# block 1

==> block_1/layer_met2.png <==
Scale bar: 100 um. Cells faint in the background.
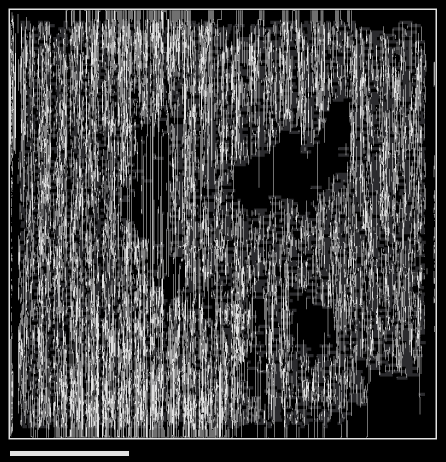

### src/rtl/inst_queue_pkg.sv
// inst_queue_pkg
//   Shared constants and types for the instruction queue that sits between
//   the instruction cache and decode.
//   - INST_WIDTH / LINE_SIZE        : instruction and cache-line widths
//   - WORDS_PER_LINE / OFFSET_WIDTH : line geometry (16 words, 64-byte line)
//   - iq_entry_t                    : one queued instruction with its PC
//   - sat_inc                       : saturating 32-bit increment
package inst_queue_pkg;

  localparam int INST_WIDTH     = 32;
  localparam int LINE_SIZE      = 512;
  localparam int WORDS_PER_LINE = 16;
  localparam int OFFSET_WIDTH   = 6;
  localparam int PC_WIDTH       = 64;
  localparam int WORD_IDX_WIDTH = 4;

  typedef struct packed {
    logic [PC_WIDTH-1:0]   pc;
    logic [INST_WIDTH-1:0] inst;
  } iq_entry_t;

  function automatic logic [31:0] sat_inc(input logic [31:0] val, input logic en);
    return (en && (val != 32'hFFFF_FFFF)) ? val + 32'd1 : val;
  endfunction

endpackage

### src/rtl/inst_queue_fifo.sv
// iq_fifo
//   Generic DEPTH-entry synchronous FIFO of iq_entry_t with flush.
//   Ports:
//     clk, rst_n          clock, asynchronous active-low reset
//     push_i/push_entry_i write one entry at the tail (ignored when full)
//     pop_i               drop the head entry (ignored when empty)
//     flush_i             empties the FIFO; overrides push and pop
//     head_o              registered contents of the head slot
//     full_o, empty_o     occupancy flags from the registered count
//     count_o             number of valid entries, 0..DEPTH
module iq_fifo
  import inst_queue_pkg::*;
#(
  parameter int DEPTH = 8
) (
  input  logic                     clk,
  input  logic                     rst_n,
  input  logic                     push_i,
  input  iq_entry_t                push_entry_i,
  input  logic                     pop_i,
  input  logic                     flush_i,
  output iq_entry_t                head_o,
  output logic                     full_o,
  output logic                     empty_o,
  output logic [$clog2(DEPTH):0]   count_o
);

  localparam int PTR_W = $clog2(DEPTH);
  localparam int CNT_W = PTR_W + 1;

  logic [PTR_W-1:0] head_q, head_d;
  logic [PTR_W-1:0] tail_q, tail_d;
  logic [CNT_W-1:0] count_q, count_d;
  iq_entry_t        mem_q [DEPTH];

  logic push_ok;
  logic pop_ok;

  assign full_o  = (count_q == CNT_W'(DEPTH));
  assign empty_o = (count_q == '0);
  assign count_o = count_q;
  assign head_o  = mem_q[head_q];

  assign push_ok = push_i && !full_o;
  assign pop_ok  = pop_i && !empty_o;

  // DEPTH is a power of two, so pointer overflow is the modulo wrap.
  always_comb begin
    head_d  = head_q;
    tail_d  = tail_q;
    count_d = count_q;
    if (flush_i) begin
      head_d  = '0;
      tail_d  = '0;
      count_d = '0;
    end else begin
      if (push_ok) tail_d = tail_q + PTR_W'(1);
      if (pop_ok)  head_d = head_q + PTR_W'(1);
      case ({push_ok, pop_ok})
        2'b10:   count_d = count_q + CNT_W'(1);
        2'b01:   count_d = count_q - CNT_W'(1);
        default: count_d = count_q;
      endcase
    end
  end

  always_ff @(posedge clk or negedge rst_n) begin
    if (!rst_n) begin
      head_q  <= '0;
      tail_q  <= '0;
      count_q <= '0;
    end else begin
      head_q  <= head_d;
      tail_q  <= tail_d;
      count_q <= count_d;
    end
  end

  // Storage needs no reset: slots are only observed once written.
  always_ff @(posedge clk) begin
    if (push_ok && !flush_i) mem_q[tail_q] <= push_entry_i;
  end

endmodule

### src/rtl/inst_queue.sv
// inst_queue
//   Takes one cache line + fetch PC from the icache, slices it into 32-bit
//   instructions from the PC's word offset to the end of the line, buffers
//   them in iq_fifo and hands them to decode one per cycle.
//   Optional build macro INST_QUEUE_PERF_EN adds three saturating 32-bit
//   performance counters (icache stall cycles, empty cycles, dequeues).
//   Ports:
//     clk, rst_n                  clock, asynchronous active-low reset
//     icache_valid_i/pc_i/data_i  line offered by the icache
//     stall_icache_o              line not accepted this cycle
//     iq_valid_o/pc_o/inst_o      head instruction towards decode
//     decode_ready_i              decode takes the head this cycle
//     squash_pipe_i               flush line buffer and FIFO
//     perf_*_cnt_o                counters (INST_QUEUE_PERF_EN only)
module inst_queue
  import inst_queue_pkg::*;
#(
  parameter int DEPTH      = 8,
  parameter int LINE_SIZE  = inst_queue_pkg::LINE_SIZE,
  parameter int INST_WIDTH = inst_queue_pkg::INST_WIDTH
) (
  input  logic                  clk,
  input  logic                  rst_n,
  input  logic                  icache_valid_i,
  input  logic [63:0]           icache_pc_i,
  input  logic [LINE_SIZE-1:0]  icache_data_i,
  output logic                  stall_icache_o,
  output logic                  iq_valid_o,
  output logic [63:0]           iq_pc_o,
  output logic [INST_WIDTH-1:0] iq_inst_o,
  input  logic                  decode_ready_i,
  input  logic                  squash_pipe_i
`ifdef INST_QUEUE_PERF_EN
  ,
  output logic [31:0]           perf_stall_cnt_o,
  output logic [31:0]           perf_empty_cnt_o,
  output logic [31:0]           perf_inst_cnt_o
`endif
);

  logic                      lb_vld_q,  lb_vld_d;
  logic [LINE_SIZE-1:0]      lb_line_q, lb_line_d;
  logic [63:OFFSET_WIDTH]    lb_base_q, lb_base_d;
  logic [WORD_IDX_WIDTH-1:0] lb_ptr_q,  lb_ptr_d;

  logic                      fifo_full;
  logic                      fifo_empty;
  logic [$clog2(DEPTH):0]    fifo_count;
  iq_entry_t                 fifo_head;
  iq_entry_t                 push_entry;

  logic xfer;
  logic last;
  logic accept;
  logic push;
  logic pop;

  logic unused_pc_bits;
  assign unused_pc_bits = ^icache_pc_i[1:0];

  // Full-gating uses the registered count only: a dequeue in the same
  // cycle does not open a slot for the line buffer.
  assign xfer           = lb_vld_q && !fifo_full;
  assign last           = xfer && (lb_ptr_q == WORD_IDX_WIDTH'(WORDS_PER_LINE - 1));
  assign stall_icache_o = lb_vld_q && !last;
  assign accept         = icache_valid_i && !stall_icache_o && !squash_pipe_i;
  assign push           = xfer && !squash_pipe_i;
  assign pop            = !fifo_empty && decode_ready_i && !squash_pipe_i;

  assign push_entry.pc   = {lb_base_q, lb_ptr_q, 2'b00};
  assign push_entry.inst = lb_line_q[int'(lb_ptr_q) * INST_WIDTH +: INST_WIDTH];

  // Acceptance during the last transfer reloads the buffer directly, so
  // back-to-back lines stream without a bubble.
  always_comb begin
    lb_vld_d  = lb_vld_q;
    lb_line_d = lb_line_q;
    lb_base_d = lb_base_q;
    lb_ptr_d  = lb_ptr_q;
    if (squash_pipe_i) begin
      lb_vld_d = 1'b0;
      lb_ptr_d = '0;
    end else if (accept) begin
      lb_vld_d  = 1'b1;
      lb_line_d = icache_data_i;
      lb_base_d = icache_pc_i[63:OFFSET_WIDTH];
      lb_ptr_d  = icache_pc_i[OFFSET_WIDTH-1:2];
    end else if (push) begin
      if (last) lb_vld_d = 1'b0;
      else      lb_ptr_d = lb_ptr_q + WORD_IDX_WIDTH'(1);
    end
  end

  always_ff @(posedge clk or negedge rst_n) begin
    if (!rst_n) begin
      lb_vld_q  <= 1'b0;
      lb_line_q <= '0;
      lb_base_q <= '0;
      lb_ptr_q  <= '0;
    end else begin
      lb_vld_q  <= lb_vld_d;
      lb_line_q <= lb_line_d;
      lb_base_q <= lb_base_d;
      lb_ptr_q  <= lb_ptr_d;
    end
  end

  iq_fifo #(
    .DEPTH (DEPTH)
  ) u_fifo (
    .clk          (clk),
    .rst_n        (rst_n),
    .push_i       (push),
    .push_entry_i (push_entry),
    .pop_i        (pop),
    .flush_i      (squash_pipe_i),
    .head_o       (fifo_head),
    .full_o       (fifo_full),
    .empty_o      (fifo_empty),
    .count_o      (fifo_count)
  );

  assign iq_valid_o = !fifo_empty;
  assign iq_pc_o    = fifo_head.pc;
  assign iq_inst_o  = fifo_head.inst;

`ifdef INST_QUEUE_PERF_EN
  logic [31:0] perf_stall_q, perf_stall_d;
  logic [31:0] perf_empty_q, perf_empty_d;
  logic [31:0] perf_inst_q,  perf_inst_d;

  // Squash deliberately leaves the counters alone.
  always_comb begin
    perf_stall_d = sat_inc(perf_stall_q, icache_valid_i && stall_icache_o);
    perf_empty_d = sat_inc(perf_empty_q, (fifo_count == '0) && !lb_vld_q);
    perf_inst_d  = sat_inc(perf_inst_q, pop);
  end

  always_ff @(posedge clk or negedge rst_n) begin
    if (!rst_n) begin
      perf_stall_q <= '0;
      perf_empty_q <= '0;
      perf_inst_q  <= '0;
    end else begin
      perf_stall_q <= perf_stall_d;
      perf_empty_q <= perf_empty_d;
      perf_inst_q  <= perf_inst_d;
    end
  end

  assign perf_stall_cnt_o = perf_stall_q;
  assign perf_empty_cnt_o = perf_empty_q;
  assign perf_inst_cnt_o  = perf_inst_q;
`else
  logic unused_fifo_count;
  assign unused_fifo_count = ^fifo_count;
`endif

endmodule

### config.mk
export PLATFORM = sky130hd
export DESIGN_NAME = inst_queue
export DESIGN_NICKNAME = d
export VERILOG_FILES = /design/src/rtl/inst_queue_pkg.sv /design/src/rtl/inst_queue_fifo.sv /design/src/rtl/inst_queue.sv
export SDC_FILE = /design/constraint.sdc
export NUM_CORES = 2
export LEC_CHECK = 0
export CELL_PAD_IN_SITES_DETAIL_PLACEMENT = 1
export CELL_PAD_IN_SITES_GLOBAL_PLACEMENT = 1
export CORE_AREA = 8 8 350 352
export DETAILED_ROUTE_END_ITERATION = 16
export DIE_AREA = 0 0 358 360
export HOLD_SLACK_MARGIN = 0.03
export PLACE_DENSITY = 0.79
export SETUP_SLACK_MARGIN = 0.02
export SYNTH_ARGS = -nofsm -noshare
export SYNTH_HDL_FRONTEND = slang
export SYNTH_SLANG_ARGS = --single-unit
### constraint.sdc
create_clock -name clk -period 15.7 [get_ports clk]
set_input_delay 1.57 -clock clk [delete_from_list [all_inputs] [get_ports clk]]
set_output_delay 1.57 -clock clk [all_outputs]
set_load 0.03 [all_outputs]
# block 2

===== config.mk =====
export PLATFORM = sky130hd
export DESIGN_NAME = alu_share_arbiter_flat
export DESIGN_NICKNAME = d
export VERILOG_FILES = /design/src/rtl/alu_share_if.sv /design/src/rtl/alu_share_arbiter.sv /design/src/flat_wrapper.sv
export SDC_FILE = /design/constraint.sdc
export NUM_CORES = 1
export LEC_CHECK = 0
export ABC_AREA = 0
export CORE_AREA = 2 2 119 121
export CTS_BUF_LIST = sky130_fd_sc_hd__clkbuf_8 sky130_fd_sc_hd__clkbuf_16
export CTS_CLUSTER_DIAMETER = 30
export CTS_CLUSTER_SIZE = 10
export DETAILED_ROUTE_END_ITERATION = 8
export DIE_AREA = 0 0 121 123
export GPL_ROUTABILITY_DRIVEN = 1
export GPL_TIMING_DRIVEN = 0
export PLACE_DENSITY = 0.85
export SLEW_MARGIN = 20
export SYNTH_ARGS = -nofsm -noshare
export SYNTH_HDL_FRONTEND = slang
export SYNTH_SLANG_ARGS = --single-unit

===== constraint.sdc =====
create_clock -name clk -period 2.1 [get_ports clk]
set_clock_uncertainty 0.05 [all_clocks]
set_input_delay 0.525 -clock clk [delete_from_list [all_inputs] [get_ports clk]]
set_output_delay 0.525 -clock clk [all_outputs]
set_load 0.01 [all_outputs]

===== src/rtl/alu_share_if.sv =====
// alu_share_if: request/response bus between requesters and the shared-ALU arbiter
interface alu_share_if #(
  parameter int NUM_REQ = 2,
  parameter int ID_W = (NUM_REQ > 1) ? $clog2(NUM_REQ) : 1
);
  logic [NUM_REQ-1:0] req_valid;
  logic [NUM_REQ-1:0] req_ready;
  logic [NUM_REQ*32-1:0] req_a;
  logic [NUM_REQ*32-1:0] req_b;
  logic [NUM_REQ*3-1:0] req_op;
  logic rsp_valid;
  logic rsp_ready;
  logic [31:0] rsp_data;
  logic rsp_zero;
  logic [ID_W-1:0] rsp_id;
  modport master (
    output req_valid, req_a, req_b, req_op, rsp_ready,
    input req_ready, rsp_valid, rsp_data, rsp_zero, rsp_id
  );
  modport slave (
    input req_valid, req_a, req_b, req_op, rsp_ready,
    output req_ready, rsp_valid, rsp_data, rsp_zero, rsp_id
  );
endinterface


===== src/rtl/alu_share_arbiter.sv =====
// alu_share_arbiter: round-robin sharing of one ALU among NUM_REQ requesters; ALU_SHARE_OPCNT_EN enables op_count
module alu_share_arbiter #(
  parameter int NUM_REQ = 2,
  parameter int ID_W = (NUM_REQ > 1) ? $clog2(NUM_REQ) : 1
) (
  input  logic clk,
  input  logic reset,
  alu_share_if.slave bus,
  output logic [31:0] alu_a,
  output logic [31:0] alu_b,
  output logic [2:0] alu_ctrl,
  input  logic [31:0] alu_result,
  input  logic alu_zero,
  output logic [31:0] op_count
);
  typedef enum logic [1:0] {IDLE, EXEC, RESP} state_t;
  state_t state, state_n;
  logic [ID_W-1:0] last_grant, win, idx;
  logic found, grant;
  always_comb begin
    found = 1'b0;
    win = '0;
    idx = '0;
    for (int k = 1; k <= NUM_REQ; k++) begin
      idx = ID_W'((int'(last_grant) + k) % NUM_REQ);
      if (!found && bus.req_valid[idx]) begin
        found = 1'b1;
        win = idx;
      end
    end
  end
  always_ff @(posedge clk) begin
    if (reset) state <= IDLE;
    else state <= state_n;
  end
  always_comb begin
    grant = (state == IDLE) && found;
    state_n = grant ? EXEC : (state == EXEC) ? RESP : (state == RESP && bus.rsp_ready) ? IDLE : state;
    bus.req_ready = grant ? NUM_REQ'(1) << win : '0;
  end
  assign bus.rsp_valid = (state == RESP);
  always_ff @(posedge clk) begin
    if (reset) begin
      last_grant <= ID_W'(NUM_REQ - 1);
      alu_a <= '0;
      alu_b <= '0;
      alu_ctrl <= '0;
      bus.rsp_id <= '0;
      bus.rsp_data <= '0;
      bus.rsp_zero <= 1'b0;
    end else begin
      if (grant) begin
        alu_a <= bus.req_a[32*win +: 32];
        alu_b <= bus.req_b[32*win +: 32];
        alu_ctrl <= bus.req_op[3*win +: 3];
        last_grant <= win;
        bus.rsp_id <= win;
      end
      if (state == EXEC) begin
        bus.rsp_data <= alu_result;
        bus.rsp_zero <= alu_zero;
      end
    end
  end
`ifdef ALU_SHARE_OPCNT_EN
  logic [31:0] cnt;
  always_ff @(posedge clk) begin
    if (reset) cnt <= '0;
    else if (grant) cnt <= cnt + 32'd1;
  end
  assign op_count = cnt;
`else
  assign op_count = '0;
`endif
endmodule

===== src/flat_wrapper.sv =====
// flat-port wrapper written by rule: the top's interface ports become plain ports
module alu_share_arbiter_flat 
#(
  parameter int NUM_REQ = 2,
  parameter int ID_W = (NUM_REQ > 1) ? $clog2(NUM_REQ) : 1
)
  (clk, reset, alu_a, alu_b, alu_ctrl, alu_result, alu_zero, op_count, bus_req_valid, bus_req_a, bus_req_b, bus_req_op, bus_rsp_ready, bus_req_ready, bus_rsp_valid, bus_rsp_data, bus_rsp_zero, bus_rsp_id);
  alu_share_if #(.NUM_REQ(NUM_REQ), .ID_W(ID_W)) bus_i ();
  input  logic clk;
  input  logic reset;
  output logic [31:0] alu_a;
  output logic [31:0] alu_b;
  output logic [2:0] alu_ctrl;
  input  logic [31:0] alu_result;
  input  logic alu_zero;
  output logic [31:0] op_count;
  input wire logic [$bits(bus_i.req_valid)-1:0] bus_req_valid;
  input wire logic [$bits(bus_i.req_a)-1:0] bus_req_a;
  input wire logic [$bits(bus_i.req_b)-1:0] bus_req_b;
  input wire logic [$bits(bus_i.req_op)-1:0] bus_req_op;
  input wire logic [$bits(bus_i.rsp_ready)-1:0] bus_rsp_ready;
  output wire logic [$bits(bus_i.req_ready)-1:0] bus_req_ready;
  output wire logic [$bits(bus_i.rsp_valid)-1:0] bus_rsp_valid;
  output wire logic [$bits(bus_i.rsp_data)-1:0] bus_rsp_data;
  output wire logic [$bits(bus_i.rsp_zero)-1:0] bus_rsp_zero;
  output wire logic [$bits(bus_i.rsp_id)-1:0] bus_rsp_id;
  assign bus_i.req_valid = bus_req_valid;
  assign bus_i.req_a = bus_req_a;
  assign bus_i.req_b = bus_req_b;
  assign bus_i.req_op = bus_req_op;
  assign bus_i.rsp_ready = bus_rsp_ready;
  assign bus_req_ready = bus_i.req_ready;
  assign bus_rsp_valid = bus_i.rsp_valid;
  assign bus_rsp_data = bus_i.rsp_data;
  assign bus_rsp_zero = bus_i.rsp_zero;
  assign bus_rsp_id = bus_i.rsp_id;
  alu_share_arbiter #(.NUM_REQ(NUM_REQ), .ID_W(ID_W)) u_core (.clk(clk), .reset(reset), .bus(bus_i), .alu_a(alu_a), .alu_b(alu_b), .alu_ctrl(alu_ctrl), .alu_result(alu_result), .alu_zero(alu_zero), .op_count(op_count));
endmodule

# block 3

[config.mk]
export PLATFORM = sky130hd
export DESIGN_NAME = parity_serializer
export DESIGN_NICKNAME = d
export VERILOG_FILES = /design/src/rtl/parity_serializer.sv
export SDC_FILE = /design/constraint.sdc
export NUM_CORES = 1
export LEC_CHECK = 0
export CAP_MARGIN = 5
export CORE_ASPECT_RATIO = 0.9
export CORE_MARGIN = 2
export CORE_UTILIZATION = 55
export DETAILED_ROUTE_END_ITERATION = 10
export GPL_ROUTABILITY_DRIVEN = 0
export GPL_TIMING_DRIVEN = 0
export HOLD_SLACK_MARGIN = 0.03
export PLACE_DENSITY = 0.82
export SYNTH_ARGS = -nofsm -noshare
export SYNTH_HDL_FRONTEND = slang
export SYNTH_SLANG_ARGS = --single-unit
[constraint.sdc]
create_clock -name clk -period 3.3 [get_ports clk]
set_clock_uncertainty 0.15 [all_clocks]
set_input_delay 0.99 -clock clk [delete_from_list [all_inputs] [get_ports clk]]
set_output_delay 0.99 -clock clk [all_outputs]
set_load 0.005 [all_outputs]
[src/rtl/parity_serializer.sv]
// Purpose: parallel-to-serial framer; shifts a WIDTH-bit word out LSB-first, then one parity bit.
// Latency: first serial bit 1 cycle after accept; frame-to-frame spacing WIDTH+3 cycles.
// Backpressure: ready is high only in IDLE; a load while ready=0 is dropped, not queued.
//
// Ports:
//   clk    rising-edge clock
//   rst    asynchronous active-low reset (release synchronous to clk)
//   din    parallel word, sampled only on the accepting edge (load & ready)
//   load   frame request
//   ready  high only while idle
//   sout   serial data line (data bits, then parity)
//   svalid high while sout carries a frame bit
//   pflag  high in the parity-bit cycle
//   done   one-cycle pulse in the cycle after the parity bit
`timescale 1ns/1ps
module parity_serializer #(
  parameter int WIDTH = 8,
  parameter bit ODD   = 1'b0
) (
  input  logic             clk,
  input  logic             rst,
  input  logic [WIDTH-1:0] din,
  input  logic             load,
  output logic             ready,
  output logic             sout,
  output logic             svalid,
  output logic             pflag,
  output logic             done
);

  localparam int CW = $clog2(WIDTH) + 1;
  localparam logic [CW-1:0] LAST = CW'(WIDTH - 1);
  localparam logic [CW-1:0] ONE  = CW'(1);

  typedef enum logic [1:0] {
    IDLE   = 2'd0,
    SHIFT  = 2'd1,
    PARITY = 2'd2,
    DONE   = 2'd3
  } state_t;

  state_t           state, state_nxt;
  logic [WIDTH-1:0] sreg, sreg_nxt;
  logic [CW-1:0]    cnt, cnt_nxt;
  logic             par, par_nxt;
  logic             accept;

  // Next-value outputs; every output is a flop loaded from these.
  logic ready_d, sout_d, svalid_d, pflag_d, done_d;

  assign accept = (state == IDLE) && load;

  // State and datapath registers.
  always_ff @(posedge clk or negedge rst) begin
    if (!rst) begin
      state <= IDLE;
      sreg  <= '0;
      cnt   <= '0;
      par   <= 1'b0;
    end else begin
      state <= state_nxt;
      sreg  <= sreg_nxt;
      cnt   <= cnt_nxt;
      par   <= par_nxt;
    end
  end

  // Next-state and datapath update.
  always_comb begin
    state_nxt = state;
    sreg_nxt  = sreg;
    cnt_nxt   = cnt;
    par_nxt   = par;
    case (state)
      IDLE: begin
        if (load) begin
          sreg_nxt  = din;
          par_nxt   = (^din) ^ ODD;
          cnt_nxt   = '0;
          state_nxt = SHIFT;
        end
      end
      SHIFT: begin
        sreg_nxt = sreg >> 1;
        // Counter stops advancing once the last data bit has been sent.
        if (cnt == LAST) begin
          state_nxt = PARITY;
        end else begin
          cnt_nxt = cnt + ONE;
        end
      end
      PARITY:  state_nxt = DONE;
      DONE:    state_nxt = IDLE;
      default: state_nxt = IDLE;
    endcase
  end

  // Output decode from the upcoming state so the registered outputs line up
  // with the state they describe.  sout in SHIFT is the bit about to sit in
  // sreg[0]: din[0] on accept, sreg[1] on each later shift.
  always_comb begin
    ready_d  = 1'b0;
    sout_d   = 1'b0;
    svalid_d = 1'b0;
    pflag_d  = 1'b0;
    done_d   = 1'b0;
    case (state_nxt)
      IDLE:   ready_d = 1'b1;
      SHIFT: begin
        sout_d   = accept ? din[0] : sreg[1];
        svalid_d = 1'b1;
      end
      PARITY: begin
        sout_d   = par_nxt;
        svalid_d = 1'b1;
        pflag_d  = 1'b1;
      end
      DONE:    done_d = 1'b1;
      default: ready_d = 1'b0;
    endcase
  end

  always_ff @(posedge clk or negedge rst) begin
    if (!rst) begin
      ready  <= 1'b1;
      sout   <= 1'b0;
      svalid <= 1'b0;
      pflag  <= 1'b0;
      done   <= 1'b0;
    end else begin
      ready  <= ready_d;
      sout   <= sout_d;
      svalid <= svalid_d;
      pflag  <= pflag_d;
      done   <= done_d;
    end
  end

endmodule

==> block_3/congestion.png <==
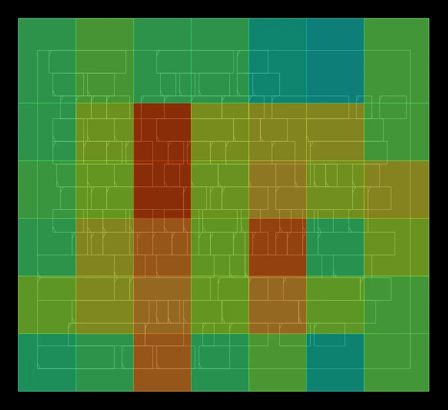
GR Util met3: 3.04%
WL/cell: 13.9 um
All-Layer GR Usage: 19.0%
GRT met2 Usage: 31.9%
GR peak layer: met2

==> notes.md, block 3 <==
flow finished, numbers: 1st-iter DRT viols 20, n_taps 24, fp_density about three fifths, most frequent logic cells in the routed design dfrtp_1 (18), clkdlybuf4s50_1 (15), o21ai_0 (9), vias in the first global route about 700, Largest register FFs 7, Yosys cell types 25, Fin. Hold Viols 0, Peak Freq between 300 and 400 MHz, hold buffer count at CTS 0, Worst setup SP type primary input, sequential group power approximately 0.00038 W, Layout non-clock buf frac 14.0%, Crit. End Element flop, number of enable flip-flop cells 0, CTS buffer count 3, Buffers excl. clock 19, Top Registers sreg: 7 flops, cnt: 4 flops, state: 2 flops, worst r2r src cnt[0]$_DFFE_PN0P_, mux share around 2.6%, met3 WL about 93 um, ys async rst share 100%, highest-count logic cell in the final layout dfrtp_1, hold depth 2, flops & latches, synth 19, Reg with most FFs sreg, CTS H-tree lvls 1, Sw Share 37.7%, Synth Seq Share 47.2%, DRC 0, Post-Route M1 WL ~850 um, slowest stage cell on the critical path clkdlybuf4s50_1, post-CTS setup buffer count 0, highest routed metal layer met4, die area roughly 2200 um^2, PnR worst setup slack around 0.8 ns, first-pass GRT wire length around 3.1 mm, crit path DAT between 2 and 3 ns, pwr dens 727 nW/um^2, largest net degree at the start of global routing 20, Comb/total area about two fifths, Combinational Power between 0.0003 and 0.0004 W, Ports 16, Clock Power Share a little over an eighth, #MultiIn Comb 69, Comb power frac 43.6%, Pwr Total 0.000884 W, sequential cell area share about 39%, Cell area leaders dfrtp_1 (45%), ha_1 (6.2%), and2b_2 (6.1%), initial antenna violation count 0, Slew HR 42.6%, final worst path period need between 2 and 3 ns, XOR Share, Synth under 10%, sequential power share about 43%, unrepaired setup endpoints after global routing false, Routed Antenna Nets 0, vias ~760, CTS Buffer Depth 2, share of post-route cells with drive strength above 1 about 18%, TNS Setup 0 ns, Post-DP Area about 1200 um^2, YS chip area approximately 1000 um^2, status completed, placed insts between 100 and 150, comb area leader simple AND/OR/NAND/NOR gates, Buffers on Ports 15, final WL about 1.9 mm, Log Warnings 29, Final nets 131, Power Clock about 0.00012 W
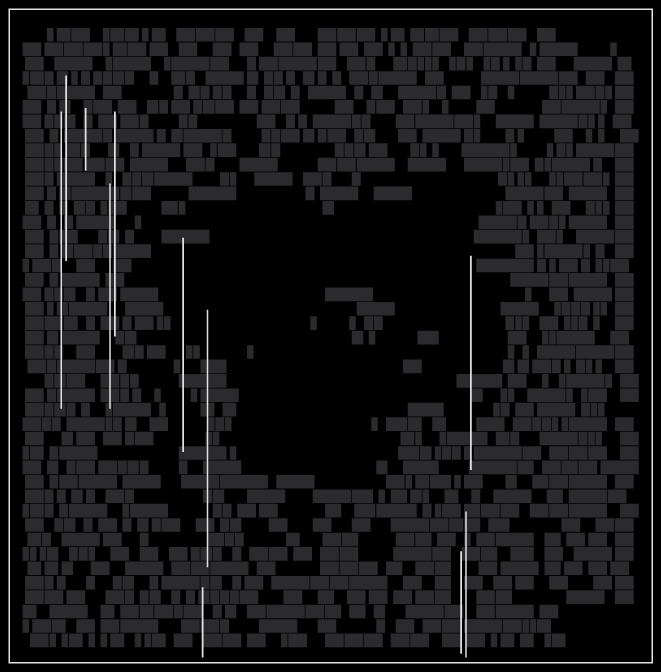
(block_2/layer_met4.png)
Cells faint in the background.
The wires run mostly vertical. The layer holds 2.1% of the routed length. The layer carries 374 um of wire. The longest straight run is 55.8 um. 10 nets have wire on it.
final WL: 17.5 mm
vias: 5296

==> block_2/layer_met3.png <==
Scale bar: 20 um.
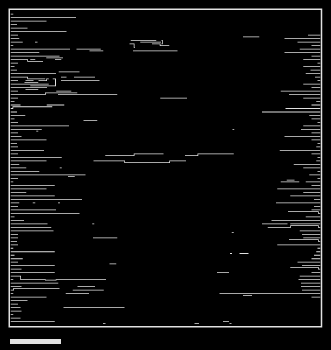
The layer carries 1740 um of wire. The longest straight run is 39.0 um.

==> notes.md, block 2 <==
flow finished, numbers: CTS Sinks 104, most frequent logic cells in the routed design clkdlybuf4s50_1 (269), dfxtp_1 (101), nand3_1 (96), worst r2r src u_core.state[0]$_SDFFE_PP0P_, number of enable flip-flop cells 0, Synth Seq Share a little under half, GRT met2 Usage about 39%, IR drop worst, VDD about 0.5 mV, num rows 43, n_taps 180, Final Wtd Congestion between 0.8 and 0.9, Layout non-clock buf frac about two fifths, placed insts just over 1000, GR peak layer met2, CTS Buffer Depth 2, hpwl dp 13.2 mm, area leader, netlist dfxtp_1, CP cell instances buf_8 -> nor3b_4 -> buf_12 -> nand2_2 -> inv_2 -> buf_6, share of post-route cells with drive strength above 1 under 10%, largest net degree at the start of global routing 19, max cap viols 0, final setup fails 0, CP endpoint bus_req_ready[1], die area 14900 um^2, Tcrit/Tclk final approximately 95%, Cell area leaders dfxtp_1 (46%), nand3_1 (11%), a31oi_1 (6.6%), sequential group power between 0.002 and 0.0025 W, Post-DP Area around 7600 um^2, Worst setup SP type flop, Flop area around 2100 um^2, pwr dens roughly 690 nW/um^2, status completed, most common cell in the netlist dfxtp_1, Buffers excl. clock 368, Int Power 0.00394 W, combinational gate area about 2100 um^2, Switch Pwr around 0.0016 W, synthesized area ~4500 um^2, flop count roughly 100
==> block_1/layer_met3.png <==
Scale bar: 100 um.
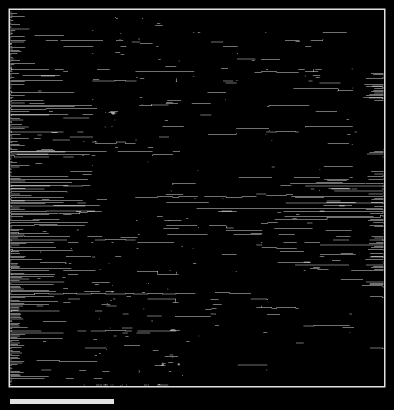
499 nets have wire on it. The longest straight run is 178 um.

About block_1/layer_met2.png:
The longest straight run is 195 um. The wires run mostly vertical. The layer carries 81.5 mm of wire.
vias: 29000
final WL: 159 mm

==> notes.md, block 1 <==
flow finished, numbers: Final Wtd Congestion 0.860, Flop area about 37000 um^2, Non-clk invs 3, yosys aoi share approximately 1.1%, Final Cell Area between 60000 and 70000 um^2, WL/cell between 30 and 40 um, ys async rst share 43.8%, Post-DP Area 63800 um^2, TritonRoute pass-1 iters 5, Area Growth Syn to Fin 23.1%, status completed, TNS Setup 0 ns, Main synth FF type edfxtp_1, largest net degree at the start of global routing about 160, CP bufs+invs 3, Layout non-clock buf frac a little over a tenth, Buffers excl. clock about 720, flop count 1337, initial antenna violation count 78, reg2reg end lb_line_q[417]$_DFFE_PN0P_, length of routed met2 wiring 81.5 mm, Vias/cell approximately 5.7, IR drop worst, VDD roughly 0.11 mV, slowest stage cell on the critical path dfrtp_4, Hold Crit Start lb_line_q[446]$_DFFE_PN0P_, met1 GRT Util ~30%, CTS H-tree lvls 4, Reg with most FFs u_fifo.mem_q, Worst setup SP type flop, Critical Path Stages 5, cell class with the largest area share sequential cells, #MultiIn Comb 1218, CP cell instances buf_4 -> buf_4 -> mux4_2 -> mux2_2 -> clkdlybuf4s50_1, highest-count logic cell in the final layout edfxtp_1, leakage about 25 nW, Die W between 300 and 400 um, DP Worst Slack approximately 9.4 ns, CTS Sinks about 1300

==> notes/layouts.md <==
Pictures saved along the way, in no particular order.

M1 wires.
shot_01.png
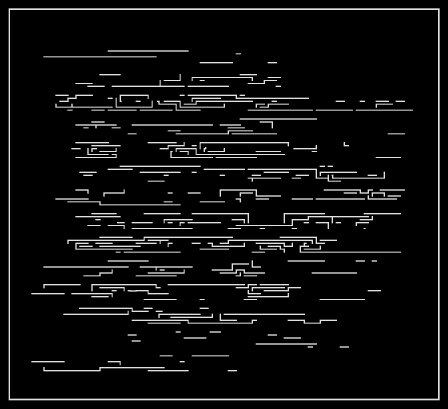
shot_02.png
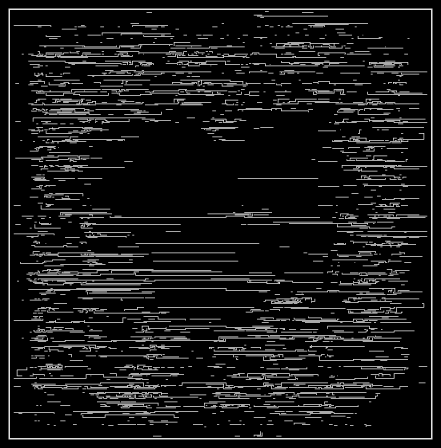
shot_03.png
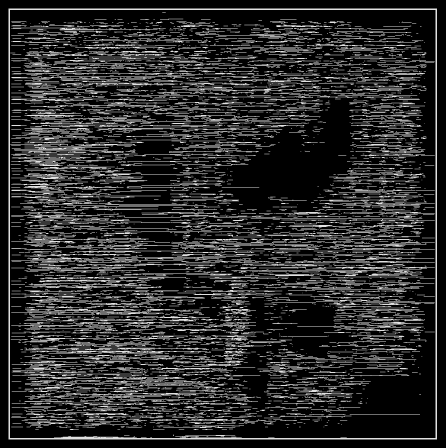
shot_02.png: block 2
shot_03.png: block 1
shot_01.png: block 3


# block 4

[src/rtl/ff_bank_pkg.sv]
// ----------------------------------------------------------------------------
// ff_bank_pkg
// Shared definitions for the banked-register arbiter:
//   - state_t      : arbiter FSM states (IDLE, GRANT)
//   - DEF_N_REQ    : default number of requesters
//   - DEF_WIDTH    : default bank word width
//   - DEF_DEPTH    : default number of bank words
// Optional build macro used by the arbiter: FF_BANK_RDATA_REG_EN
// ----------------------------------------------------------------------------
package ff_bank_pkg;

    typedef enum logic {
        IDLE  = 1'b0,
        GRANT = 1'b1
    } state_t;

    localparam int DEF_N_REQ = 4;
    localparam int DEF_WIDTH = 8;
    localparam int DEF_DEPTH = 4;

endpackage : ff_bank_pkg

[src/rtl/ff_bank_word.sv]
// ----------------------------------------------------------------------------
// ff_bank_word
// One storage word of the bank: a WIDTH-bit register with synchronous clear
// and load enable.
// Ports:
//   clk  in   clock
//   clr  in   synchronous active-high clear (word -> 0)
//   ena  in   load enable (this word is the target of a write)
//   d    in   WIDTH  data to load
//   q    out  WIDTH  stored word
// ----------------------------------------------------------------------------
module ff_bank_word
    import ff_bank_pkg::*;
#(
    parameter int WIDTH = DEF_WIDTH
) (
    input  logic             clk,
    input  logic             clr,
    input  logic             ena,
    input  logic [WIDTH-1:0] d,
    output logic [WIDTH-1:0] q
);

    logic [WIDTH-1:0] r_q;

    always_ff @(posedge clk) begin
        if (clr) begin
            r_q <= '0;
        end else if (ena) begin
            r_q <= d;
        end
    end

    assign q = r_q;

endmodule : ff_bank_word

[src/rtl/ff_bank_arbiter.sv]
// ----------------------------------------------------------------------------
// ff_bank_arbiter
// Round-robin arbiter in front of a small register bank. One requester at a
// time owns the bank; an unlocked grant performs a single access and returns
// to IDLE, a locked grant keeps ownership and performs one access per cycle.
// Ports:
//   clk     in   clock
//   clr     in   synchronous active-high reset
//   req     in   N_REQ        per-requester access request
//   lock    in   N_REQ        per-requester hold-grant request
//   we      in   N_REQ        per-requester write enable (0 = read)
//   addr    in   N_REQ*AW     packed per-requester word addresses
//   wdata   in   N_REQ*WIDTH  packed per-requester write data
//   gnt     out  N_REQ        one-hot registered grant
//   rdata   out  WIDTH        read data of the granted access
//   rvalid  out  1            rdata valid strobe
//   busy    out  1            high while in GRANT
// Build option: define FF_BANK_RDATA_REG_EN to register rdata/rvalid (one
// cycle after the read edge); otherwise they are combinational during GRANT.
// ----------------------------------------------------------------------------
module ff_bank_arbiter
    import ff_bank_pkg::*;
#(
    parameter  int N_REQ = DEF_N_REQ,
    parameter  int WIDTH = DEF_WIDTH,
    parameter  int DEPTH = DEF_DEPTH,
    localparam int AW    = $clog2(DEPTH),
    localparam int PW    = $clog2(N_REQ)
) (
    input  logic                   clk,
    input  logic                   clr,
    input  logic [N_REQ-1:0]       req,
    input  logic [N_REQ-1:0]       lock,
    input  logic [N_REQ-1:0]       we,
    input  logic [N_REQ*AW-1:0]    addr,
    input  logic [N_REQ*WIDTH-1:0] wdata,
    output logic [N_REQ-1:0]       gnt,
    output logic [WIDTH-1:0]       rdata,
    output logic                   rvalid,
    output logic                   busy
);

    state_t            r_state;
    logic [PW-1:0]     r_winner;
    logic [PW-1:0]     r_ptr;
    logic [N_REQ-1:0]  r_gnt;

    logic [AW-1:0]     w_addr_arr  [N_REQ];
    logic [WIDTH-1:0]  w_wdata_arr [N_REQ];
    logic [WIDTH-1:0]  w_word_q    [DEPTH];

    logic [AW-1:0]     w_addr_win;
    logic [WIDTH-1:0]  w_wdata_win;
    logic              w_we_win;
    logic              w_wr_fire;
    logic              w_rd_fire;
    logic [WIDTH-1:0]  w_rd_word;

    logic              w_found;
    logic [PW-1:0]     w_pick;

    // Unpack the per-requester buses so the winner can be selected by index.
    genvar gi;
    generate
        for (gi = 0; gi < N_REQ; gi++) begin : g_unpack
            assign w_addr_arr[gi]  = addr[gi*AW +: AW];
            assign w_wdata_arr[gi] = wdata[gi*WIDTH +: WIDTH];
        end
    endgenerate

    // The winner's controls are sampled live on every GRANT cycle, so a
    // locked owner can stream different addresses/data each cycle.
    assign w_addr_win  = w_addr_arr[r_winner];
    assign w_wdata_win = w_wdata_arr[r_winner];
    assign w_we_win    = we[r_winner];
    assign w_wr_fire   = (r_state == GRANT) &&  w_we_win;
    assign w_rd_fire   = (r_state == GRANT) && !w_we_win;

    generate
        for (gi = 0; gi < DEPTH; gi++) begin : g_bank
            ff_bank_word #(
                .WIDTH (WIDTH)
            ) u_word (
                .clk (clk),
                .clr (clr),
                .ena (w_wr_fire && (w_addr_win == AW'(gi))),
                .d   (w_wdata_win),
                .q   (w_word_q[gi])
            );
        end
    endgenerate

    assign w_rd_word = w_word_q[w_addr_win];

    // Round-robin search: first requester at or after r_ptr, wrapping.
    always_comb begin
        logic [PW:0] v_idx;
        w_found = 1'b0;
        w_pick  = r_ptr;
        v_idx   = '0;
        for (int i = 0; i < N_REQ; i++) begin
            v_idx = {1'b0, r_ptr} + (PW+1)'(i);
            if (v_idx >= (PW+1)'(N_REQ)) begin
                v_idx = v_idx - (PW+1)'(N_REQ);
            end
            if (!w_found && req[v_idx[PW-1:0]]) begin
                w_found = 1'b1;
                w_pick  = v_idx[PW-1:0];
            end
        end
    end

    always_ff @(posedge clk) begin
        if (clr) begin
            r_state  <= IDLE;
            r_gnt    <= '0;
            r_ptr    <= '0;
            r_winner <= '0;
        end else begin
            case (r_state)
                IDLE: begin
                    if (w_found) begin
                        r_state  <= GRANT;
                        r_winner <= w_pick;
                        r_gnt    <= N_REQ'(1) << w_pick;
                    end else begin
                        r_gnt    <= '0;
                    end
                end
                GRANT: begin
                    // Only lock holds the grant; dropping req is ignored.
                    if (!lock[r_winner]) begin
                        r_state <= IDLE;
                        r_gnt   <= '0;
                        r_ptr   <= (r_winner == PW'(N_REQ-1)) ? '0 : r_winner + PW'(1);
                    end
                end
                default: begin
                    r_state <= IDLE;
                    r_gnt   <= '0;
                end
            endcase
        end
    end

    assign gnt  = r_gnt;
    assign busy = (r_state == GRANT);

`ifdef FF_BANK_RDATA_REG_EN
    logic [WIDTH-1:0] r_rdata;
    logic             r_rvalid;

    // Captured at the read edge; a write one cycle earlier is already in
    // the word, so back-to-back locked write/read returns the new value.
    always_ff @(posedge clk) begin
        if (clr) begin
            r_rdata  <= '0;
            r_rvalid <= 1'b0;
        end else begin
            r_rvalid <= w_rd_fire;
            if (w_rd_fire) begin
                r_rdata <= w_rd_word;
            end
        end
    end

    assign rdata  = r_rdata;
    assign rvalid = r_rvalid;
`else
    logic [WIDTH-1:0] r_rdata_hold;

    // Remembers the last read so rdata holds steady while rvalid is low.
    always_ff @(posedge clk) begin
        if (clr) begin
            r_rdata_hold <= '0;
        end else if (w_rd_fire) begin
            r_rdata_hold <= w_rd_word;
        end
    end

    assign rvalid = w_rd_fire;
    assign rdata  = w_rd_fire ? w_rd_word : r_rdata_hold;
`endif

endmodule : ff_bank_arbiter

[config.mk]
export PLATFORM = sky130hd
export DESIGN_NAME = ff_bank_arbiter
export DESIGN_NICKNAME = d
export VERILOG_FILES = /design/src/rtl/ff_bank_pkg.sv /design/src/rtl/ff_bank_word.sv /design/src/rtl/ff_bank_arbiter.sv
export SDC_FILE = /design/constraint.sdc
export NUM_CORES = 1
export LEC_CHECK = 0
export ABC_AREA = 1
export CORE_MARGIN = 2
export CORE_UTILIZATION = 52
export CTS_BUF_LIST = sky130_fd_sc_hd__clkbuf_8
export DETAILED_ROUTE_END_ITERATION = 8
export HOLD_SLACK_MARGIN = 0.15
export MAX_ROUTING_LAYER = met4
export PLACE_DENSITY_LB_ADDON = 0.15
export SYNTH_ARGS = -nofsm -noshare
export SYNTH_HDL_FRONTEND = slang
export SYNTH_SLANG_ARGS = --single-unit
[constraint.sdc]
create_clock -name clk -period 2 [get_ports clk]
set_clock_uncertainty 0.1 [all_clocks]
set_input_delay 0.4 -clock clk [delete_from_list [all_inputs] [get_ports clk]]
set_output_delay 0.4 -clock clk [all_outputs]
set_load 0.02 [all_outputs]
# block 5

File: config.mk
export PLATFORM = sky130hd
export DESIGN_NAME = fp_add_scheduler_flat
export DESIGN_NICKNAME = d
export VERILOG_FILES = /design/src/rtl/fp_add_scheduler_if.sv /design/src/rtl/fp_add_scheduler.sv /design/src/flat_wrapper.sv
export SDC_FILE = /design/constraint.sdc
export NUM_CORES = 1
export LEC_CHECK = 0
export CORE_MARGIN = 2
export CORE_UTILIZATION = 45
export DETAILED_ROUTE_END_ITERATION = 6
export PLACE_DENSITY = 0.79
export SLEW_MARGIN = 20
export SYNTH_ARGS = -nofsm -noshare
export SYNTH_HDL_FRONTEND = slang
export SYNTH_SLANG_ARGS = --single-unit
File: constraint.sdc
create_clock -name clk -period 6.9 [get_ports clk]
set_input_delay 1.035 -clock clk [delete_from_list [all_inputs] [get_ports clk]]
set_output_delay 1.035 -clock clk [all_outputs]
set_load 0.02 [all_outputs]
File: src/rtl/fp_add_scheduler_if.sv
// Bus bundle for fp_add_scheduler: two requester ports, the response port,
// the shared adder datapath connection and the busy flag.
interface fp_add_scheduler_if;
  logic        req0_valid;
  logic        req0_ready;
  logic [31:0] req0_a;
  logic [31:0] req0_b;
  logic        req1_valid;
  logic        req1_ready;
  logic [31:0] req1_a;
  logic [31:0] req1_b;
  logic        resp_valid;
  logic        resp_ready;
  logic        resp_id;
  logic [31:0] resp_data;
  logic        dp_sign1;
  logic        dp_sign2;
  logic [7:0]  dp_exp1;
  logic [7:0]  dp_exp2;
  logic [23:0] dp_mant1;
  logic [23:0] dp_mant2;
  logic [7:0]  dp_shift_amnt;
  logic        dp_shift_dir;
  logic [31:0] dp_result;
  logic        busy;

  // Scheduler side
  modport slave (
    input  req0_valid, req0_a, req0_b, req1_valid, req1_a, req1_b,
    input  resp_ready, dp_result,
    output req0_ready, req1_ready, resp_valid, resp_id, resp_data,
    output dp_sign1, dp_sign2, dp_exp1, dp_exp2, dp_mant1, dp_mant2,
    output dp_shift_amnt, dp_shift_dir, busy
  );

  // Requesters, consumer and datapath side
  modport master (
    output req0_valid, req0_a, req0_b, req1_valid, req1_a, req1_b,
    output resp_ready, dp_result,
    input  req0_ready, req1_ready, resp_valid, resp_id, resp_data,
    input  dp_sign1, dp_sign2, dp_exp1, dp_exp2, dp_mant1, dp_mant2,
    input  dp_shift_amnt, dp_shift_dir, busy
  );
endinterface

File: src/rtl/fp_add_scheduler.sv
// Round-robin scheduler sharing one multi-cycle FP adder datapath between two
// requesters, with a zero-operand bypass and a held response port.
module fp_add_scheduler #(
  parameter int unsigned LAT = 1
) (
  input logic               clk,
  input logic               rst,
  fp_add_scheduler_if.slave bus
);

  typedef enum logic [1:0] {IDLE, EXEC, DONE} state_t;

  localparam logic [3:0] LAT_CNT = 4'(LAT);

  state_t      state_q, state_d;
  logic        last_grant_q, last_grant_d;
  logic        id_q, id_d;
  logic [31:0] a_q, a_d;
  logic [31:0] b_q, b_d;
  logic [3:0]  cnt_q, cnt_d;
  logic        resp_valid_q, resp_valid_d;
  logic [31:0] resp_data_q, resp_data_d;
  logic        sign1_q, sign1_d, sign2_q, sign2_d;
  logic [7:0]  exp1_q, exp1_d, exp2_q, exp2_d;
  logic [23:0] mant1_q, mant1_d, mant2_q, mant2_d;
  logic [7:0]  amnt_q, amnt_d;
  logic        dir_q, dir_d;

  logic        grant;
  logic        rdy0, rdy1;
  logic        a_zero, b_zero;
  logic [7:0]  ea, eb;

  // Round-robin grant and ready generation; ready only offered in IDLE
  always_comb begin
    grant = (bus.req0_valid && bus.req1_valid) ? ~last_grant_q : bus.req1_valid;
    rdy0  = (state_q == IDLE) && !rst && bus.req0_valid && !grant;
    rdy1  = (state_q == IDLE) && !rst && bus.req1_valid && grant;
  end

  // Next-state logic: accept, wait on the datapath or bypass, hold response
  always_comb begin
    state_d      = state_q;
    last_grant_d = last_grant_q;
    id_d         = id_q;
    a_d          = a_q;
    b_d          = b_q;
    cnt_d        = cnt_q;
    resp_valid_d = resp_valid_q;
    resp_data_d  = resp_data_q;
    sign1_d      = sign1_q;
    sign2_d      = sign2_q;
    exp1_d       = exp1_q;
    exp2_d       = exp2_q;
    mant1_d      = mant1_q;
    mant2_d      = mant2_q;
    amnt_d       = amnt_q;
    dir_d        = dir_q;
    ea           = a_q[30:23];
    eb           = b_q[30:23];
    a_zero       = (a_q[30:0] == '0);
    b_zero       = (b_q[30:0] == '0);

    unique case (state_q)
      IDLE: begin
        if (rdy0 || rdy1) begin
          id_d         = grant;
          last_grant_d = grant;
          a_d          = grant ? bus.req1_a : bus.req0_a;
          b_d          = grant ? bus.req1_b : bus.req0_b;
          cnt_d        = '0;
          state_d      = EXEC;
        end
      end
      EXEC: begin
        // Zero bypass is resolved in the first EXEC cycle from the latched
        // operands; the datapath is loaded only when neither operand is zero,
        // then held for LAT cycles before dp_result is sampled.
        if (cnt_q == '0) begin
          if (a_zero || b_zero) begin
            if (a_zero && b_zero) resp_data_d = {a_q[31] & b_q[31], 31'b0};
            else if (a_zero)      resp_data_d = b_q;
            else                  resp_data_d = a_q;
            resp_valid_d = 1'b1;
            state_d      = DONE;
          end else begin
            sign1_d = a_q[31];
            sign2_d = b_q[31];
            exp1_d  = ea;
            exp2_d  = eb;
            mant1_d = {(ea != '0), a_q[22:0]};
            mant2_d = {(eb != '0), b_q[22:0]};
            amnt_d  = ea - eb;
            dir_d   = (eb > ea);
            cnt_d   = 4'd1;
          end
        end else if (cnt_q == LAT_CNT) begin
          resp_data_d  = bus.dp_result;
          resp_valid_d = 1'b1;
          state_d      = DONE;
        end else begin
          cnt_d = cnt_q + 4'd1;
        end
      end
      DONE: begin
        if (bus.resp_ready) begin
          resp_valid_d = 1'b0;
          state_d      = IDLE;
        end
      end
      default: state_d = IDLE;
    endcase
  end

  // State and datapath registers, cleared asynchronously
  always_ff @(posedge clk or posedge rst) begin
    if (rst) begin
      state_q      <= IDLE;
      last_grant_q <= 1'b1;
      id_q         <= 1'b0;
      a_q          <= '0;
      b_q          <= '0;
      cnt_q        <= '0;
      resp_valid_q <= 1'b0;
      resp_data_q  <= '0;
      sign1_q      <= 1'b0;
      sign2_q      <= 1'b0;
      exp1_q       <= '0;
      exp2_q       <= '0;
      mant1_q      <= '0;
      mant2_q      <= '0;
      amnt_q       <= '0;
      dir_q        <= 1'b0;
    end else begin
      state_q      <= state_d;
      last_grant_q <= last_grant_d;
      id_q         <= id_d;
      a_q          <= a_d;
      b_q          <= b_d;
      cnt_q        <= cnt_d;
      resp_valid_q <= resp_valid_d;
      resp_data_q  <= resp_data_d;
      sign1_q      <= sign1_d;
      sign2_q      <= sign2_d;
      exp1_q       <= exp1_d;
      exp2_q       <= exp2_d;
      mant1_q      <= mant1_d;
      mant2_q      <= mant2_d;
      amnt_q       <= amnt_d;
      dir_q        <= dir_d;
    end
  end

  assign bus.req0_ready    = rdy0;
  assign bus.req1_ready    = rdy1;
  assign bus.resp_valid    = resp_valid_q;
  assign bus.resp_id       = id_q;
  assign bus.resp_data     = resp_data_q;
  assign bus.dp_sign1      = sign1_q;
  assign bus.dp_sign2      = sign2_q;
  assign bus.dp_exp1       = exp1_q;
  assign bus.dp_exp2       = exp2_q;
  assign bus.dp_mant1      = mant1_q;
  assign bus.dp_mant2      = mant2_q;
  assign bus.dp_shift_amnt = amnt_q;
  assign bus.dp_shift_dir  = dir_q;
  assign bus.busy          = (state_q != IDLE);

endmodule

File: src/flat_wrapper.sv
// flat-port wrapper written by rule: the top's interface ports become plain ports
module fp_add_scheduler_flat 
#(
  parameter int unsigned LAT = 1
)
  (clk, rst, bus_req0_valid, bus_req0_a, bus_req0_b, bus_req1_valid, bus_req1_a, bus_req1_b, bus_resp_ready, bus_dp_result, bus_req0_ready, bus_req1_ready, bus_resp_valid, bus_resp_id, bus_resp_data, bus_dp_sign1, bus_dp_sign2, bus_dp_exp1, bus_dp_exp2, bus_dp_mant1, bus_dp_mant2, bus_dp_shift_amnt, bus_dp_shift_dir, bus_busy);
  fp_add_scheduler_if bus_i ();
  input logic clk;
  input logic rst;
  input wire logic [$bits(bus_i.req0_valid)-1:0] bus_req0_valid;
  input wire logic [$bits(bus_i.req0_a)-1:0] bus_req0_a;
  input wire logic [$bits(bus_i.req0_b)-1:0] bus_req0_b;
  input wire logic [$bits(bus_i.req1_valid)-1:0] bus_req1_valid;
  input wire logic [$bits(bus_i.req1_a)-1:0] bus_req1_a;
  input wire logic [$bits(bus_i.req1_b)-1:0] bus_req1_b;
  input wire logic [$bits(bus_i.resp_ready)-1:0] bus_resp_ready;
  input wire logic [$bits(bus_i.dp_result)-1:0] bus_dp_result;
  output wire logic [$bits(bus_i.req0_ready)-1:0] bus_req0_ready;
  output wire logic [$bits(bus_i.req1_ready)-1:0] bus_req1_ready;
  output wire logic [$bits(bus_i.resp_valid)-1:0] bus_resp_valid;
  output wire logic [$bits(bus_i.resp_id)-1:0] bus_resp_id;
  output wire logic [$bits(bus_i.resp_data)-1:0] bus_resp_data;
  output wire logic [$bits(bus_i.dp_sign1)-1:0] bus_dp_sign1;
  output wire logic [$bits(bus_i.dp_sign2)-1:0] bus_dp_sign2;
  output wire logic [$bits(bus_i.dp_exp1)-1:0] bus_dp_exp1;
  output wire logic [$bits(bus_i.dp_exp2)-1:0] bus_dp_exp2;
  output wire logic [$bits(bus_i.dp_mant1)-1:0] bus_dp_mant1;
  output wire logic [$bits(bus_i.dp_mant2)-1:0] bus_dp_mant2;
  output wire logic [$bits(bus_i.dp_shift_amnt)-1:0] bus_dp_shift_amnt;
  output wire logic [$bits(bus_i.dp_shift_dir)-1:0] bus_dp_shift_dir;
  output wire logic [$bits(bus_i.busy)-1:0] bus_busy;
  assign bus_i.req0_valid = bus_req0_valid;
  assign bus_i.req0_a = bus_req0_a;
  assign bus_i.req0_b = bus_req0_b;
  assign bus_i.req1_valid = bus_req1_valid;
  assign bus_i.req1_a = bus_req1_a;
  assign bus_i.req1_b = bus_req1_b;
  assign bus_i.resp_ready = bus_resp_ready;
  assign bus_i.dp_result = bus_dp_result;
  assign bus_req0_ready = bus_i.req0_ready;
  assign bus_req1_ready = bus_i.req1_ready;
  assign bus_resp_valid = bus_i.resp_valid;
  assign bus_resp_id = bus_i.resp_id;
  assign bus_resp_data = bus_i.resp_data;
  assign bus_dp_sign1 = bus_i.dp_sign1;
  assign bus_dp_sign2 = bus_i.dp_sign2;
  assign bus_dp_exp1 = bus_i.dp_exp1;
  assign bus_dp_exp2 = bus_i.dp_exp2;
  assign bus_dp_mant1 = bus_i.dp_mant1;
  assign bus_dp_mant2 = bus_i.dp_mant2;
  assign bus_dp_shift_amnt = bus_i.dp_shift_amnt;
  assign bus_dp_shift_dir = bus_i.dp_shift_dir;
  assign bus_busy = bus_i.busy;
  fp_add_scheduler #(.LAT(LAT)) u_core (.clk(clk), .rst(rst), .bus(bus_i));
endmodule
# block 6

<file path="config.mk">
export PLATFORM = sky130hd
export DESIGN_NAME = tm_display_serializer
export DESIGN_NICKNAME = d
export VERILOG_FILES = /design/src/rtl/tm_ser_pkg.sv /design/src/rtl/tm_ser_bitclk.sv /design/src/rtl/tm_display_serializer.sv
export SDC_FILE = /design/constraint.sdc
export NUM_CORES = 1
export LEC_CHECK = 0
export CORE_UTILIZATION = 55
export DETAILED_ROUTE_END_ITERATION = 10
export PLACE_DENSITY_LB_ADDON = 0.2
export SYNTH_ARGS = -nofsm -noshare
export SYNTH_HDL_FRONTEND = slang
export SYNTH_SLANG_ARGS = --single-unit
export TNS_END_PERCENT = 5
</file>
<file path="constraint.sdc">
create_clock -name clock -period 3.05 [get_ports clock]
set_input_delay 0.61 -clock clock [delete_from_list [all_inputs] [get_ports clock]]
set_output_delay 0.61 -clock clock [all_outputs]
set_load 0.05 [all_outputs]
</file>
<file path="src/rtl/tm_ser_pkg.sv">
// ============================================================================
//  Module      : tm_ser_pkg
//  Description : Shared types and frame-width helper for the Turing machine
//                display serializer.
//                Optional feature macro: TM_SER_PARITY_EN (even-parity bit
//                appended after the display LSB).
//  Revision    : 1.0  initial release
// ============================================================================
`default_nettype none

package tm_ser_pkg;

  // Serializer FSM states
  typedef enum logic [1:0] {
    IDLE  = 2'd0,
    SHIFT = 2'd1,
    LATCH = 2'd2
  } ser_state_t;

  // Width of the parity term appended to the frame
`ifdef TM_SER_PARITY_EN
  localparam int PARITY_W = 1;
`else
  localparam int PARITY_W = 0;
`endif

  // Frame = {done, state, display} plus the optional parity bit
  function automatic int frame_width(input int disp_w, input int state_w);
    return 1 + state_w + disp_w + PARITY_W;
  endfunction

endpackage : tm_ser_pkg

`default_nettype wire

</file>
<file path="src/rtl/tm_ser_bitclk.sv">
// ============================================================================
//  Module      : tm_ser_bitclk
//  Description : Bit-period phase counter for the display serializer. Counts
//                0..2*DIV-1 while enabled, drives a registered serial clock
//                (low for the first DIV cycles, high for the second DIV) and
//                flags the last cycle of each bit.
//  Revision    : 1.0  initial release
// ============================================================================
`default_nettype none

module tm_ser_bitclk #(
  parameter int DIV = 4
) (
  input  logic clock,
  input  logic reset,
  input  logic i_enable,
  input  logic i_clear,
  output logic o_sclk,
  output logic o_tick
);

  // 2*255-1 = 509 fits in 9 bits
  localparam int                PH_W   = 9;
  localparam logic [PH_W-1:0]   c_last = PH_W'(2 * DIV - 1);
  localparam logic [PH_W-1:0]   c_half = PH_W'(DIV);

  logic [PH_W-1:0] r_phase;
  logic            r_sclk;
  logic [PH_W-1:0] w_phase_inc;

  assign w_phase_inc = r_phase + 1'b1;
  assign o_tick      = i_enable & (r_phase == c_last);
  assign o_sclk      = r_sclk;

  // Phase counter; sclk is registered alongside so it always equals (phase >= DIV)
  always_ff @(posedge clock or posedge reset) begin
    if (reset) begin
      r_phase <= '0;
      r_sclk  <= 1'b0;
    end else if (i_clear) begin
      r_phase <= '0;
      r_sclk  <= 1'b0;
    end else if (i_enable) begin
      if (r_phase == c_last) begin
        r_phase <= '0;
        r_sclk  <= 1'b0;
      end else begin
        r_phase <= w_phase_inc;
        r_sclk  <= (w_phase_inc >= c_half);
      end
    end
  end

endmodule : tm_ser_bitclk

`default_nettype wire

</file>
<file path="src/rtl/tm_display_serializer.sv">
// ============================================================================
//  Module      : tm_display_serializer
//  Description : Snapshots {done, state, display} from the Turing machine core
//                and shifts it MSB first over a clock/data/latch serial link
//                to an external shift-register board. A frame is sent after
//                reset, whenever the snapshot changes, or on a force request.
//                Optional feature macro: TM_SER_PARITY_EN (even-parity bit
//                appended after the display LSB).
//  Revision    : 1.0  initial release
// ============================================================================
`default_nettype none

module tm_display_serializer
  import tm_ser_pkg::*;
#(
  parameter int DISP_W  = 11,
  parameter int STATE_W = 4,
  parameter int DIV     = 4
) (
  input  logic               clock,
  input  logic               reset,
  input  logic [DISP_W-1:0]  i_display,
  input  logic [STATE_W-1:0] i_state,
  input  logic               i_done,
  input  logic               i_force,
  output logic               o_sclk,
  output logic               o_sdata,
  output logic               o_slatch,
  output logic               o_busy
);

  localparam int BASE_W  = 1 + STATE_W + DISP_W;
  localparam int FRAME_W = frame_width(DISP_W, STATE_W);
  localparam int CNT_W   = $clog2(FRAME_W);

  localparam logic [1:0]       ST_IDLE    = IDLE;
  localparam logic [1:0]       ST_SHIFT   = SHIFT;
  localparam logic [1:0]       ST_LATCH   = LATCH;
  localparam logic [CNT_W-1:0] c_bit_top  = CNT_W'(FRAME_W - 1);
  localparam logic [7:0]       c_lat_last = 8'(DIV - 1);

  logic [1:0]         r_state;
  logic [FRAME_W-1:0] r_shreg;
  logic [FRAME_W-1:0] r_last_sent;
  logic [CNT_W-1:0]   r_bit_cnt;
  logic [7:0]         r_lat_cnt;
  logic               r_force_pend;
  logic               r_first;
  logic               r_sdata;
  logic               r_slatch;
  logic               r_busy;

  logic [BASE_W-1:0]  w_frame_base;
  logic [FRAME_W-1:0] w_frame_now;
  logic               w_send;
  logic               w_bit_en;
  logic               w_bit_clr;
  logic               w_tick;
  logic               w_sclk;

  assign w_frame_base = {i_done, i_state, i_display};

`ifdef TM_SER_PARITY_EN
  // Even parity over the captured snapshot, placed after the display LSB
  assign w_frame_now = {w_frame_base, ^w_frame_base};
`else
  assign w_frame_now = w_frame_base;
`endif

  assign w_send    = (w_frame_now != r_last_sent) | i_force | r_force_pend | r_first;
  assign w_bit_en  = (r_state == ST_SHIFT);
  assign w_bit_clr = (r_state != ST_SHIFT);

  tm_ser_bitclk #(
    .DIV      (DIV)
  ) u_bitclk (
    .clock    (clock),
    .reset    (reset),
    .i_enable (w_bit_en),
    .i_clear  (w_bit_clr),
    .o_sclk   (w_sclk),
    .o_tick   (w_tick)
  );

  assign o_sclk   = w_sclk;
  assign o_sdata  = r_sdata;
  assign o_slatch = r_slatch;
  assign o_busy   = r_busy;

  // Frame FSM: load snapshot, shift bits out on each end-of-bit tick, then latch
  always_ff @(posedge clock or posedge reset) begin
    if (reset) begin
      r_state      <= ST_IDLE;
      r_shreg      <= '0;
      r_last_sent  <= '0;
      r_bit_cnt    <= '0;
      r_lat_cnt    <= '0;
      r_force_pend <= 1'b0;
      r_first      <= 1'b1;
      r_sdata      <= 1'b0;
      r_slatch     <= 1'b0;
      r_busy       <= 1'b0;
    end else begin
      case (r_state)
        ST_IDLE: begin
          if (w_send) begin
            r_shreg      <= w_frame_now;
            r_last_sent  <= w_frame_now;
            r_bit_cnt    <= c_bit_top;
            r_first      <= 1'b0;
            r_force_pend <= 1'b0;
            r_sdata      <= w_frame_now[FRAME_W-1];
            r_busy       <= 1'b1;
            r_state      <= ST_SHIFT;
          end
        end

        ST_SHIFT: begin
          // A force during a frame is held until the link is idle again
          if (i_force) begin
            r_force_pend <= 1'b1;
          end
          if (w_tick) begin
            r_shreg <= r_shreg << 1;
            if (r_bit_cnt == '0) begin
              r_sdata   <= 1'b0;
              r_slatch  <= 1'b1;
              r_lat_cnt <= '0;
              r_state   <= ST_LATCH;
            end else begin
              r_bit_cnt <= r_bit_cnt - 1'b1;
              r_sdata   <= r_shreg[FRAME_W-2];
            end
          end
        end

        ST_LATCH: begin
          if (i_force) begin
            r_force_pend <= 1'b1;
          end
          if (r_lat_cnt == c_lat_last) begin
            r_slatch <= 1'b0;
            r_busy   <= 1'b0;
            r_state  <= ST_IDLE;
          end else begin
            r_lat_cnt <= r_lat_cnt + 1'b1;
          end
        end

        default: begin
          r_sdata  <= 1'b0;
          r_slatch <= 1'b0;
          r_busy   <= 1'b0;
          r_state  <= ST_IDLE;
        end
      endcase
    end
  end

endmodule : tm_display_serializer

`default_nettype wire

</file>
# block 7

===== src/rtl/piso_serializer_if.sv =====
// ============================================================================
// Module      : piso_serializer_if
// Description : Word handshake, bit strobe and serial output bundle for the
//               parallel-in serial-out serializer.
// Revision    : 1.0 - initial release
// ============================================================================
`default_nettype none

interface piso_serializer_if #(
    parameter int WIDTH = 8
) ();
    logic             shift_en;
    logic [WIDTH-1:0] data_in;
    logic             data_valid;
    logic             data_ready;
    logic             serial_out;
    logic             bit_valid;
    logic             done;
    logic             busy;

    modport master (
        output shift_en, data_in, data_valid,
        input  data_ready, serial_out, bit_valid, done, busy
    );

    modport slave (
        input  shift_en, data_in, data_valid,
        output data_ready, serial_out, bit_valid, done, busy
    );
endinterface

`default_nettype wire


===== src/rtl/piso_serializer.sv =====
// ============================================================================
// Module      : piso_serializer
// Description : Accepts a WIDTH-bit word on a valid/ready handshake and emits
//               it one bit per shift_en strobe with bit_valid/done qualifiers.
// Revision    : 1.0 - initial release
// ============================================================================
`default_nettype none

module piso_serializer #(
    parameter int WIDTH     = 8,
    parameter bit MSB_FIRST = 1'b1
) (
    input  wire logic         clk,
    input  wire logic         rst,
    piso_serializer_if.slave  bus
);

    localparam int CW = $clog2(WIDTH + 1);
    localparam logic [CW-1:0] C_LAST = CW'(WIDTH - 1);

    typedef enum logic [0:0] {
        ST_IDLE  = 1'b0,
        ST_SHIFT = 1'b1
    } state_t;

    state_t           r_state;
    state_t           w_state_nxt;
    logic [WIDTH-1:0] r_shift;
    logic [WIDTH-1:0] w_shift_nxt;
    logic [WIDTH-1:0] w_shifted;
    logic [CW-1:0]    r_cnt;
    logic [CW-1:0]    w_cnt_nxt;
    logic             r_serial;
    logic             w_serial_nxt;
    logic             r_bit_valid;
    logic             w_bit_valid_nxt;
    logic             r_done;
    logic             w_done_nxt;
    logic             w_out_bit;

    // Bit order is fixed at elaboration; both paths zero-fill the vacated end.
    generate
        if (MSB_FIRST) begin : g_msb_first
            assign w_out_bit = r_shift[WIDTH-1];
            assign w_shifted = {r_shift[WIDTH-2:0], 1'b0};
        end else begin : g_lsb_first
            assign w_out_bit = r_shift[0];
            assign w_shifted = {1'b0, r_shift[WIDTH-1:1]};
        end
    endgenerate

    always_ff @(posedge clk or posedge rst) begin
        if (rst) begin
            r_state     <= ST_IDLE;
            r_shift     <= '0;
            r_cnt       <= '0;
            r_serial    <= 1'b0;
            r_bit_valid <= 1'b0;
            r_done      <= 1'b0;
        end else begin
            r_state     <= w_state_nxt;
            r_shift     <= w_shift_nxt;
            r_cnt       <= w_cnt_nxt;
            r_serial    <= w_serial_nxt;
            r_bit_valid <= w_bit_valid_nxt;
            r_done      <= w_done_nxt;
        end
    end

    always_comb begin
        w_state_nxt     = r_state;
        w_shift_nxt     = r_shift;
        w_cnt_nxt       = r_cnt;
        w_serial_nxt    = r_serial;
        w_bit_valid_nxt = 1'b0;
        w_done_nxt      = 1'b0;
        case (r_state)
            ST_IDLE: begin
                if (bus.data_valid) begin
                    w_shift_nxt = bus.data_in;
                    w_cnt_nxt   = '0;
                    w_state_nxt = ST_SHIFT;
                end
            end
            ST_SHIFT: begin
                if (bus.shift_en) begin
                    w_serial_nxt    = w_out_bit;
                    w_shift_nxt     = w_shifted;
                    w_bit_valid_nxt = 1'b1;
                    // Counter parks at zero on the last bit so it never exceeds WIDTH-1.
                    if (r_cnt == C_LAST) begin
                        w_cnt_nxt   = '0;
                        w_done_nxt  = 1'b1;
                        w_state_nxt = ST_IDLE;
                    end else begin
                        w_cnt_nxt   = r_cnt + CW'(1);
                    end
                end
            end
            default: begin
                w_state_nxt = ST_IDLE;
            end
        endcase
    end

    assign bus.data_ready = (r_state == ST_IDLE);
    assign bus.busy       = (r_state == ST_SHIFT);
    assign bus.serial_out = r_serial;
    assign bus.bit_valid  = r_bit_valid;
    assign bus.done       = r_done;

endmodule

`default_nettype wire


===== src/flat_wrapper.sv =====
// flat-port wrapper written by rule: the top's interface ports become plain ports
module piso_serializer_flat 
#(
    parameter int WIDTH     = 8,
    parameter bit MSB_FIRST = 1'b1
)
  (clk, rst, bus_shift_en, bus_data_in, bus_data_valid, bus_data_ready, bus_serial_out, bus_bit_valid, bus_done, bus_busy);
  piso_serializer_if #(.WIDTH(WIDTH)) bus_i ();
  input  wire logic clk;
  input  wire logic rst;
  input wire logic [$bits(bus_i.shift_en)-1:0] bus_shift_en;
  input wire logic [$bits(bus_i.data_in)-1:0] bus_data_in;
  input wire logic [$bits(bus_i.data_valid)-1:0] bus_data_valid;
  output wire logic [$bits(bus_i.data_ready)-1:0] bus_data_ready;
  output wire logic [$bits(bus_i.serial_out)-1:0] bus_serial_out;
  output wire logic [$bits(bus_i.bit_valid)-1:0] bus_bit_valid;
  output wire logic [$bits(bus_i.done)-1:0] bus_done;
  output wire logic [$bits(bus_i.busy)-1:0] bus_busy;
  assign bus_i.shift_en = bus_shift_en;
  assign bus_i.data_in = bus_data_in;
  assign bus_i.data_valid = bus_data_valid;
  assign bus_data_ready = bus_i.data_ready;
  assign bus_serial_out = bus_i.serial_out;
  assign bus_bit_valid = bus_i.bit_valid;
  assign bus_done = bus_i.done;
  assign bus_busy = bus_i.busy;
  piso_serializer #(.WIDTH(WIDTH), .MSB_FIRST(MSB_FIRST)) u_core (.clk(clk), .rst(rst), .bus(bus_i));
endmodule

===== config.mk =====
export PLATFORM = sky130hd
export DESIGN_NAME = piso_serializer_flat
export DESIGN_NICKNAME = d
export VERILOG_FILES = /design/src/rtl/piso_serializer_if.sv /design/src/rtl/piso_serializer.sv /design/src/flat_wrapper.sv
export SDC_FILE = /design/constraint.sdc
export NUM_CORES = 1
export LEC_CHECK = 0
export CORE_MARGIN = 2
export CORE_UTILIZATION = 53
export CTS_BUF_LIST = sky130_fd_sc_hd__clkbuf_4
export DETAILED_ROUTE_END_ITERATION = 10
export GPL_TIMING_DRIVEN = 1
export PLACE_DENSITY_LB_ADDON = 0.12
export SYNTH_ARGS = -nofsm -noshare
export SYNTH_HDL_FRONTEND = slang
export SYNTH_SLANG_ARGS = --single-unit

===== constraint.sdc =====
create_clock -name clk -period 2.6 [get_ports clk]
set_input_delay 0.26 -clock clk [delete_from_list [all_inputs] [get_ports clk]]
set_output_delay 0.26 -clock clk [all_outputs]
set_load 0.1 [all_outputs]

==> block_7/detail.png <==
Scale bar: 5 um. Window x 0 to 20, y 21 to 41 um. Cells in grey, sequential cells in the stronger grey; small squares are vias.
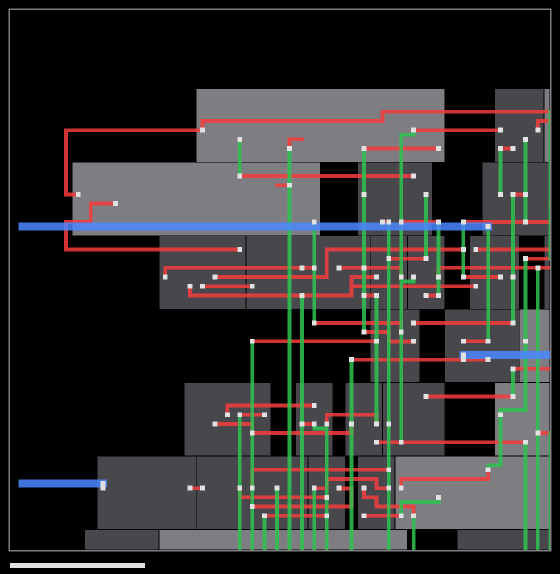
Key: metal 1 = red; metal 3 = blue; metal 2 = green
Netlist names of flops here include `u_core.r_cnt` (2), `u_core.bus.busy` (1). Most frequent: nand2_1 (4), dfrtp_1 (3). Sequential cells in the window: 3. 21 logic cells have their middle in the window.

==> notes.md, block 7 <==
flow finished, numbers: Syn Nets 77, combinational gate area ~300 um^2, vias in the first global route slightly below 500, first-pass GRT wire length 2.04 mm, Fin. Hold Viols 0, Routed Antenna Nets 0, Sw Share 42.7%, latest clock arrival within the worst-skew pair ~0.28 ns, Synth Seq Share between 50% and 60%, highest-count logic cell in the final layout dfrtp_1, largest net degree at the start of global routing 19, PnR worst setup slack about 1 ns, Combinational Power approximately 0.0004 W, Crit Path Class reg2out, Largest stage delay, worst path approximately 0.43 ns, final worst path period need ~1.6 ns, synthesized area ~740 um^2, Critical Path Stages 3, Tcrit/Tclk final 60.8%, Peak Freq 633 MHz, Largest register FFs 8, Worst-Margin Slew a little over 0.6 ns, placed insts 94, XOR Share, Synth under 10%, hold crit path type in2async, sequential power share between 40% and 50%, DP Worst Slack roughly 1 ns, slowest stage cell on the critical path dfrtp_1, root buffer cell clkbuf_4, length of routed met2 wiring between 600 and 700 um, met1 GRT Util a little over a fifth, GR peak layer met2, TritonRoute pass-1 iters 4, crit path max fanout 11, flops & latches, synth 16, Yosys cell types 21, CTS tree yes, status completed, sequential cell area share a little over two fifths, layout filler cell count between 100 and 150, fp_density 56.9%, DRC 0, Cell area leaders dfrtp_1 (54%), mux2i_1 (9.5%), nand2_1 (5.6%), die area ~1700 um^2, highest routed metal layer met3, post-synthesis adder-cell area fraction between 1.5 and 2%, CP cell instances buf_4 -> inv_1 -> buf_4, IR drop worst, VDD 0.549 mV, vias 513, # resized after CTS 0, Final Cell Area just over 900 um^2, Vias/cell between 5 and 6, pwr dens just under 1000 nW/um^2, hpwl dp about 920 um, Slew HR between 50% and 60%, hold slack final ~0.34 ns, #MultiIn Comb about 42, area leader, netlist dfrtp_1, Area Growth Syn to Fin 24.0%, GR Util met3 4.79%, Final nets around 97, post-synthesis instance total between 60 and 70, Main synth FF type dfrtp_1, Worst setup SP type flop, max-slew violations 0, Flop area 400 um^2, clock buf count 3, YS chip area approximately 740 um^2
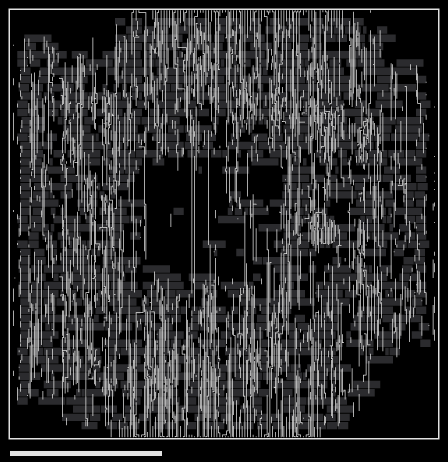
(block_5/layer_met2.png)
Scale bar: 50 um. Cells faint in the background.
The longest straight run is 55.1 um. The layer holds 48% of the routed length. The wires run mostly vertical. 989 nets have wire on it. The layer carries 11600 um of wire.
GRT met2 Usage: 39.7%
final WL: 23.9 mm
vias: 6718

==> notes.md, block 5 <==
flow finished, numbers: clock buf count 17, root buffer cell clkbuf_16, antenna cells 1, status completed, area leader, netlist dfrtp_1, Die W 141 um, final worst path period need 4.04 ns, comb area leader multiplexers, Area Growth Syn to Fin 42.1%, CP cell instances clkdlybuf4s50_1 -> nor2_1 -> nand2_1 -> nor2_1 -> clkdlybuf4s50_1, met1 GRT Util 32.6%, Yosys cell types roughly 44, max-slew violations 0, post-synthesis instance total 751, highest-count logic cell in the final layout clkdlybuf4s50_1, Comb power frac between 40% and 50%, Sw Share around 40%, reg2reg end u_core.bus.resp_data[27]$_DFFE_PP0P_, length of routed met2 wiring roughly 12 mm, PnR worst setup slack between 2 and 3 ns, #MultiIn Comb 511, hold buffer count at CTS 0, post-synthesis adder-cell area fraction approximately 1.9%, top cells by count dfrtp_1 (179), nand2_1 (115), o21ai_0 (107), mux2i_1 (64), mux2_2 (37), first-pass GRT wire length ~38 mm, CTS H-tree lvls 4, YS chip area approximately 8500 um^2, slowest stage cell on the critical path clkdlybuf4s50_1, synthesized area about 8500 um^2, flops & latches, synth 180
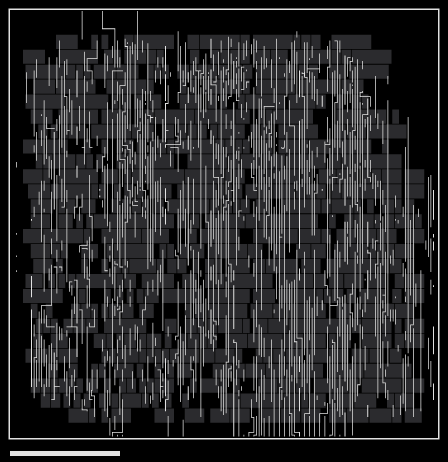
(block_4/layer_met2.png)
Scale bar: 20 um. Cells faint in the background.
The layer carries 4310 um of wire. The wires run mostly vertical.
final WL: 9.02 mm
GRT met2 Usage: 47.4%

==> block_4/layer_met1.png <==
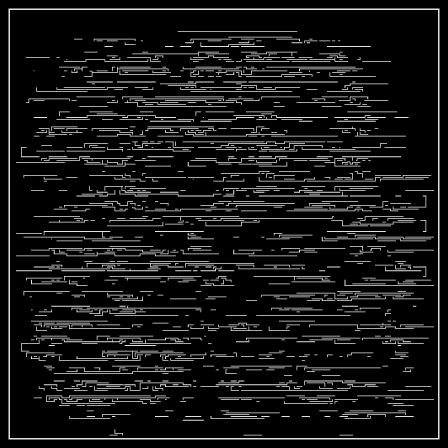
The longest straight run is 21.6 um. 525 nets have wire on it. The wires run mostly horizontal.

==> notes.md, block 4 <==
flow finished, numbers: status finished, violations left, failing checks setup timing, simple share 34.9%, ys async rst share 0%, Yosys cell types 35, PnR worst setup slack -0.347 ns, pwr dens about 1500 nW/um^2, Main synth FF type dfxtp_1, Final nets roughly 570, most common cell in the netlist nand2_1, crit path max fanout 6, Clock Power Share 11.8%, Slew HR around 79%, CTS buffer count 5, WL/cell between 15 and 20 um, sequential group power around 0.0014 W, Critical Path Stages 10, worst r2r src r_winner[0]$_SDFFE_PP0P_, Int Power 0.00327 W, flop count ~49, synthesized area ~2800 um^2, r2r setup slk 0.03 ns, Syn Nets about 470, Worst-Margin Slew 0.311 ns, max-slew violations 0, GR Util met3 just over 7%, All-Layer GR Usage between 20% and 30%, Layout non-clock buf frac approximately a quarter, first-pass GRT wire length between 10 and 15 mm, Pwr Total around 0.0062 W, final setup fails 9, DRC 0, clock buf count 6, Post-Route M1 WL just under 4 mm, Non-clk invs 30, Switch Pwr ~0.003 W, CP delay by family, top simple AND/OR/NAND/NOR gates, n_taps approximately 70, GR peak layer met2, final worst path period need 2.35 ns, #MultiIn Comb ~320, number of cells in Yosys stat around 420
==> block_6/layer_met4.png <==
Cells faint in the background.
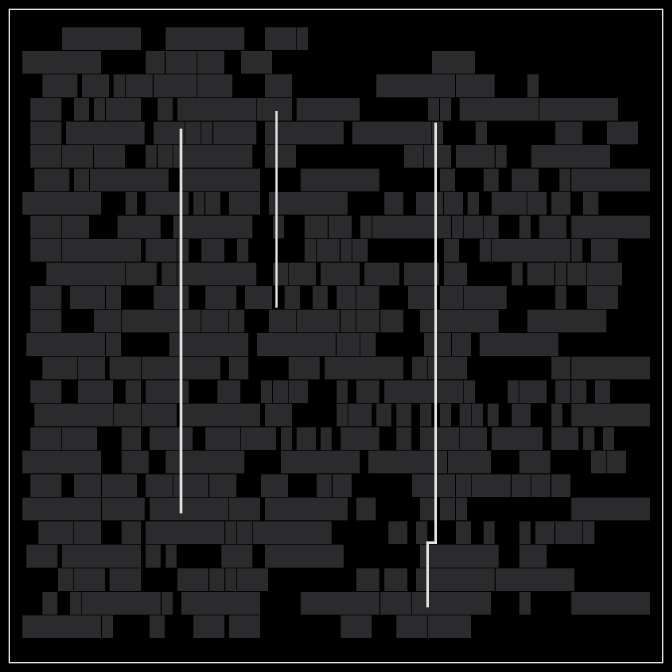
The wires run mostly vertical. The layer holds 2.3% of the routed length. 2 nets have wire on it. The layer carries 123 um of wire. The longest straight run is 48.4 um.

==> block_6/layer_met1.png <==
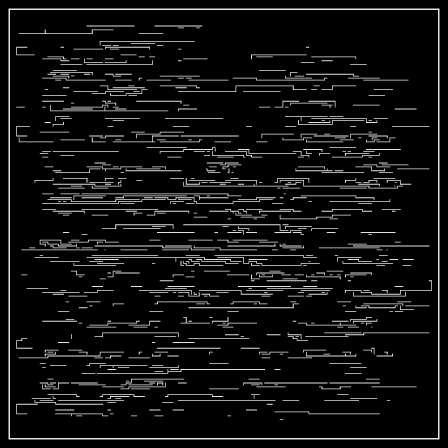
295 nets have wire on it. The wires run mostly horizontal. The layer holds 49% of the routed length. The longest straight run is 25.8 um. The layer carries 2650 um of wire.

==> notes.md, block 6 <==
flow finished, numbers: Worst setup SP type flop, Comb power frac a little over two fifths, final worst path period need approximately 2.6 ns, simple share a little over an eighth, Fin. Hold Viols 0, Final Wtd Congestion 0.771, Hold Crit Start r_first$_DFFE_PP1P_, vias between 2000 and 2500, most frequent logic cells in the routed design dfrtp_1 (59), nand2_1 (26), clkdlybuf4s50_1 (22), highest-count logic cell in the final layout dfrtp_1, sequential power share around two fifths, status completed, final WL around 5.4 mm, CTS Sinks roughly 60, Largest stage delay, worst path between 0.4 and 0.5 ns, GR peak layer met2, antenna cells 0, Power Clock 0.000681 W, gr ovfl total 0, synthesized area per cell 10.7 um^2, unrepaired setup endpoints after global routing false, Final Cell Area 3470 um^2, max-slew violations 0, post-CTS setup buffer count 0, CP endpoint r_lat_cnt[7]$_DFFE_PP0P_, YS chip area 2960 um^2, pwr dens between 900 and 1000 nW/um^2, Clock Skew ~0.0036 ns, number of cells in Yosys stat between 200 and 300, met3 WL 120 um, Worst-Margin Slew 0.679 ns, clock buf count 15, TritonRoute pass-1 iters 5, first-pass GRT wire length approximately 9.0 mm, final setup fails 0, Final nets between 300 and 400, layout filler cell count 442, CP cell instances inv_1 -> ha_1 -> or3b_4 -> o41a_1 -> a21oi_2 -> nand4_1 -> or3_1 -> a21oi_1, yosys aoi share a little over a tenth, number of enable flip-flop cells 0, post-synthesis instance total ~280, Post-DP Area about 3300 um^2, All-Layer GR Usage 22.1%, post-layout util 67.6%

# block 8

==> block_8/congestion.png <==
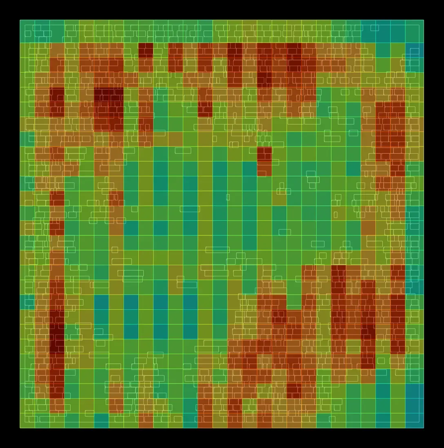

**src/rtl/iiq_issue_select_if.sv**
```systemverilog
// Queue-side and execute-side signals of the integer issue-queue select stage.
// The master modport is the select block; the slave modport is the queue/execute environment.
`ifndef IIQ_N_ENTRIES
`define IIQ_N_ENTRIES 4
`endif

interface iiq_issue_select_if #(
   parameter int N_ENTRIES     = `IIQ_N_ENTRIES,
   parameter int TAG_WIDTH     = 6,
   parameter int PAYLOAD_WIDTH = 32,
   parameter int N_CDB         = 2
);
   localparam int ENTRY_WIDTH = PAYLOAD_WIDTH + 3*TAG_WIDTH + 2;
   localparam int CNT_WIDTH   = $clog2(N_ENTRIES) + 1;

   logic [N_ENTRIES*ENTRY_WIDTH-1:0] entry_douts;
   logic [CNT_WIDTH-1:0]             entry_count;
   logic [N_CDB-1:0]                 cdb_valid;
   logic [N_CDB*TAG_WIDTH-1:0]       cdb_tag;
   logic                             flush;
   logic                             deq_ready;
   logic [N_ENTRIES-1:0]             deq_sel_onehot;
   logic [N_ENTRIES-1:0]             wr_en;
   logic [N_ENTRIES*ENTRY_WIDTH-1:0] wr_data;
   logic                             iss_valid;
   logic                             iss_ready;
   logic [PAYLOAD_WIDTH-1:0]         iss_payload;
   logic [TAG_WIDTH-1:0]             iss_dst_tag;

   // iss_valid/iss_ready: a transfer happens on every edge where both are high; while iss_valid
   // is high and iss_ready low the payload is held. deq_ready/deq_sel_onehot is a zero-cycle dequeue.
   modport master (
      input  entry_douts, entry_count, cdb_valid, cdb_tag, flush, iss_ready,
      output deq_ready, deq_sel_onehot, wr_en, wr_data, iss_valid, iss_payload, iss_dst_tag
   );
   modport slave (
      output entry_douts, entry_count, cdb_valid, cdb_tag, flush, iss_ready,
      input  deq_ready, deq_sel_onehot, wr_en, wr_data, iss_valid, iss_payload, iss_dst_tag
   );
endinterface

```
**src/rtl/iiq_issue_select.sv**
```systemverilog
// IIQ issue stage: operand wakeup, oldest-ready select and issue register with self-wakeup.
// Optional macro IIQ_WAKEUP_BYPASS_EN lets an entry woken this cycle be selected this cycle.
`ifndef IIQ_N_ENTRIES
`define IIQ_N_ENTRIES 4
`endif

module iiq_issue_select #(
   parameter int N_ENTRIES     = `IIQ_N_ENTRIES,
   parameter int TAG_WIDTH     = 6,
   parameter int PAYLOAD_WIDTH = 32,
   parameter int N_CDB         = 2,
   parameter int WAKEUP_DELAY  = 1,
   parameter int ENTRY_WIDTH   = PAYLOAD_WIDTH + 3*TAG_WIDTH + 2
) (
   input logic               clk,
   input logic               rst,
   iiq_issue_select_if.master bus
);
   localparam int CNT_WIDTH = $clog2(N_ENTRIES) + 1;
   localparam int S1_LSB    = 1;
   localparam int S2_RDY    = TAG_WIDTH + 1;
   localparam int S2_LSB    = TAG_WIDTH + 2;
   localparam int DST_LSB   = 2*TAG_WIDTH + 2;
   localparam int PAY_LSB   = 3*TAG_WIDTH + 2;

   logic [N_ENTRIES-1:0]             valid;
   logic [N_ENTRIES-1:0]             rdy;
   logic [N_ENTRIES-1:0]             sel;
   logic [N_ENTRIES-1:0]             wr_en_c;
   logic [N_ENTRIES*ENTRY_WIDTH-1:0] wr_data_c;
   logic [PAYLOAD_WIDTH-1:0]         sel_payload;
   logic [TAG_WIDTH-1:0]             sel_dst;
   logic                             can_accept;
   logic                             handoff;

   logic                             iss_valid_q;
   logic [PAYLOAD_WIDTH-1:0]         iss_payload_q;
   logic [TAG_WIDTH-1:0]             iss_dst_q;

   logic [WAKEUP_DELAY-1:0]          swk_v;
   logic [TAG_WIDTH-1:0]             swk_tag [WAKEUP_DELAY];

   assign can_accept = !iss_valid_q || bus.iss_ready || bus.flush;
   assign handoff    = iss_valid_q && bus.iss_ready && !bus.flush;

   always_comb begin
      logic [ENTRY_WIDTH-1:0] ent;
      logic [ENTRY_WIDTH-1:0] img;
      logic [TAG_WIDTH-1:0]   s1t;
      logic [TAG_WIDTH-1:0]   s2t;
      logic                   m1;
      logic                   m2;
      logic                   h1;
      logic                   h2;
      logic                   found;
      ent         = '0;
      img         = '0;
      s1t         = '0;
      s2t         = '0;
      m1          = 1'b0;
      m2          = 1'b0;
      h1          = 1'b0;
      h2          = 1'b0;
      found       = 1'b0;
      valid       = '0;
      rdy         = '0;
      sel         = '0;
      wr_en_c     = '0;
      wr_data_c   = '0;
      sel_payload = '0;
      sel_dst     = '0;
      for (int i = 0; i < N_ENTRIES; i++) begin
         ent      = bus.entry_douts[i*ENTRY_WIDTH +: ENTRY_WIDTH];
         s1t      = ent[S1_LSB +: TAG_WIDTH];
         s2t      = ent[S2_LSB +: TAG_WIDTH];
         valid[i] = CNT_WIDTH'(i) < bus.entry_count;
         // Broadcast set: valid CDB ports plus the self-wakeup output stage.
         m1 = swk_v[WAKEUP_DELAY-1] && (swk_tag[WAKEUP_DELAY-1] == s1t);
         m2 = swk_v[WAKEUP_DELAY-1] && (swk_tag[WAKEUP_DELAY-1] == s2t);
         for (int p = 0; p < N_CDB; p++) begin
            if (bus.cdb_valid[p] && (bus.cdb_tag[p*TAG_WIDTH +: TAG_WIDTH] == s1t)) m1 = 1'b1;
            if (bus.cdb_valid[p] && (bus.cdb_tag[p*TAG_WIDTH +: TAG_WIDTH] == s2t)) m2 = 1'b1;
         end
         h1 = valid[i] && !ent[0] && m1;
         h2 = valid[i] && !ent[S2_RDY] && m2;
         if ((h1 || h2) && !rst) begin
            img         = ent;
            img[0]      = ent[0] | h1;
            img[S2_RDY] = ent[S2_RDY] | h2;
            wr_en_c[i]  = 1'b1;
            wr_data_c[i*ENTRY_WIDTH +: ENTRY_WIDTH] = img;
         end
`ifdef IIQ_WAKEUP_BYPASS_EN
         rdy[i] = valid[i] && (ent[0] || h1) && (ent[S2_RDY] || h2);
`else
         rdy[i] = valid[i] && ent[0] && ent[S2_RDY];
`endif
      end
      for (int i = 0; i < N_ENTRIES; i++) begin
         if (rdy[i] && !found) begin
            sel[i] = 1'b1;
            found  = 1'b1;
         end
      end
      if (!can_accept || bus.flush || rst) sel = '0;
      for (int i = 0; i < N_ENTRIES; i++) begin
         ent         = bus.entry_douts[i*ENTRY_WIDTH +: ENTRY_WIDTH];
         sel_payload = sel_payload | (ent[PAY_LSB +: PAYLOAD_WIDTH] & {PAYLOAD_WIDTH{sel[i]}});
         sel_dst     = sel_dst | (ent[DST_LSB +: TAG_WIDTH] & {TAG_WIDTH{sel[i]}});
      end
   end

   // Flush beats handoff; a stalled micro-op is held until iss_ready.
   always_ff @(posedge clk) begin
      if (rst) begin
         iss_valid_q   <= 1'b0;
         iss_payload_q <= '0;
         iss_dst_q     <= '0;
      end else if (bus.flush) begin
         iss_valid_q <= 1'b0;
      end else if (|sel) begin
         iss_valid_q   <= 1'b1;
         iss_payload_q <= sel_payload;
         iss_dst_q     <= sel_dst;
      end else if (bus.iss_ready) begin
         iss_valid_q <= 1'b0;
      end
   end

   always_ff @(posedge clk) begin
      if (rst || bus.flush) begin
         swk_v <= '0;
      end else begin
         swk_v[0]   <= handoff;
         swk_tag[0] <= iss_dst_q;
         for (int k = 1; k < WAKEUP_DELAY; k++) begin
            swk_v[k]   <= swk_v[k-1];
            swk_tag[k] <= swk_tag[k-1];
         end
      end
   end

   assign bus.deq_sel_onehot = sel;
   assign bus.deq_ready      = |sel;
   assign bus.wr_en          = wr_en_c;
   assign bus.wr_data        = wr_data_c;
   assign bus.iss_valid      = iss_valid_q;
   assign bus.iss_payload    = iss_payload_q;
   assign bus.iss_dst_tag    = iss_dst_q;

`ifndef SYNTHESIS
   a_sel_onehot0: assert property (@(posedge clk) $onehot0(sel));
   a_wr_in_range: assert property (@(posedge clk) disable iff (rst) (wr_en_c & ~valid) == '0);
   a_handoff_valid: assert property (@(posedge clk) disable iff (rst) handoff |-> iss_valid_q);
`endif
endmodule

```
**src/flat_wrapper.sv**
```systemverilog
// flat-port wrapper written by rule: the top's interface ports become plain ports
module iiq_issue_select_flat 
#(
   parameter int N_ENTRIES     = `IIQ_N_ENTRIES,
   parameter int TAG_WIDTH     = 6,
   parameter int PAYLOAD_WIDTH = 32,
   parameter int N_CDB         = 2,
   parameter int WAKEUP_DELAY  = 1,
   parameter int ENTRY_WIDTH   = PAYLOAD_WIDTH + 3*TAG_WIDTH + 2
)
  (clk, rst, bus_entry_douts, bus_entry_count, bus_cdb_valid, bus_cdb_tag, bus_flush, bus_iss_ready, bus_deq_ready, bus_deq_sel_onehot, bus_wr_en, bus_wr_data, bus_iss_valid, bus_iss_payload, bus_iss_dst_tag);
  iiq_issue_select_if #(.N_ENTRIES(N_ENTRIES), .TAG_WIDTH(TAG_WIDTH), .PAYLOAD_WIDTH(PAYLOAD_WIDTH), .N_CDB(N_CDB)) bus_i ();
  input logic clk;
  input logic rst;
  input wire logic [$bits(bus_i.entry_douts)-1:0] bus_entry_douts;
  input wire logic [$bits(bus_i.entry_count)-1:0] bus_entry_count;
  input wire logic [$bits(bus_i.cdb_valid)-1:0] bus_cdb_valid;
  input wire logic [$bits(bus_i.cdb_tag)-1:0] bus_cdb_tag;
  input wire logic [$bits(bus_i.flush)-1:0] bus_flush;
  input wire logic [$bits(bus_i.iss_ready)-1:0] bus_iss_ready;
  output wire logic [$bits(bus_i.deq_ready)-1:0] bus_deq_ready;
  output wire logic [$bits(bus_i.deq_sel_onehot)-1:0] bus_deq_sel_onehot;
  output wire logic [$bits(bus_i.wr_en)-1:0] bus_wr_en;
  output wire logic [$bits(bus_i.wr_data)-1:0] bus_wr_data;
  output wire logic [$bits(bus_i.iss_valid)-1:0] bus_iss_valid;
  output wire logic [$bits(bus_i.iss_payload)-1:0] bus_iss_payload;
  output wire logic [$bits(bus_i.iss_dst_tag)-1:0] bus_iss_dst_tag;
  assign bus_i.entry_douts = bus_entry_douts;
  assign bus_i.entry_count = bus_entry_count;
  assign bus_i.cdb_valid = bus_cdb_valid;
  assign bus_i.cdb_tag = bus_cdb_tag;
  assign bus_i.flush = bus_flush;
  assign bus_i.iss_ready = bus_iss_ready;
  assign bus_deq_ready = bus_i.deq_ready;
  assign bus_deq_sel_onehot = bus_i.deq_sel_onehot;
  assign bus_wr_en = bus_i.wr_en;
  assign bus_wr_data = bus_i.wr_data;
  assign bus_iss_valid = bus_i.iss_valid;
  assign bus_iss_payload = bus_i.iss_payload;
  assign bus_iss_dst_tag = bus_i.iss_dst_tag;
  iiq_issue_select #(.N_ENTRIES(N_ENTRIES), .TAG_WIDTH(TAG_WIDTH), .PAYLOAD_WIDTH(PAYLOAD_WIDTH), .N_CDB(N_CDB), .WAKEUP_DELAY(WAKEUP_DELAY), .ENTRY_WIDTH(ENTRY_WIDTH)) u_core (.clk(clk), .rst(rst), .bus(bus_i));
endmodule
```
**config.mk**
```make
export PLATFORM = sky130hd
export DESIGN_NAME = iiq_issue_select_flat
export DESIGN_NICKNAME = d
export VERILOG_FILES = /design/src/rtl/iiq_issue_select_if.sv /design/src/rtl/iiq_issue_select.sv /design/src/flat_wrapper.sv
export SDC_FILE = /design/constraint.sdc
export NUM_CORES = 1
export LEC_CHECK = 0
export CAP_MARGIN = 10
export CORE_AREA = 2 2 186 188
export DETAILED_ROUTE_END_ITERATION = 6
export DIE_AREA = 0 0 188 190
export GPL_TIMING_DRIVEN = 0
export PLACE_DENSITY = 0.6
export SLEW_MARGIN = 15
export SYNTH_ARGS = -nofsm -noshare
export SYNTH_HDL_FRONTEND = slang
export SYNTH_SLANG_ARGS = --single-unit
```
**constraint.sdc**
```tcl
create_clock -name clk -period 2.5 [get_ports clk]
set_input_delay 0.375 -clock clk [delete_from_list [all_inputs] [get_ports clk]]
set_output_delay 0.375 -clock clk [all_outputs]
set_load 0.05 [all_outputs]
```
# block 9

[config.mk]
export PLATFORM = sky130hd
export DESIGN_NAME = mem_bus_arbiter
export DESIGN_NICKNAME = d
export VERILOG_FILES = /design/src/rtl/mem_pkg.sv /design/src/rtl/mem_arb_select.sv /design/src/rtl/mem_bus_arbiter.sv
export SDC_FILE = /design/constraint.sdc
export NUM_CORES = 1
export LEC_CHECK = 0
export ABC_AREA = 1
export CAP_MARGIN = 20
export CORE_MARGIN = 2
export CORE_UTILIZATION = 46
export CTS_CLUSTER_DIAMETER = 60
export DETAILED_ROUTE_END_ITERATION = 12
export PLACE_DENSITY = 0.95
export SLEW_MARGIN = 20
export SYNTH_ARGS = -nofsm -noshare
export SYNTH_HDL_FRONTEND = slang
export SYNTH_SLANG_ARGS = --single-unit
[constraint.sdc]
create_clock -name clk -period 3.38 [get_ports clk]
set_input_delay 0.676 -clock clk [delete_from_list [all_inputs] [get_ports clk]]
set_output_delay 0.676 -clock clk [all_outputs]
set_load 0.02 [all_outputs]
[src/rtl/mem_pkg.sv]
// Shared types and constants for the shadow main-memory arbiter.
package mem_pkg;

  localparam int unsigned ADDR_W = 16;
  localparam int unsigned DATA_W = 8;
  localparam int unsigned CNT_W  = 4;

  localparam logic DIR_WRITE = 1'b0;
  localparam logic DIR_READ  = 1'b1;

  localparam logic [ADDR_W-1:0] ROM_TOP_DEFAULT = 16'h7FFF;

  typedef enum logic [2:0] {
    IDLE,
    SETUP,
    STROBE,
    CAPTURE,
    DONE
  } state_t;

endpackage

[src/rtl/mem_arb_select.sv]
// CPU-priority arbiter with a DMA starvation limit; yields the winner and the next burst count.
module mem_arb_select
  import mem_pkg::*;
#(
  parameter int unsigned CPU_BURST_MAX = 4
) (
  input  logic             i_cpu_req,
  input  logic             i_dma_req,
  input  logic             i_grant_en,
  input  logic [CNT_W-1:0] i_burst_cnt,
  output logic             o_grant,
  output logic             o_sel_dma,
  output logic [CNT_W-1:0] o_burst_cnt
);

  logic w_at_limit;

  assign w_at_limit = (i_burst_cnt == CNT_W'(CPU_BURST_MAX));
  assign o_grant    = i_grant_en && (i_cpu_req || i_dma_req);
  assign o_sel_dma  = i_dma_req && (!i_cpu_req || w_at_limit);

  // Count only CPU grants made while DMA is waiting.
  always_comb begin
    o_burst_cnt = i_burst_cnt;
    if (!i_dma_req || (o_grant && o_sel_dma)) begin
      o_burst_cnt = '0;
    end else if (o_grant) begin
      o_burst_cnt = i_burst_cnt + CNT_W'(1);
    end
  end

endmodule

[src/rtl/mem_bus_arbiter.sv]
// Sequences the 64K shadow memory for the CPU and DMA ports (SETUP/STROBE/CAPTURE/DONE).
// Define MEMARB_ROM_WRITE_PROTECT_EN to suppress the strobe for writes at or below ROM_TOP.
module mem_bus_arbiter
  import mem_pkg::*;
#(
  parameter int unsigned       CPU_BURST_MAX = 4,
  parameter logic [ADDR_W-1:0] ROM_TOP       = ROM_TOP_DEFAULT
) (
  input  logic              clk,
  input  logic              reset_n,
  input  logic              cpu_req,
  input  logic              cpu_we,
  input  logic [ADDR_W-1:0] cpu_addr,
  input  logic [DATA_W-1:0] cpu_wdata,
  output logic              cpu_ack,
  output logic [DATA_W-1:0] cpu_rdata,
  input  logic              dma_req,
  input  logic              dma_we,
  input  logic [ADDR_W-1:0] dma_addr,
  input  logic [DATA_W-1:0] dma_wdata,
  output logic              dma_ack,
  output logic [DATA_W-1:0] dma_rdata,
  output logic [ADDR_W-1:0] Addr,
  output logic [DATA_W-1:0] mem_wdata,
  output logic              mem_wdata_oe,
  input  logic [DATA_W-1:0] mem_rdata,
  output logic              MemBridge_Load,
  output logic              MemBridge_Direction,
  output logic              Memory_Ack,
  output logic              busy,
  output logic              wp_err
);

`ifdef MEMARB_ROM_WRITE_PROTECT_EN
  localparam logic WP_EN = 1'b1;
`else
  localparam logic WP_EN = 1'b0;
`endif

  state_t            r_state;
  logic              r_sel_dma;
  logic              r_we;
  logic [CNT_W-1:0]  r_burst_cnt;

  logic              w_grant;
  logic              w_sel_dma;
  logic [CNT_W-1:0]  w_burst_cnt;
  logic              w_win_we;
  logic [ADDR_W-1:0] w_win_addr;
  logic [DATA_W-1:0] w_win_wdata;
  logic              w_wp_block;

  mem_arb_select #(
    .CPU_BURST_MAX(CPU_BURST_MAX)
  ) u_select (
    .i_cpu_req  (cpu_req),
    .i_dma_req  (dma_req),
    .i_grant_en ((r_state == IDLE) || (r_state == DONE)),
    .i_burst_cnt(r_burst_cnt),
    .o_grant    (w_grant),
    .o_sel_dma  (w_sel_dma),
    .o_burst_cnt(w_burst_cnt)
  );

  assign w_win_we    = w_sel_dma ? dma_we    : cpu_we;
  assign w_win_addr  = w_sel_dma ? dma_addr  : cpu_addr;
  assign w_win_wdata = w_sel_dma ? dma_wdata : cpu_wdata;

  assign w_wp_block  = WP_EN && r_we && (Addr <= ROM_TOP);
  assign busy        = (r_state != IDLE);

  always_ff @(posedge clk or negedge reset_n) begin
    if (!reset_n) begin
      r_state             <= IDLE;
      r_sel_dma           <= 1'b0;
      r_we                <= 1'b0;
      r_burst_cnt         <= '0;
      Addr                <= '0;
      mem_wdata           <= '0;
      mem_wdata_oe        <= 1'b0;
      MemBridge_Load      <= 1'b1;
      MemBridge_Direction <= DIR_READ;
      Memory_Ack          <= 1'b0;
      cpu_ack             <= 1'b0;
      dma_ack             <= 1'b0;
      cpu_rdata           <= '0;
      dma_rdata           <= '0;
      wp_err              <= 1'b0;
    end else begin
      r_burst_cnt <= w_burst_cnt;
      case (r_state)
        IDLE, DONE: begin
          cpu_ack <= 1'b0;
          dma_ack <= 1'b0;
          wp_err  <= 1'b0;
          if (w_grant) begin
            r_state             <= SETUP;
            r_sel_dma           <= w_sel_dma;
            r_we                <= w_win_we;
            Addr                <= w_win_addr;
            mem_wdata           <= w_win_wdata;
            MemBridge_Direction <= w_win_we ? DIR_WRITE : DIR_READ;
            mem_wdata_oe        <= w_win_we;
          end else begin
            r_state <= IDLE;
          end
        end
        SETUP: begin
          r_state        <= STROBE;
          MemBridge_Load <= w_wp_block;
        end
        STROBE: begin
          r_state        <= CAPTURE;
          MemBridge_Load <= 1'b1;
          Memory_Ack     <= !r_we;
        end
        CAPTURE: begin
          r_state             <= DONE;
          Memory_Ack          <= 1'b0;
          mem_wdata_oe        <= 1'b0;
          MemBridge_Direction <= DIR_READ;
          wp_err              <= w_wp_block;
          if (r_sel_dma) begin
            dma_ack <= 1'b1;
            if (!r_we) dma_rdata <= mem_rdata;
          end else begin
            cpu_ack <= 1'b1;
            if (!r_we) cpu_rdata <= mem_rdata;
          end
        end
        default: r_state <= IDLE;
      endcase
    end
  end

endmodule

# block 10

<file path="src/rtl/sseg_scan_ctrl_pkg.sv">
// Shared definitions for the multiplexed seven-segment scan controller.
// Holds the digit count, the blank segment pattern, the active-low hex
// glyphs in {g,f,e,d,c,b,a} order and the per-slot FSM state type.
package sseg_scan_ctrl_pkg;

    localparam int unsigned NUM_DIGITS = 8;

    localparam logic [6:0] SEG_BLANK = 7'h7F;

    localparam logic [6:0] GLYPH_0 = 7'h40;
    localparam logic [6:0] GLYPH_1 = 7'h79;
    localparam logic [6:0] GLYPH_2 = 7'h24;
    localparam logic [6:0] GLYPH_3 = 7'h30;
    localparam logic [6:0] GLYPH_4 = 7'h19;
    localparam logic [6:0] GLYPH_5 = 7'h12;
    localparam logic [6:0] GLYPH_6 = 7'h02;
    localparam logic [6:0] GLYPH_7 = 7'h78;
    localparam logic [6:0] GLYPH_8 = 7'h00;
    localparam logic [6:0] GLYPH_9 = 7'h10;
    localparam logic [6:0] GLYPH_A = 7'h08;
    localparam logic [6:0] GLYPH_B = 7'h03;
    localparam logic [6:0] GLYPH_C = 7'h46;
    localparam logic [6:0] GLYPH_D = 7'h21;
    localparam logic [6:0] GLYPH_E = 7'h06;
    localparam logic [6:0] GLYPH_F = 7'h0E;

    typedef enum logic {
        ST_BLANK = 1'b0,
        ST_DRIVE = 1'b1
    } slot_state_t;

endpackage

</file>
<file path="src/rtl/sseg_scan_ctrl_hex2sseg.sv">
// Combinational nibble to seven-segment decoder (active-low glyphs).
// Ports:
//   i_nib  in  4  hex value 0-F
//   o_seg  out 7  segments {g,f,e,d,c,b,a}, 0 = lit
module hex2sseg
    import sseg_scan_ctrl_pkg::*;
(
    input  logic [3:0] i_nib,
    output logic [6:0] o_seg
);

    always_comb begin
        o_seg = SEG_BLANK;
        case (i_nib)
            4'h0: o_seg = GLYPH_0;
            4'h1: o_seg = GLYPH_1;
            4'h2: o_seg = GLYPH_2;
            4'h3: o_seg = GLYPH_3;
            4'h4: o_seg = GLYPH_4;
            4'h5: o_seg = GLYPH_5;
            4'h6: o_seg = GLYPH_6;
            4'h7: o_seg = GLYPH_7;
            4'h8: o_seg = GLYPH_8;
            4'h9: o_seg = GLYPH_9;
            4'hA: o_seg = GLYPH_A;
            4'hB: o_seg = GLYPH_B;
            4'hC: o_seg = GLYPH_C;
            4'hD: o_seg = GLYPH_D;
            4'hE: o_seg = GLYPH_E;
            4'hF: o_seg = GLYPH_F;
        endcase
    end

endmodule

</file>
<file path="src/rtl/sseg_scan_ctrl.sv">
// Eight-digit multiplexed seven-segment scan controller.
// Each digit owns a slot of REFRESH_DIV clocks; the first BLANK_CYC clocks
// of every slot keep all anodes off to avoid ghosting. Loaded data goes to a
// pending shadow and is applied only at the frame wrap so a frame never
// shows a mix of old and new values.
// Ports:
//   clk         in   1   system clock, rising edge
//   rst_n       in   1   asynchronous active-low reset
//   data_in     in   32  nibble k shown on digit k
//   load        in   1   capture strobe for data_in/dp_in/digit_en
//   dp_in       in   8   decimal point per digit, 1 = lit
//   digit_en    in   8   per-digit enable, 0 = dark
//   lz_blank    in   1   leading-zero suppression (live)
//   an          out  8   anodes, active-low
//   seg         out  7   segments {g,f,e,d,c,b,a}, active-low
//   dp          out  1   decimal point, active-low
//   frame_done  out  1   one-cycle pulse after each frame wrap
module sseg_scan_ctrl
    import sseg_scan_ctrl_pkg::*;
#(
    parameter int unsigned REFRESH_DIV = 100000,
    parameter int unsigned BLANK_CYC   = 16
)(
    input  logic        clk,
    input  logic        rst_n,
    input  logic [31:0] data_in,
    input  logic        load,
    input  logic [7:0]  dp_in,
    input  logic [7:0]  digit_en,
    input  logic        lz_blank,
    output logic [7:0]  an,
    output logic [6:0]  seg,
    output logic        dp,
    output logic        frame_done
);

    localparam int unsigned   PW         = $clog2(REFRESH_DIV);
    localparam logic [PW-1:0] PRESC_LAST = PW'(REFRESH_DIV - 1);
    localparam logic [PW-1:0] DRIVE_FROM = PW'(BLANK_CYC - 1);

    logic [PW-1:0] r_presc;
    logic [2:0]    r_idx;
    slot_state_t   r_state;
    slot_state_t   w_state_nx;

    logic [31:0] r_act_data;
    logic [7:0]  r_act_dp;
    logic [7:0]  r_act_en;
    logic [31:0] r_pend_data;
    logic [7:0]  r_pend_dp;
    logic [7:0]  r_pend_en;
    logic        r_pend_valid;

    logic        w_tick;
    logic        w_wrap;
    logic        w_upper_zero;
    logic        w_dark;
    logic [3:0]  w_nib;
    logic [6:0]  w_glyph;
    logic [7:0]  w_an_nx;
    logic [6:0]  w_seg_nx;
    logic        w_dp_nx;

    assign w_tick = (r_presc == PRESC_LAST);
    assign w_wrap = w_tick && (r_idx == 3'(NUM_DIGITS - 1));

    always_ff @(posedge clk or negedge rst_n) begin
        if (!rst_n) begin
            r_presc <= '0;
            r_idx   <= '0;
        end else if (w_tick) begin
            r_presc <= '0;
            r_idx   <= r_idx + 3'd1;
        end else begin
            r_presc <= r_presc + 1'b1;
        end
    end

    // State is computed from the prescaler value about to be loaded, so that
    // r_state is always DRIVE exactly when r_presc >= BLANK_CYC.
    always_ff @(posedge clk or negedge rst_n) begin
        if (!rst_n) r_state <= ST_BLANK;
        else        r_state <= w_state_nx;
    end

    always_comb begin
        w_state_nx = ST_BLANK;
        if (!w_tick && (r_presc >= DRIVE_FROM)) w_state_nx = ST_DRIVE;
    end

    // Double buffer: a load at the wrap goes straight to the active set.
    always_ff @(posedge clk or negedge rst_n) begin
        if (!rst_n) begin
            r_act_data   <= '0;
            r_act_dp     <= '0;
            r_act_en     <= '1;
            r_pend_data  <= '0;
            r_pend_dp    <= '0;
            r_pend_en    <= '0;
            r_pend_valid <= 1'b0;
        end else if (w_wrap) begin
            if (load) begin
                r_act_data <= data_in;
                r_act_dp   <= dp_in;
                r_act_en   <= digit_en;
            end else if (r_pend_valid) begin
                r_act_data <= r_pend_data;
                r_act_dp   <= r_pend_dp;
                r_act_en   <= r_pend_en;
            end
            r_pend_valid <= 1'b0;
        end else if (load) begin
            r_pend_data  <= data_in;
            r_pend_dp    <= dp_in;
            r_pend_en    <= digit_en;
            r_pend_valid <= 1'b1;
        end
    end

    assign w_nib        = r_act_data[{r_idx, 2'b00} +: 4];
    assign w_upper_zero = ((r_act_data >> {r_idx, 2'b00}) == 32'd0);
    assign w_dark       = !r_act_en[r_idx] ||
                          (lz_blank && (r_idx != 3'd0) && w_upper_zero);

    hex2sseg u_hex2sseg (
        .i_nib (w_nib),
        .o_seg (w_glyph)
    );

    always_comb begin
        w_an_nx  = 8'hFF;
        w_seg_nx = SEG_BLANK;
        w_dp_nx  = 1'b1;
        if (r_state == ST_DRIVE) begin
            if (!w_dark) w_an_nx[r_idx] = 1'b0;
            w_seg_nx = w_glyph;
            w_dp_nx  = ~r_act_dp[r_idx];
        end
    end

    always_ff @(posedge clk or negedge rst_n) begin
        if (!rst_n) begin
            an         <= 8'hFF;
            seg        <= SEG_BLANK;
            dp         <= 1'b1;
            frame_done <= 1'b0;
        end else begin
            an         <= w_an_nx;
            seg        <= w_seg_nx;
            dp         <= w_dp_nx;
            frame_done <= w_wrap;
        end
    end

endmodule
</file>
<file path="config.mk">
export PLATFORM = sky130hd
export DESIGN_NAME = sseg_scan_ctrl
export DESIGN_NICKNAME = d
export VERILOG_FILES = /design/src/rtl/sseg_scan_ctrl_pkg.sv /design/src/rtl/sseg_scan_ctrl_hex2sseg.sv /design/src/rtl/sseg_scan_ctrl.sv
export SDC_FILE = /design/constraint.sdc
export NUM_CORES = 1
export LEC_CHECK = 0
export ABC_AREA = 0
export CAP_MARGIN = 15
export CELL_PAD_IN_SITES_DETAIL_PLACEMENT = 0
export CELL_PAD_IN_SITES_GLOBAL_PLACEMENT = 1
export CORE_MARGIN = 3
export CORE_UTILIZATION = 42
export DETAILED_ROUTE_END_ITERATION = 10
export PLACE_DENSITY_LB_ADDON = 0.12
export RECOVER_POWER = 25
export SLEW_MARGIN = 20
export SYNTH_ARGS = -nofsm -noshare
export SYNTH_HDL_FRONTEND = slang
export SYNTH_SLANG_ARGS = --single-unit
</file>
<file path="constraint.sdc">
create_clock -name clk -period 2.8 [get_ports clk]
set_clock_uncertainty 0.2 [all_clocks]
set_input_delay 0.42 -clock clk [delete_from_list [all_inputs] [get_ports clk]]
set_output_delay 0.42 -clock clk [all_outputs]
set_load 0.05 [all_outputs]
</file>

==> gallery <==
The metal 2 layer.
Plate I
Scale bar: 20 um. Cells faint in the background.
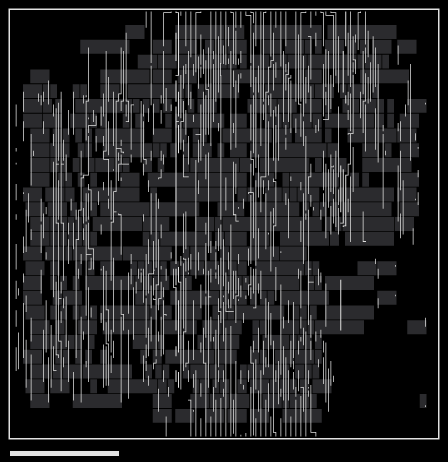
Plate II
Scale bar: 50 um. Cells faint in the background.
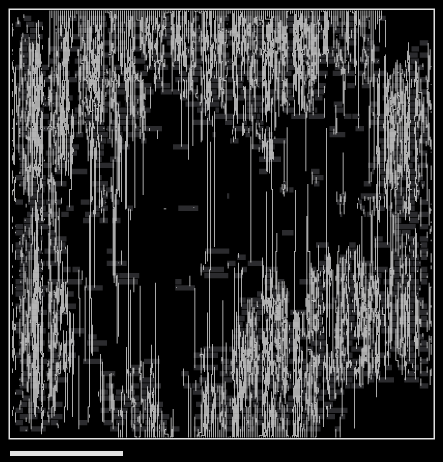
Plate III
Scale bar: 50 um. Cells faint in the background.
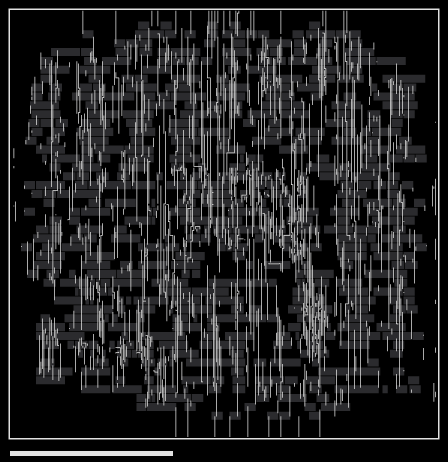
For block 10, see Plate III.
For block 8, see Plate II.
For block 9, see Plate I.
- largest die: Plate II
- smallest die: Plate I

==> block_10/congestion.png <==
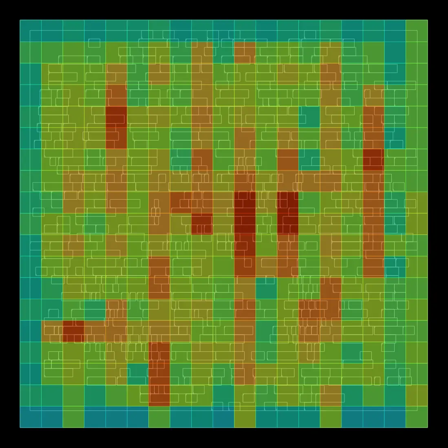
WL/cell: 17.3 um
post-layout util: 53.6%
GR peak layer: met2
GR Util met3: 3.98%

==> notes.md, block 10 <==
flow finished, numbers: hold depth 1, final WL between 10 and 15 mm, Comb power frac between 6 and 7%, die area around 17000 um^2, DRC 0, flops & latches, synth approximately 140, met1 GRT Util around 23%, num rows approximately 45, CTS Sinks approximately 140, DP Worst Slack between 0.02 and 0.025 ns, number of cells in Yosys stat just under 500, Core Box Area around 15000 um^2, Area Growth Syn to Fin 24.1%, share of post-route cells with drive strength above 1 between 30% and 40%, most frequent logic cells in the routed design mux2_2 (127), dfrtp_1 (110), clkdlybuf4s50_1 (66), Syn Nets roughly 550, yosys aoi share 4.29%, Die Y-Extent 131 um, post-synthesis instance total about 500, Int Power around 0.0037 W, root buffer cell clkbuf_16, first-pass GRT wire length between 20 and 25 mm, post-CTS setup buffer count 0, layout filler cell count approximately 1300, length of routed met2 wiring ~6.7 mm, Final Instance Count excl. Fillers ~790, status completed, Cell area leaders dfrtp_1 (42%), mux2_2 (22%), dfstp_2 (9.6%), PnR worst setup slack ~0.15 ns, fp_density 43.2%, most common cell in the netlist mux2_2, 1st-iter DRT viols 150, Yosys cell types approximately 50
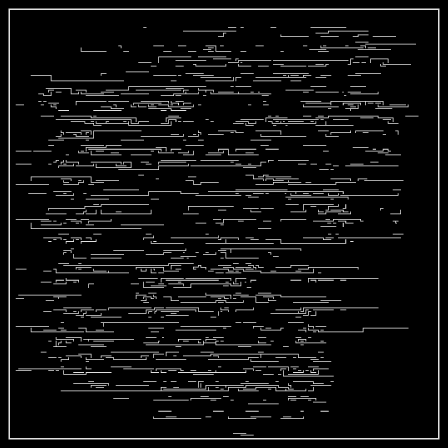
(block_9/layer_met1.png)
The wires run mostly horizontal. 422 nets have wire on it. The longest straight run is 30.8 um.
vias: 2474
final WL: 6.65 mm

==> notes.md, block 9 <==
flow finished, numbers: CP bufs+invs 1, hold buffer count at CTS 0, TNS Setup 0 ns, Worst setup SP type flop, unrepaired setup endpoints after global routing false, area leader, netlist dfrtp_1, CTS tree yes, sequential group power 0.00116 W, Flop area between 1000 and 1500 um^2, max-slew violations 0, Final Wtd Congestion 0.769, Core Box Area ~5500 um^2, Layout non-clock buf frac between 20% and 30%, met3 WL 401 um, YS chip area 2580 um^2, Peak Freq between 400 and 500 MHz, Non-clk invs 20, sequential cell area share a little over a third, Log Warnings 27, CTS Sinks 55, first-pass GRT wire length approximately 11 mm, Tcrit/Tclk final about two thirds, yosys aoi share approximately 6.4%, WL/cell approximately 13 um, Reg with most FFs Addr, most common cell in the netlist nand2_1, Final Cell Area about 3800 um^2, Die W just under 80 um, DRC 0, Main synth FF type dfrtp_1, Critical Path Stages 3, All-Layer GR Usage roughly 22%, Routed Antenna Nets 0, dominant power group combinational logic, layout filler cell count between 400 and 500, Post-Route M1 WL ~2.6 mm, #MultiIn Comb between 200 and 250, Power Clock 0.000439 W, antenna cells 0, largest net degree at the start of global routing approximately 40, root buffer cell clkbuf_8, clock network area share between 2 and 3%, leakage roughly 1.9 nW, post-CTS setup buffer count 0, IR drop worst, VDD 0.430 mV, CTS buffer count 5, Pwr Total 0.00325 W, Largest register FFs 16, simple share approximately a third, TritonRoute pass-1 iters 4, status completed, Comb power frac around 51%, post-synthesis instance total 325, number of cells in Yosys stat 325, Final nets 492, PnR worst setup slack around 1.1 ns, most frequent logic cells in the routed design nand2_1 (157), clkdlybuf4s50_1 (107), dfrtp_1 (53), share of post-route cells with drive strength above 1 under 10%, # resized after CTS 0, placed insts a little under 500, Setup crit start r_state[1]$_DFF_PN0_, Clock Skew 0.0101 ns, clock buf count 5, Combinational Power between 0.0015 and 0.002 W, vias in the first global route between 2000 and 3000, Synth Seq Share between 50% and 60%, ys async rst share 100%, Ys Warns 0, synthesized area around 2600 um^2
==> block_8/layer_met1.png <==
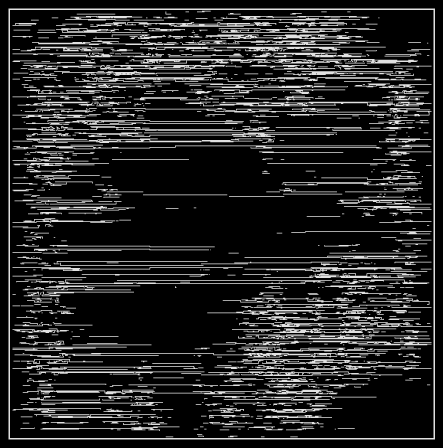
The layer holds 42% of the routed length. 1323 nets have wire on it. The layer carries 18200 um of wire. The wires run mostly horizontal. The longest straight run is 95.2 um.
final WL: 43.3 mm
vias: 8665
met1 GRT Util: 27.5%

==> block_8/layer_met4.png <==
Cells faint in the background.
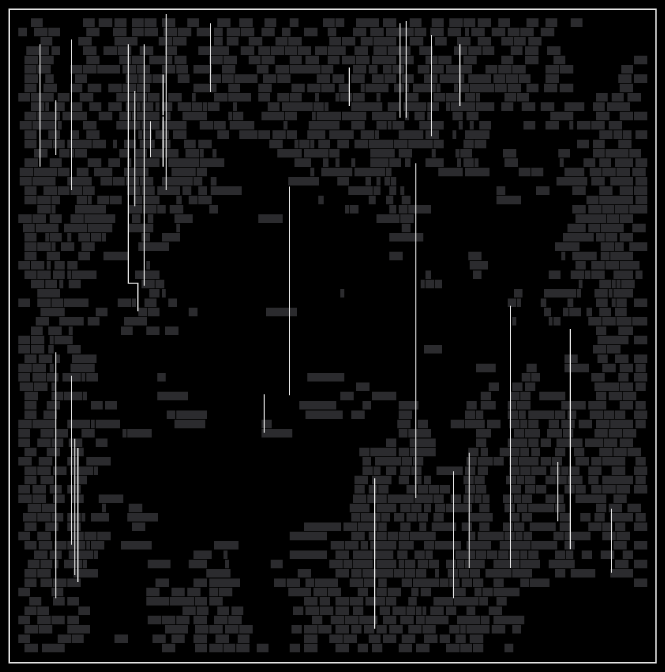
The layer carries 1150 um of wire. The longest straight run is 97.2 um. The layer holds 2.7% of the routed length. The wires run mostly vertical. 28 nets have wire on it.

About block_8/congestion.png:
All-Layer GR Usage: 21.9%
post-layout util: 44.4%
GR Util met3: 3.74%
GR peak layer: met2
WL/cell: 24.7 um

==> notes.md, block 8 <==
flow finished, numbers: hold buffer count at CTS 0, Worst path most repeated cell buf_6, CP bufs+invs 6, XOR Share, Synth around a fifth, PnR worst setup slack -0.320 ns, simple share 12.3%, post-synthesis adder-cell area fraction 0%, Final Cell Area 15100 um^2, vias in the first global route between 8000 and 9000, Pwr Total between 0.003 and 0.004 W, clock buf count 5, post-CTS setup buffer count 30, DRC 0, failing checks setup timing, Critical Path Stages 10, Synth Seq Share 16.6%, CTS Sinks 46, Routed Antenna Nets 0, synthesized area per cell 8.01 um^2, final setup fails between 200 and 250, max-slew violations 0, TNS Setup -43.88 ns, CTS buffer count 5, status finished, violations left, Post-DP Area roughly 12000 um^2


==> gallery <==
Signal wires on met3.
image #1
Scale bar: 50 um.
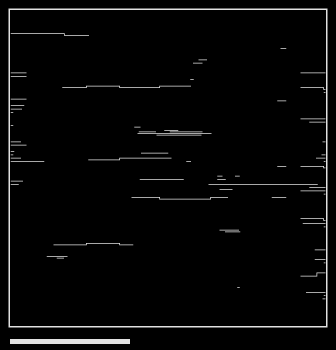
image #2
Scale bar: 50 um.
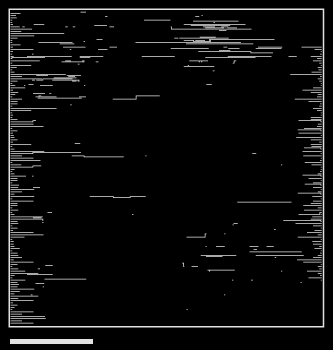
image #3
Scale bar: 20 um.
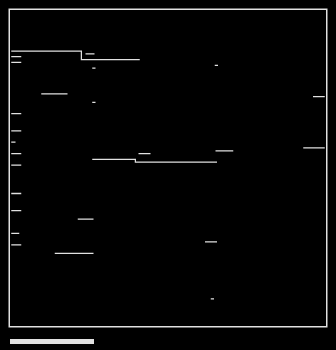
image #4
Scale bar: 20 um.
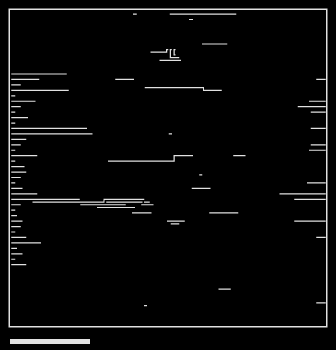
image #5
Scale bar: 50 um.
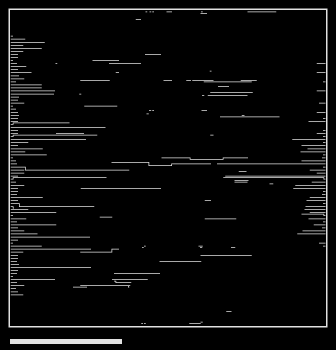
image #6
Scale bar: 10 um.
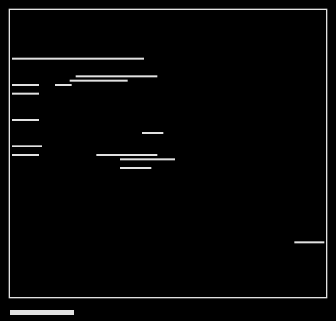
Of these, largest die: image #2
Of these, smallest die: image #6
For block 9, see image #4.
For block 3, see image #6.
For block 8, see image #2.
For block 5, see image #5.
For block 10, see image #1.
For block 6, see image #3.

Key to image #2:
The longest straight run is 63.0 um. The wires run mostly horizontal.


==> layout pictures side by side <==
M1 wires.
(a)
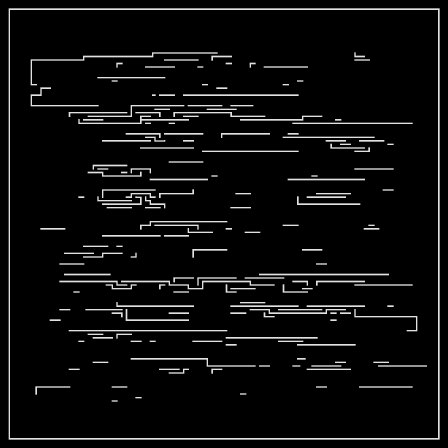
(b)
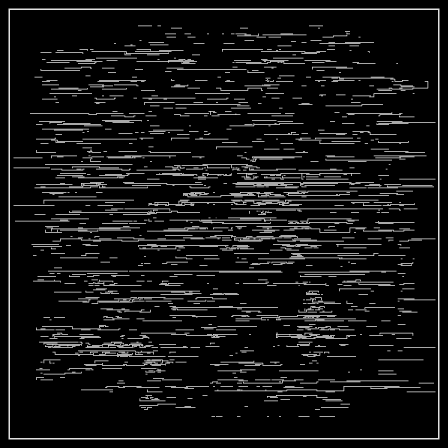
(c)
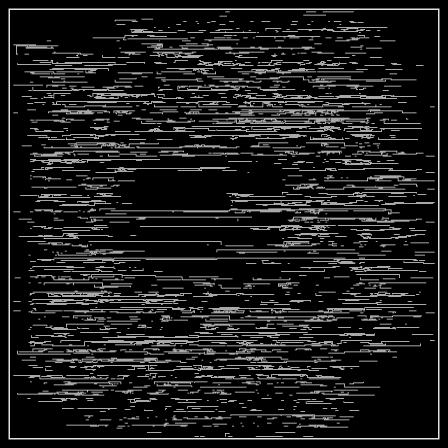
(c) -> block 5
(a) -> block 7
(b) -> block 10

Power and IR drop assume default switching activity.
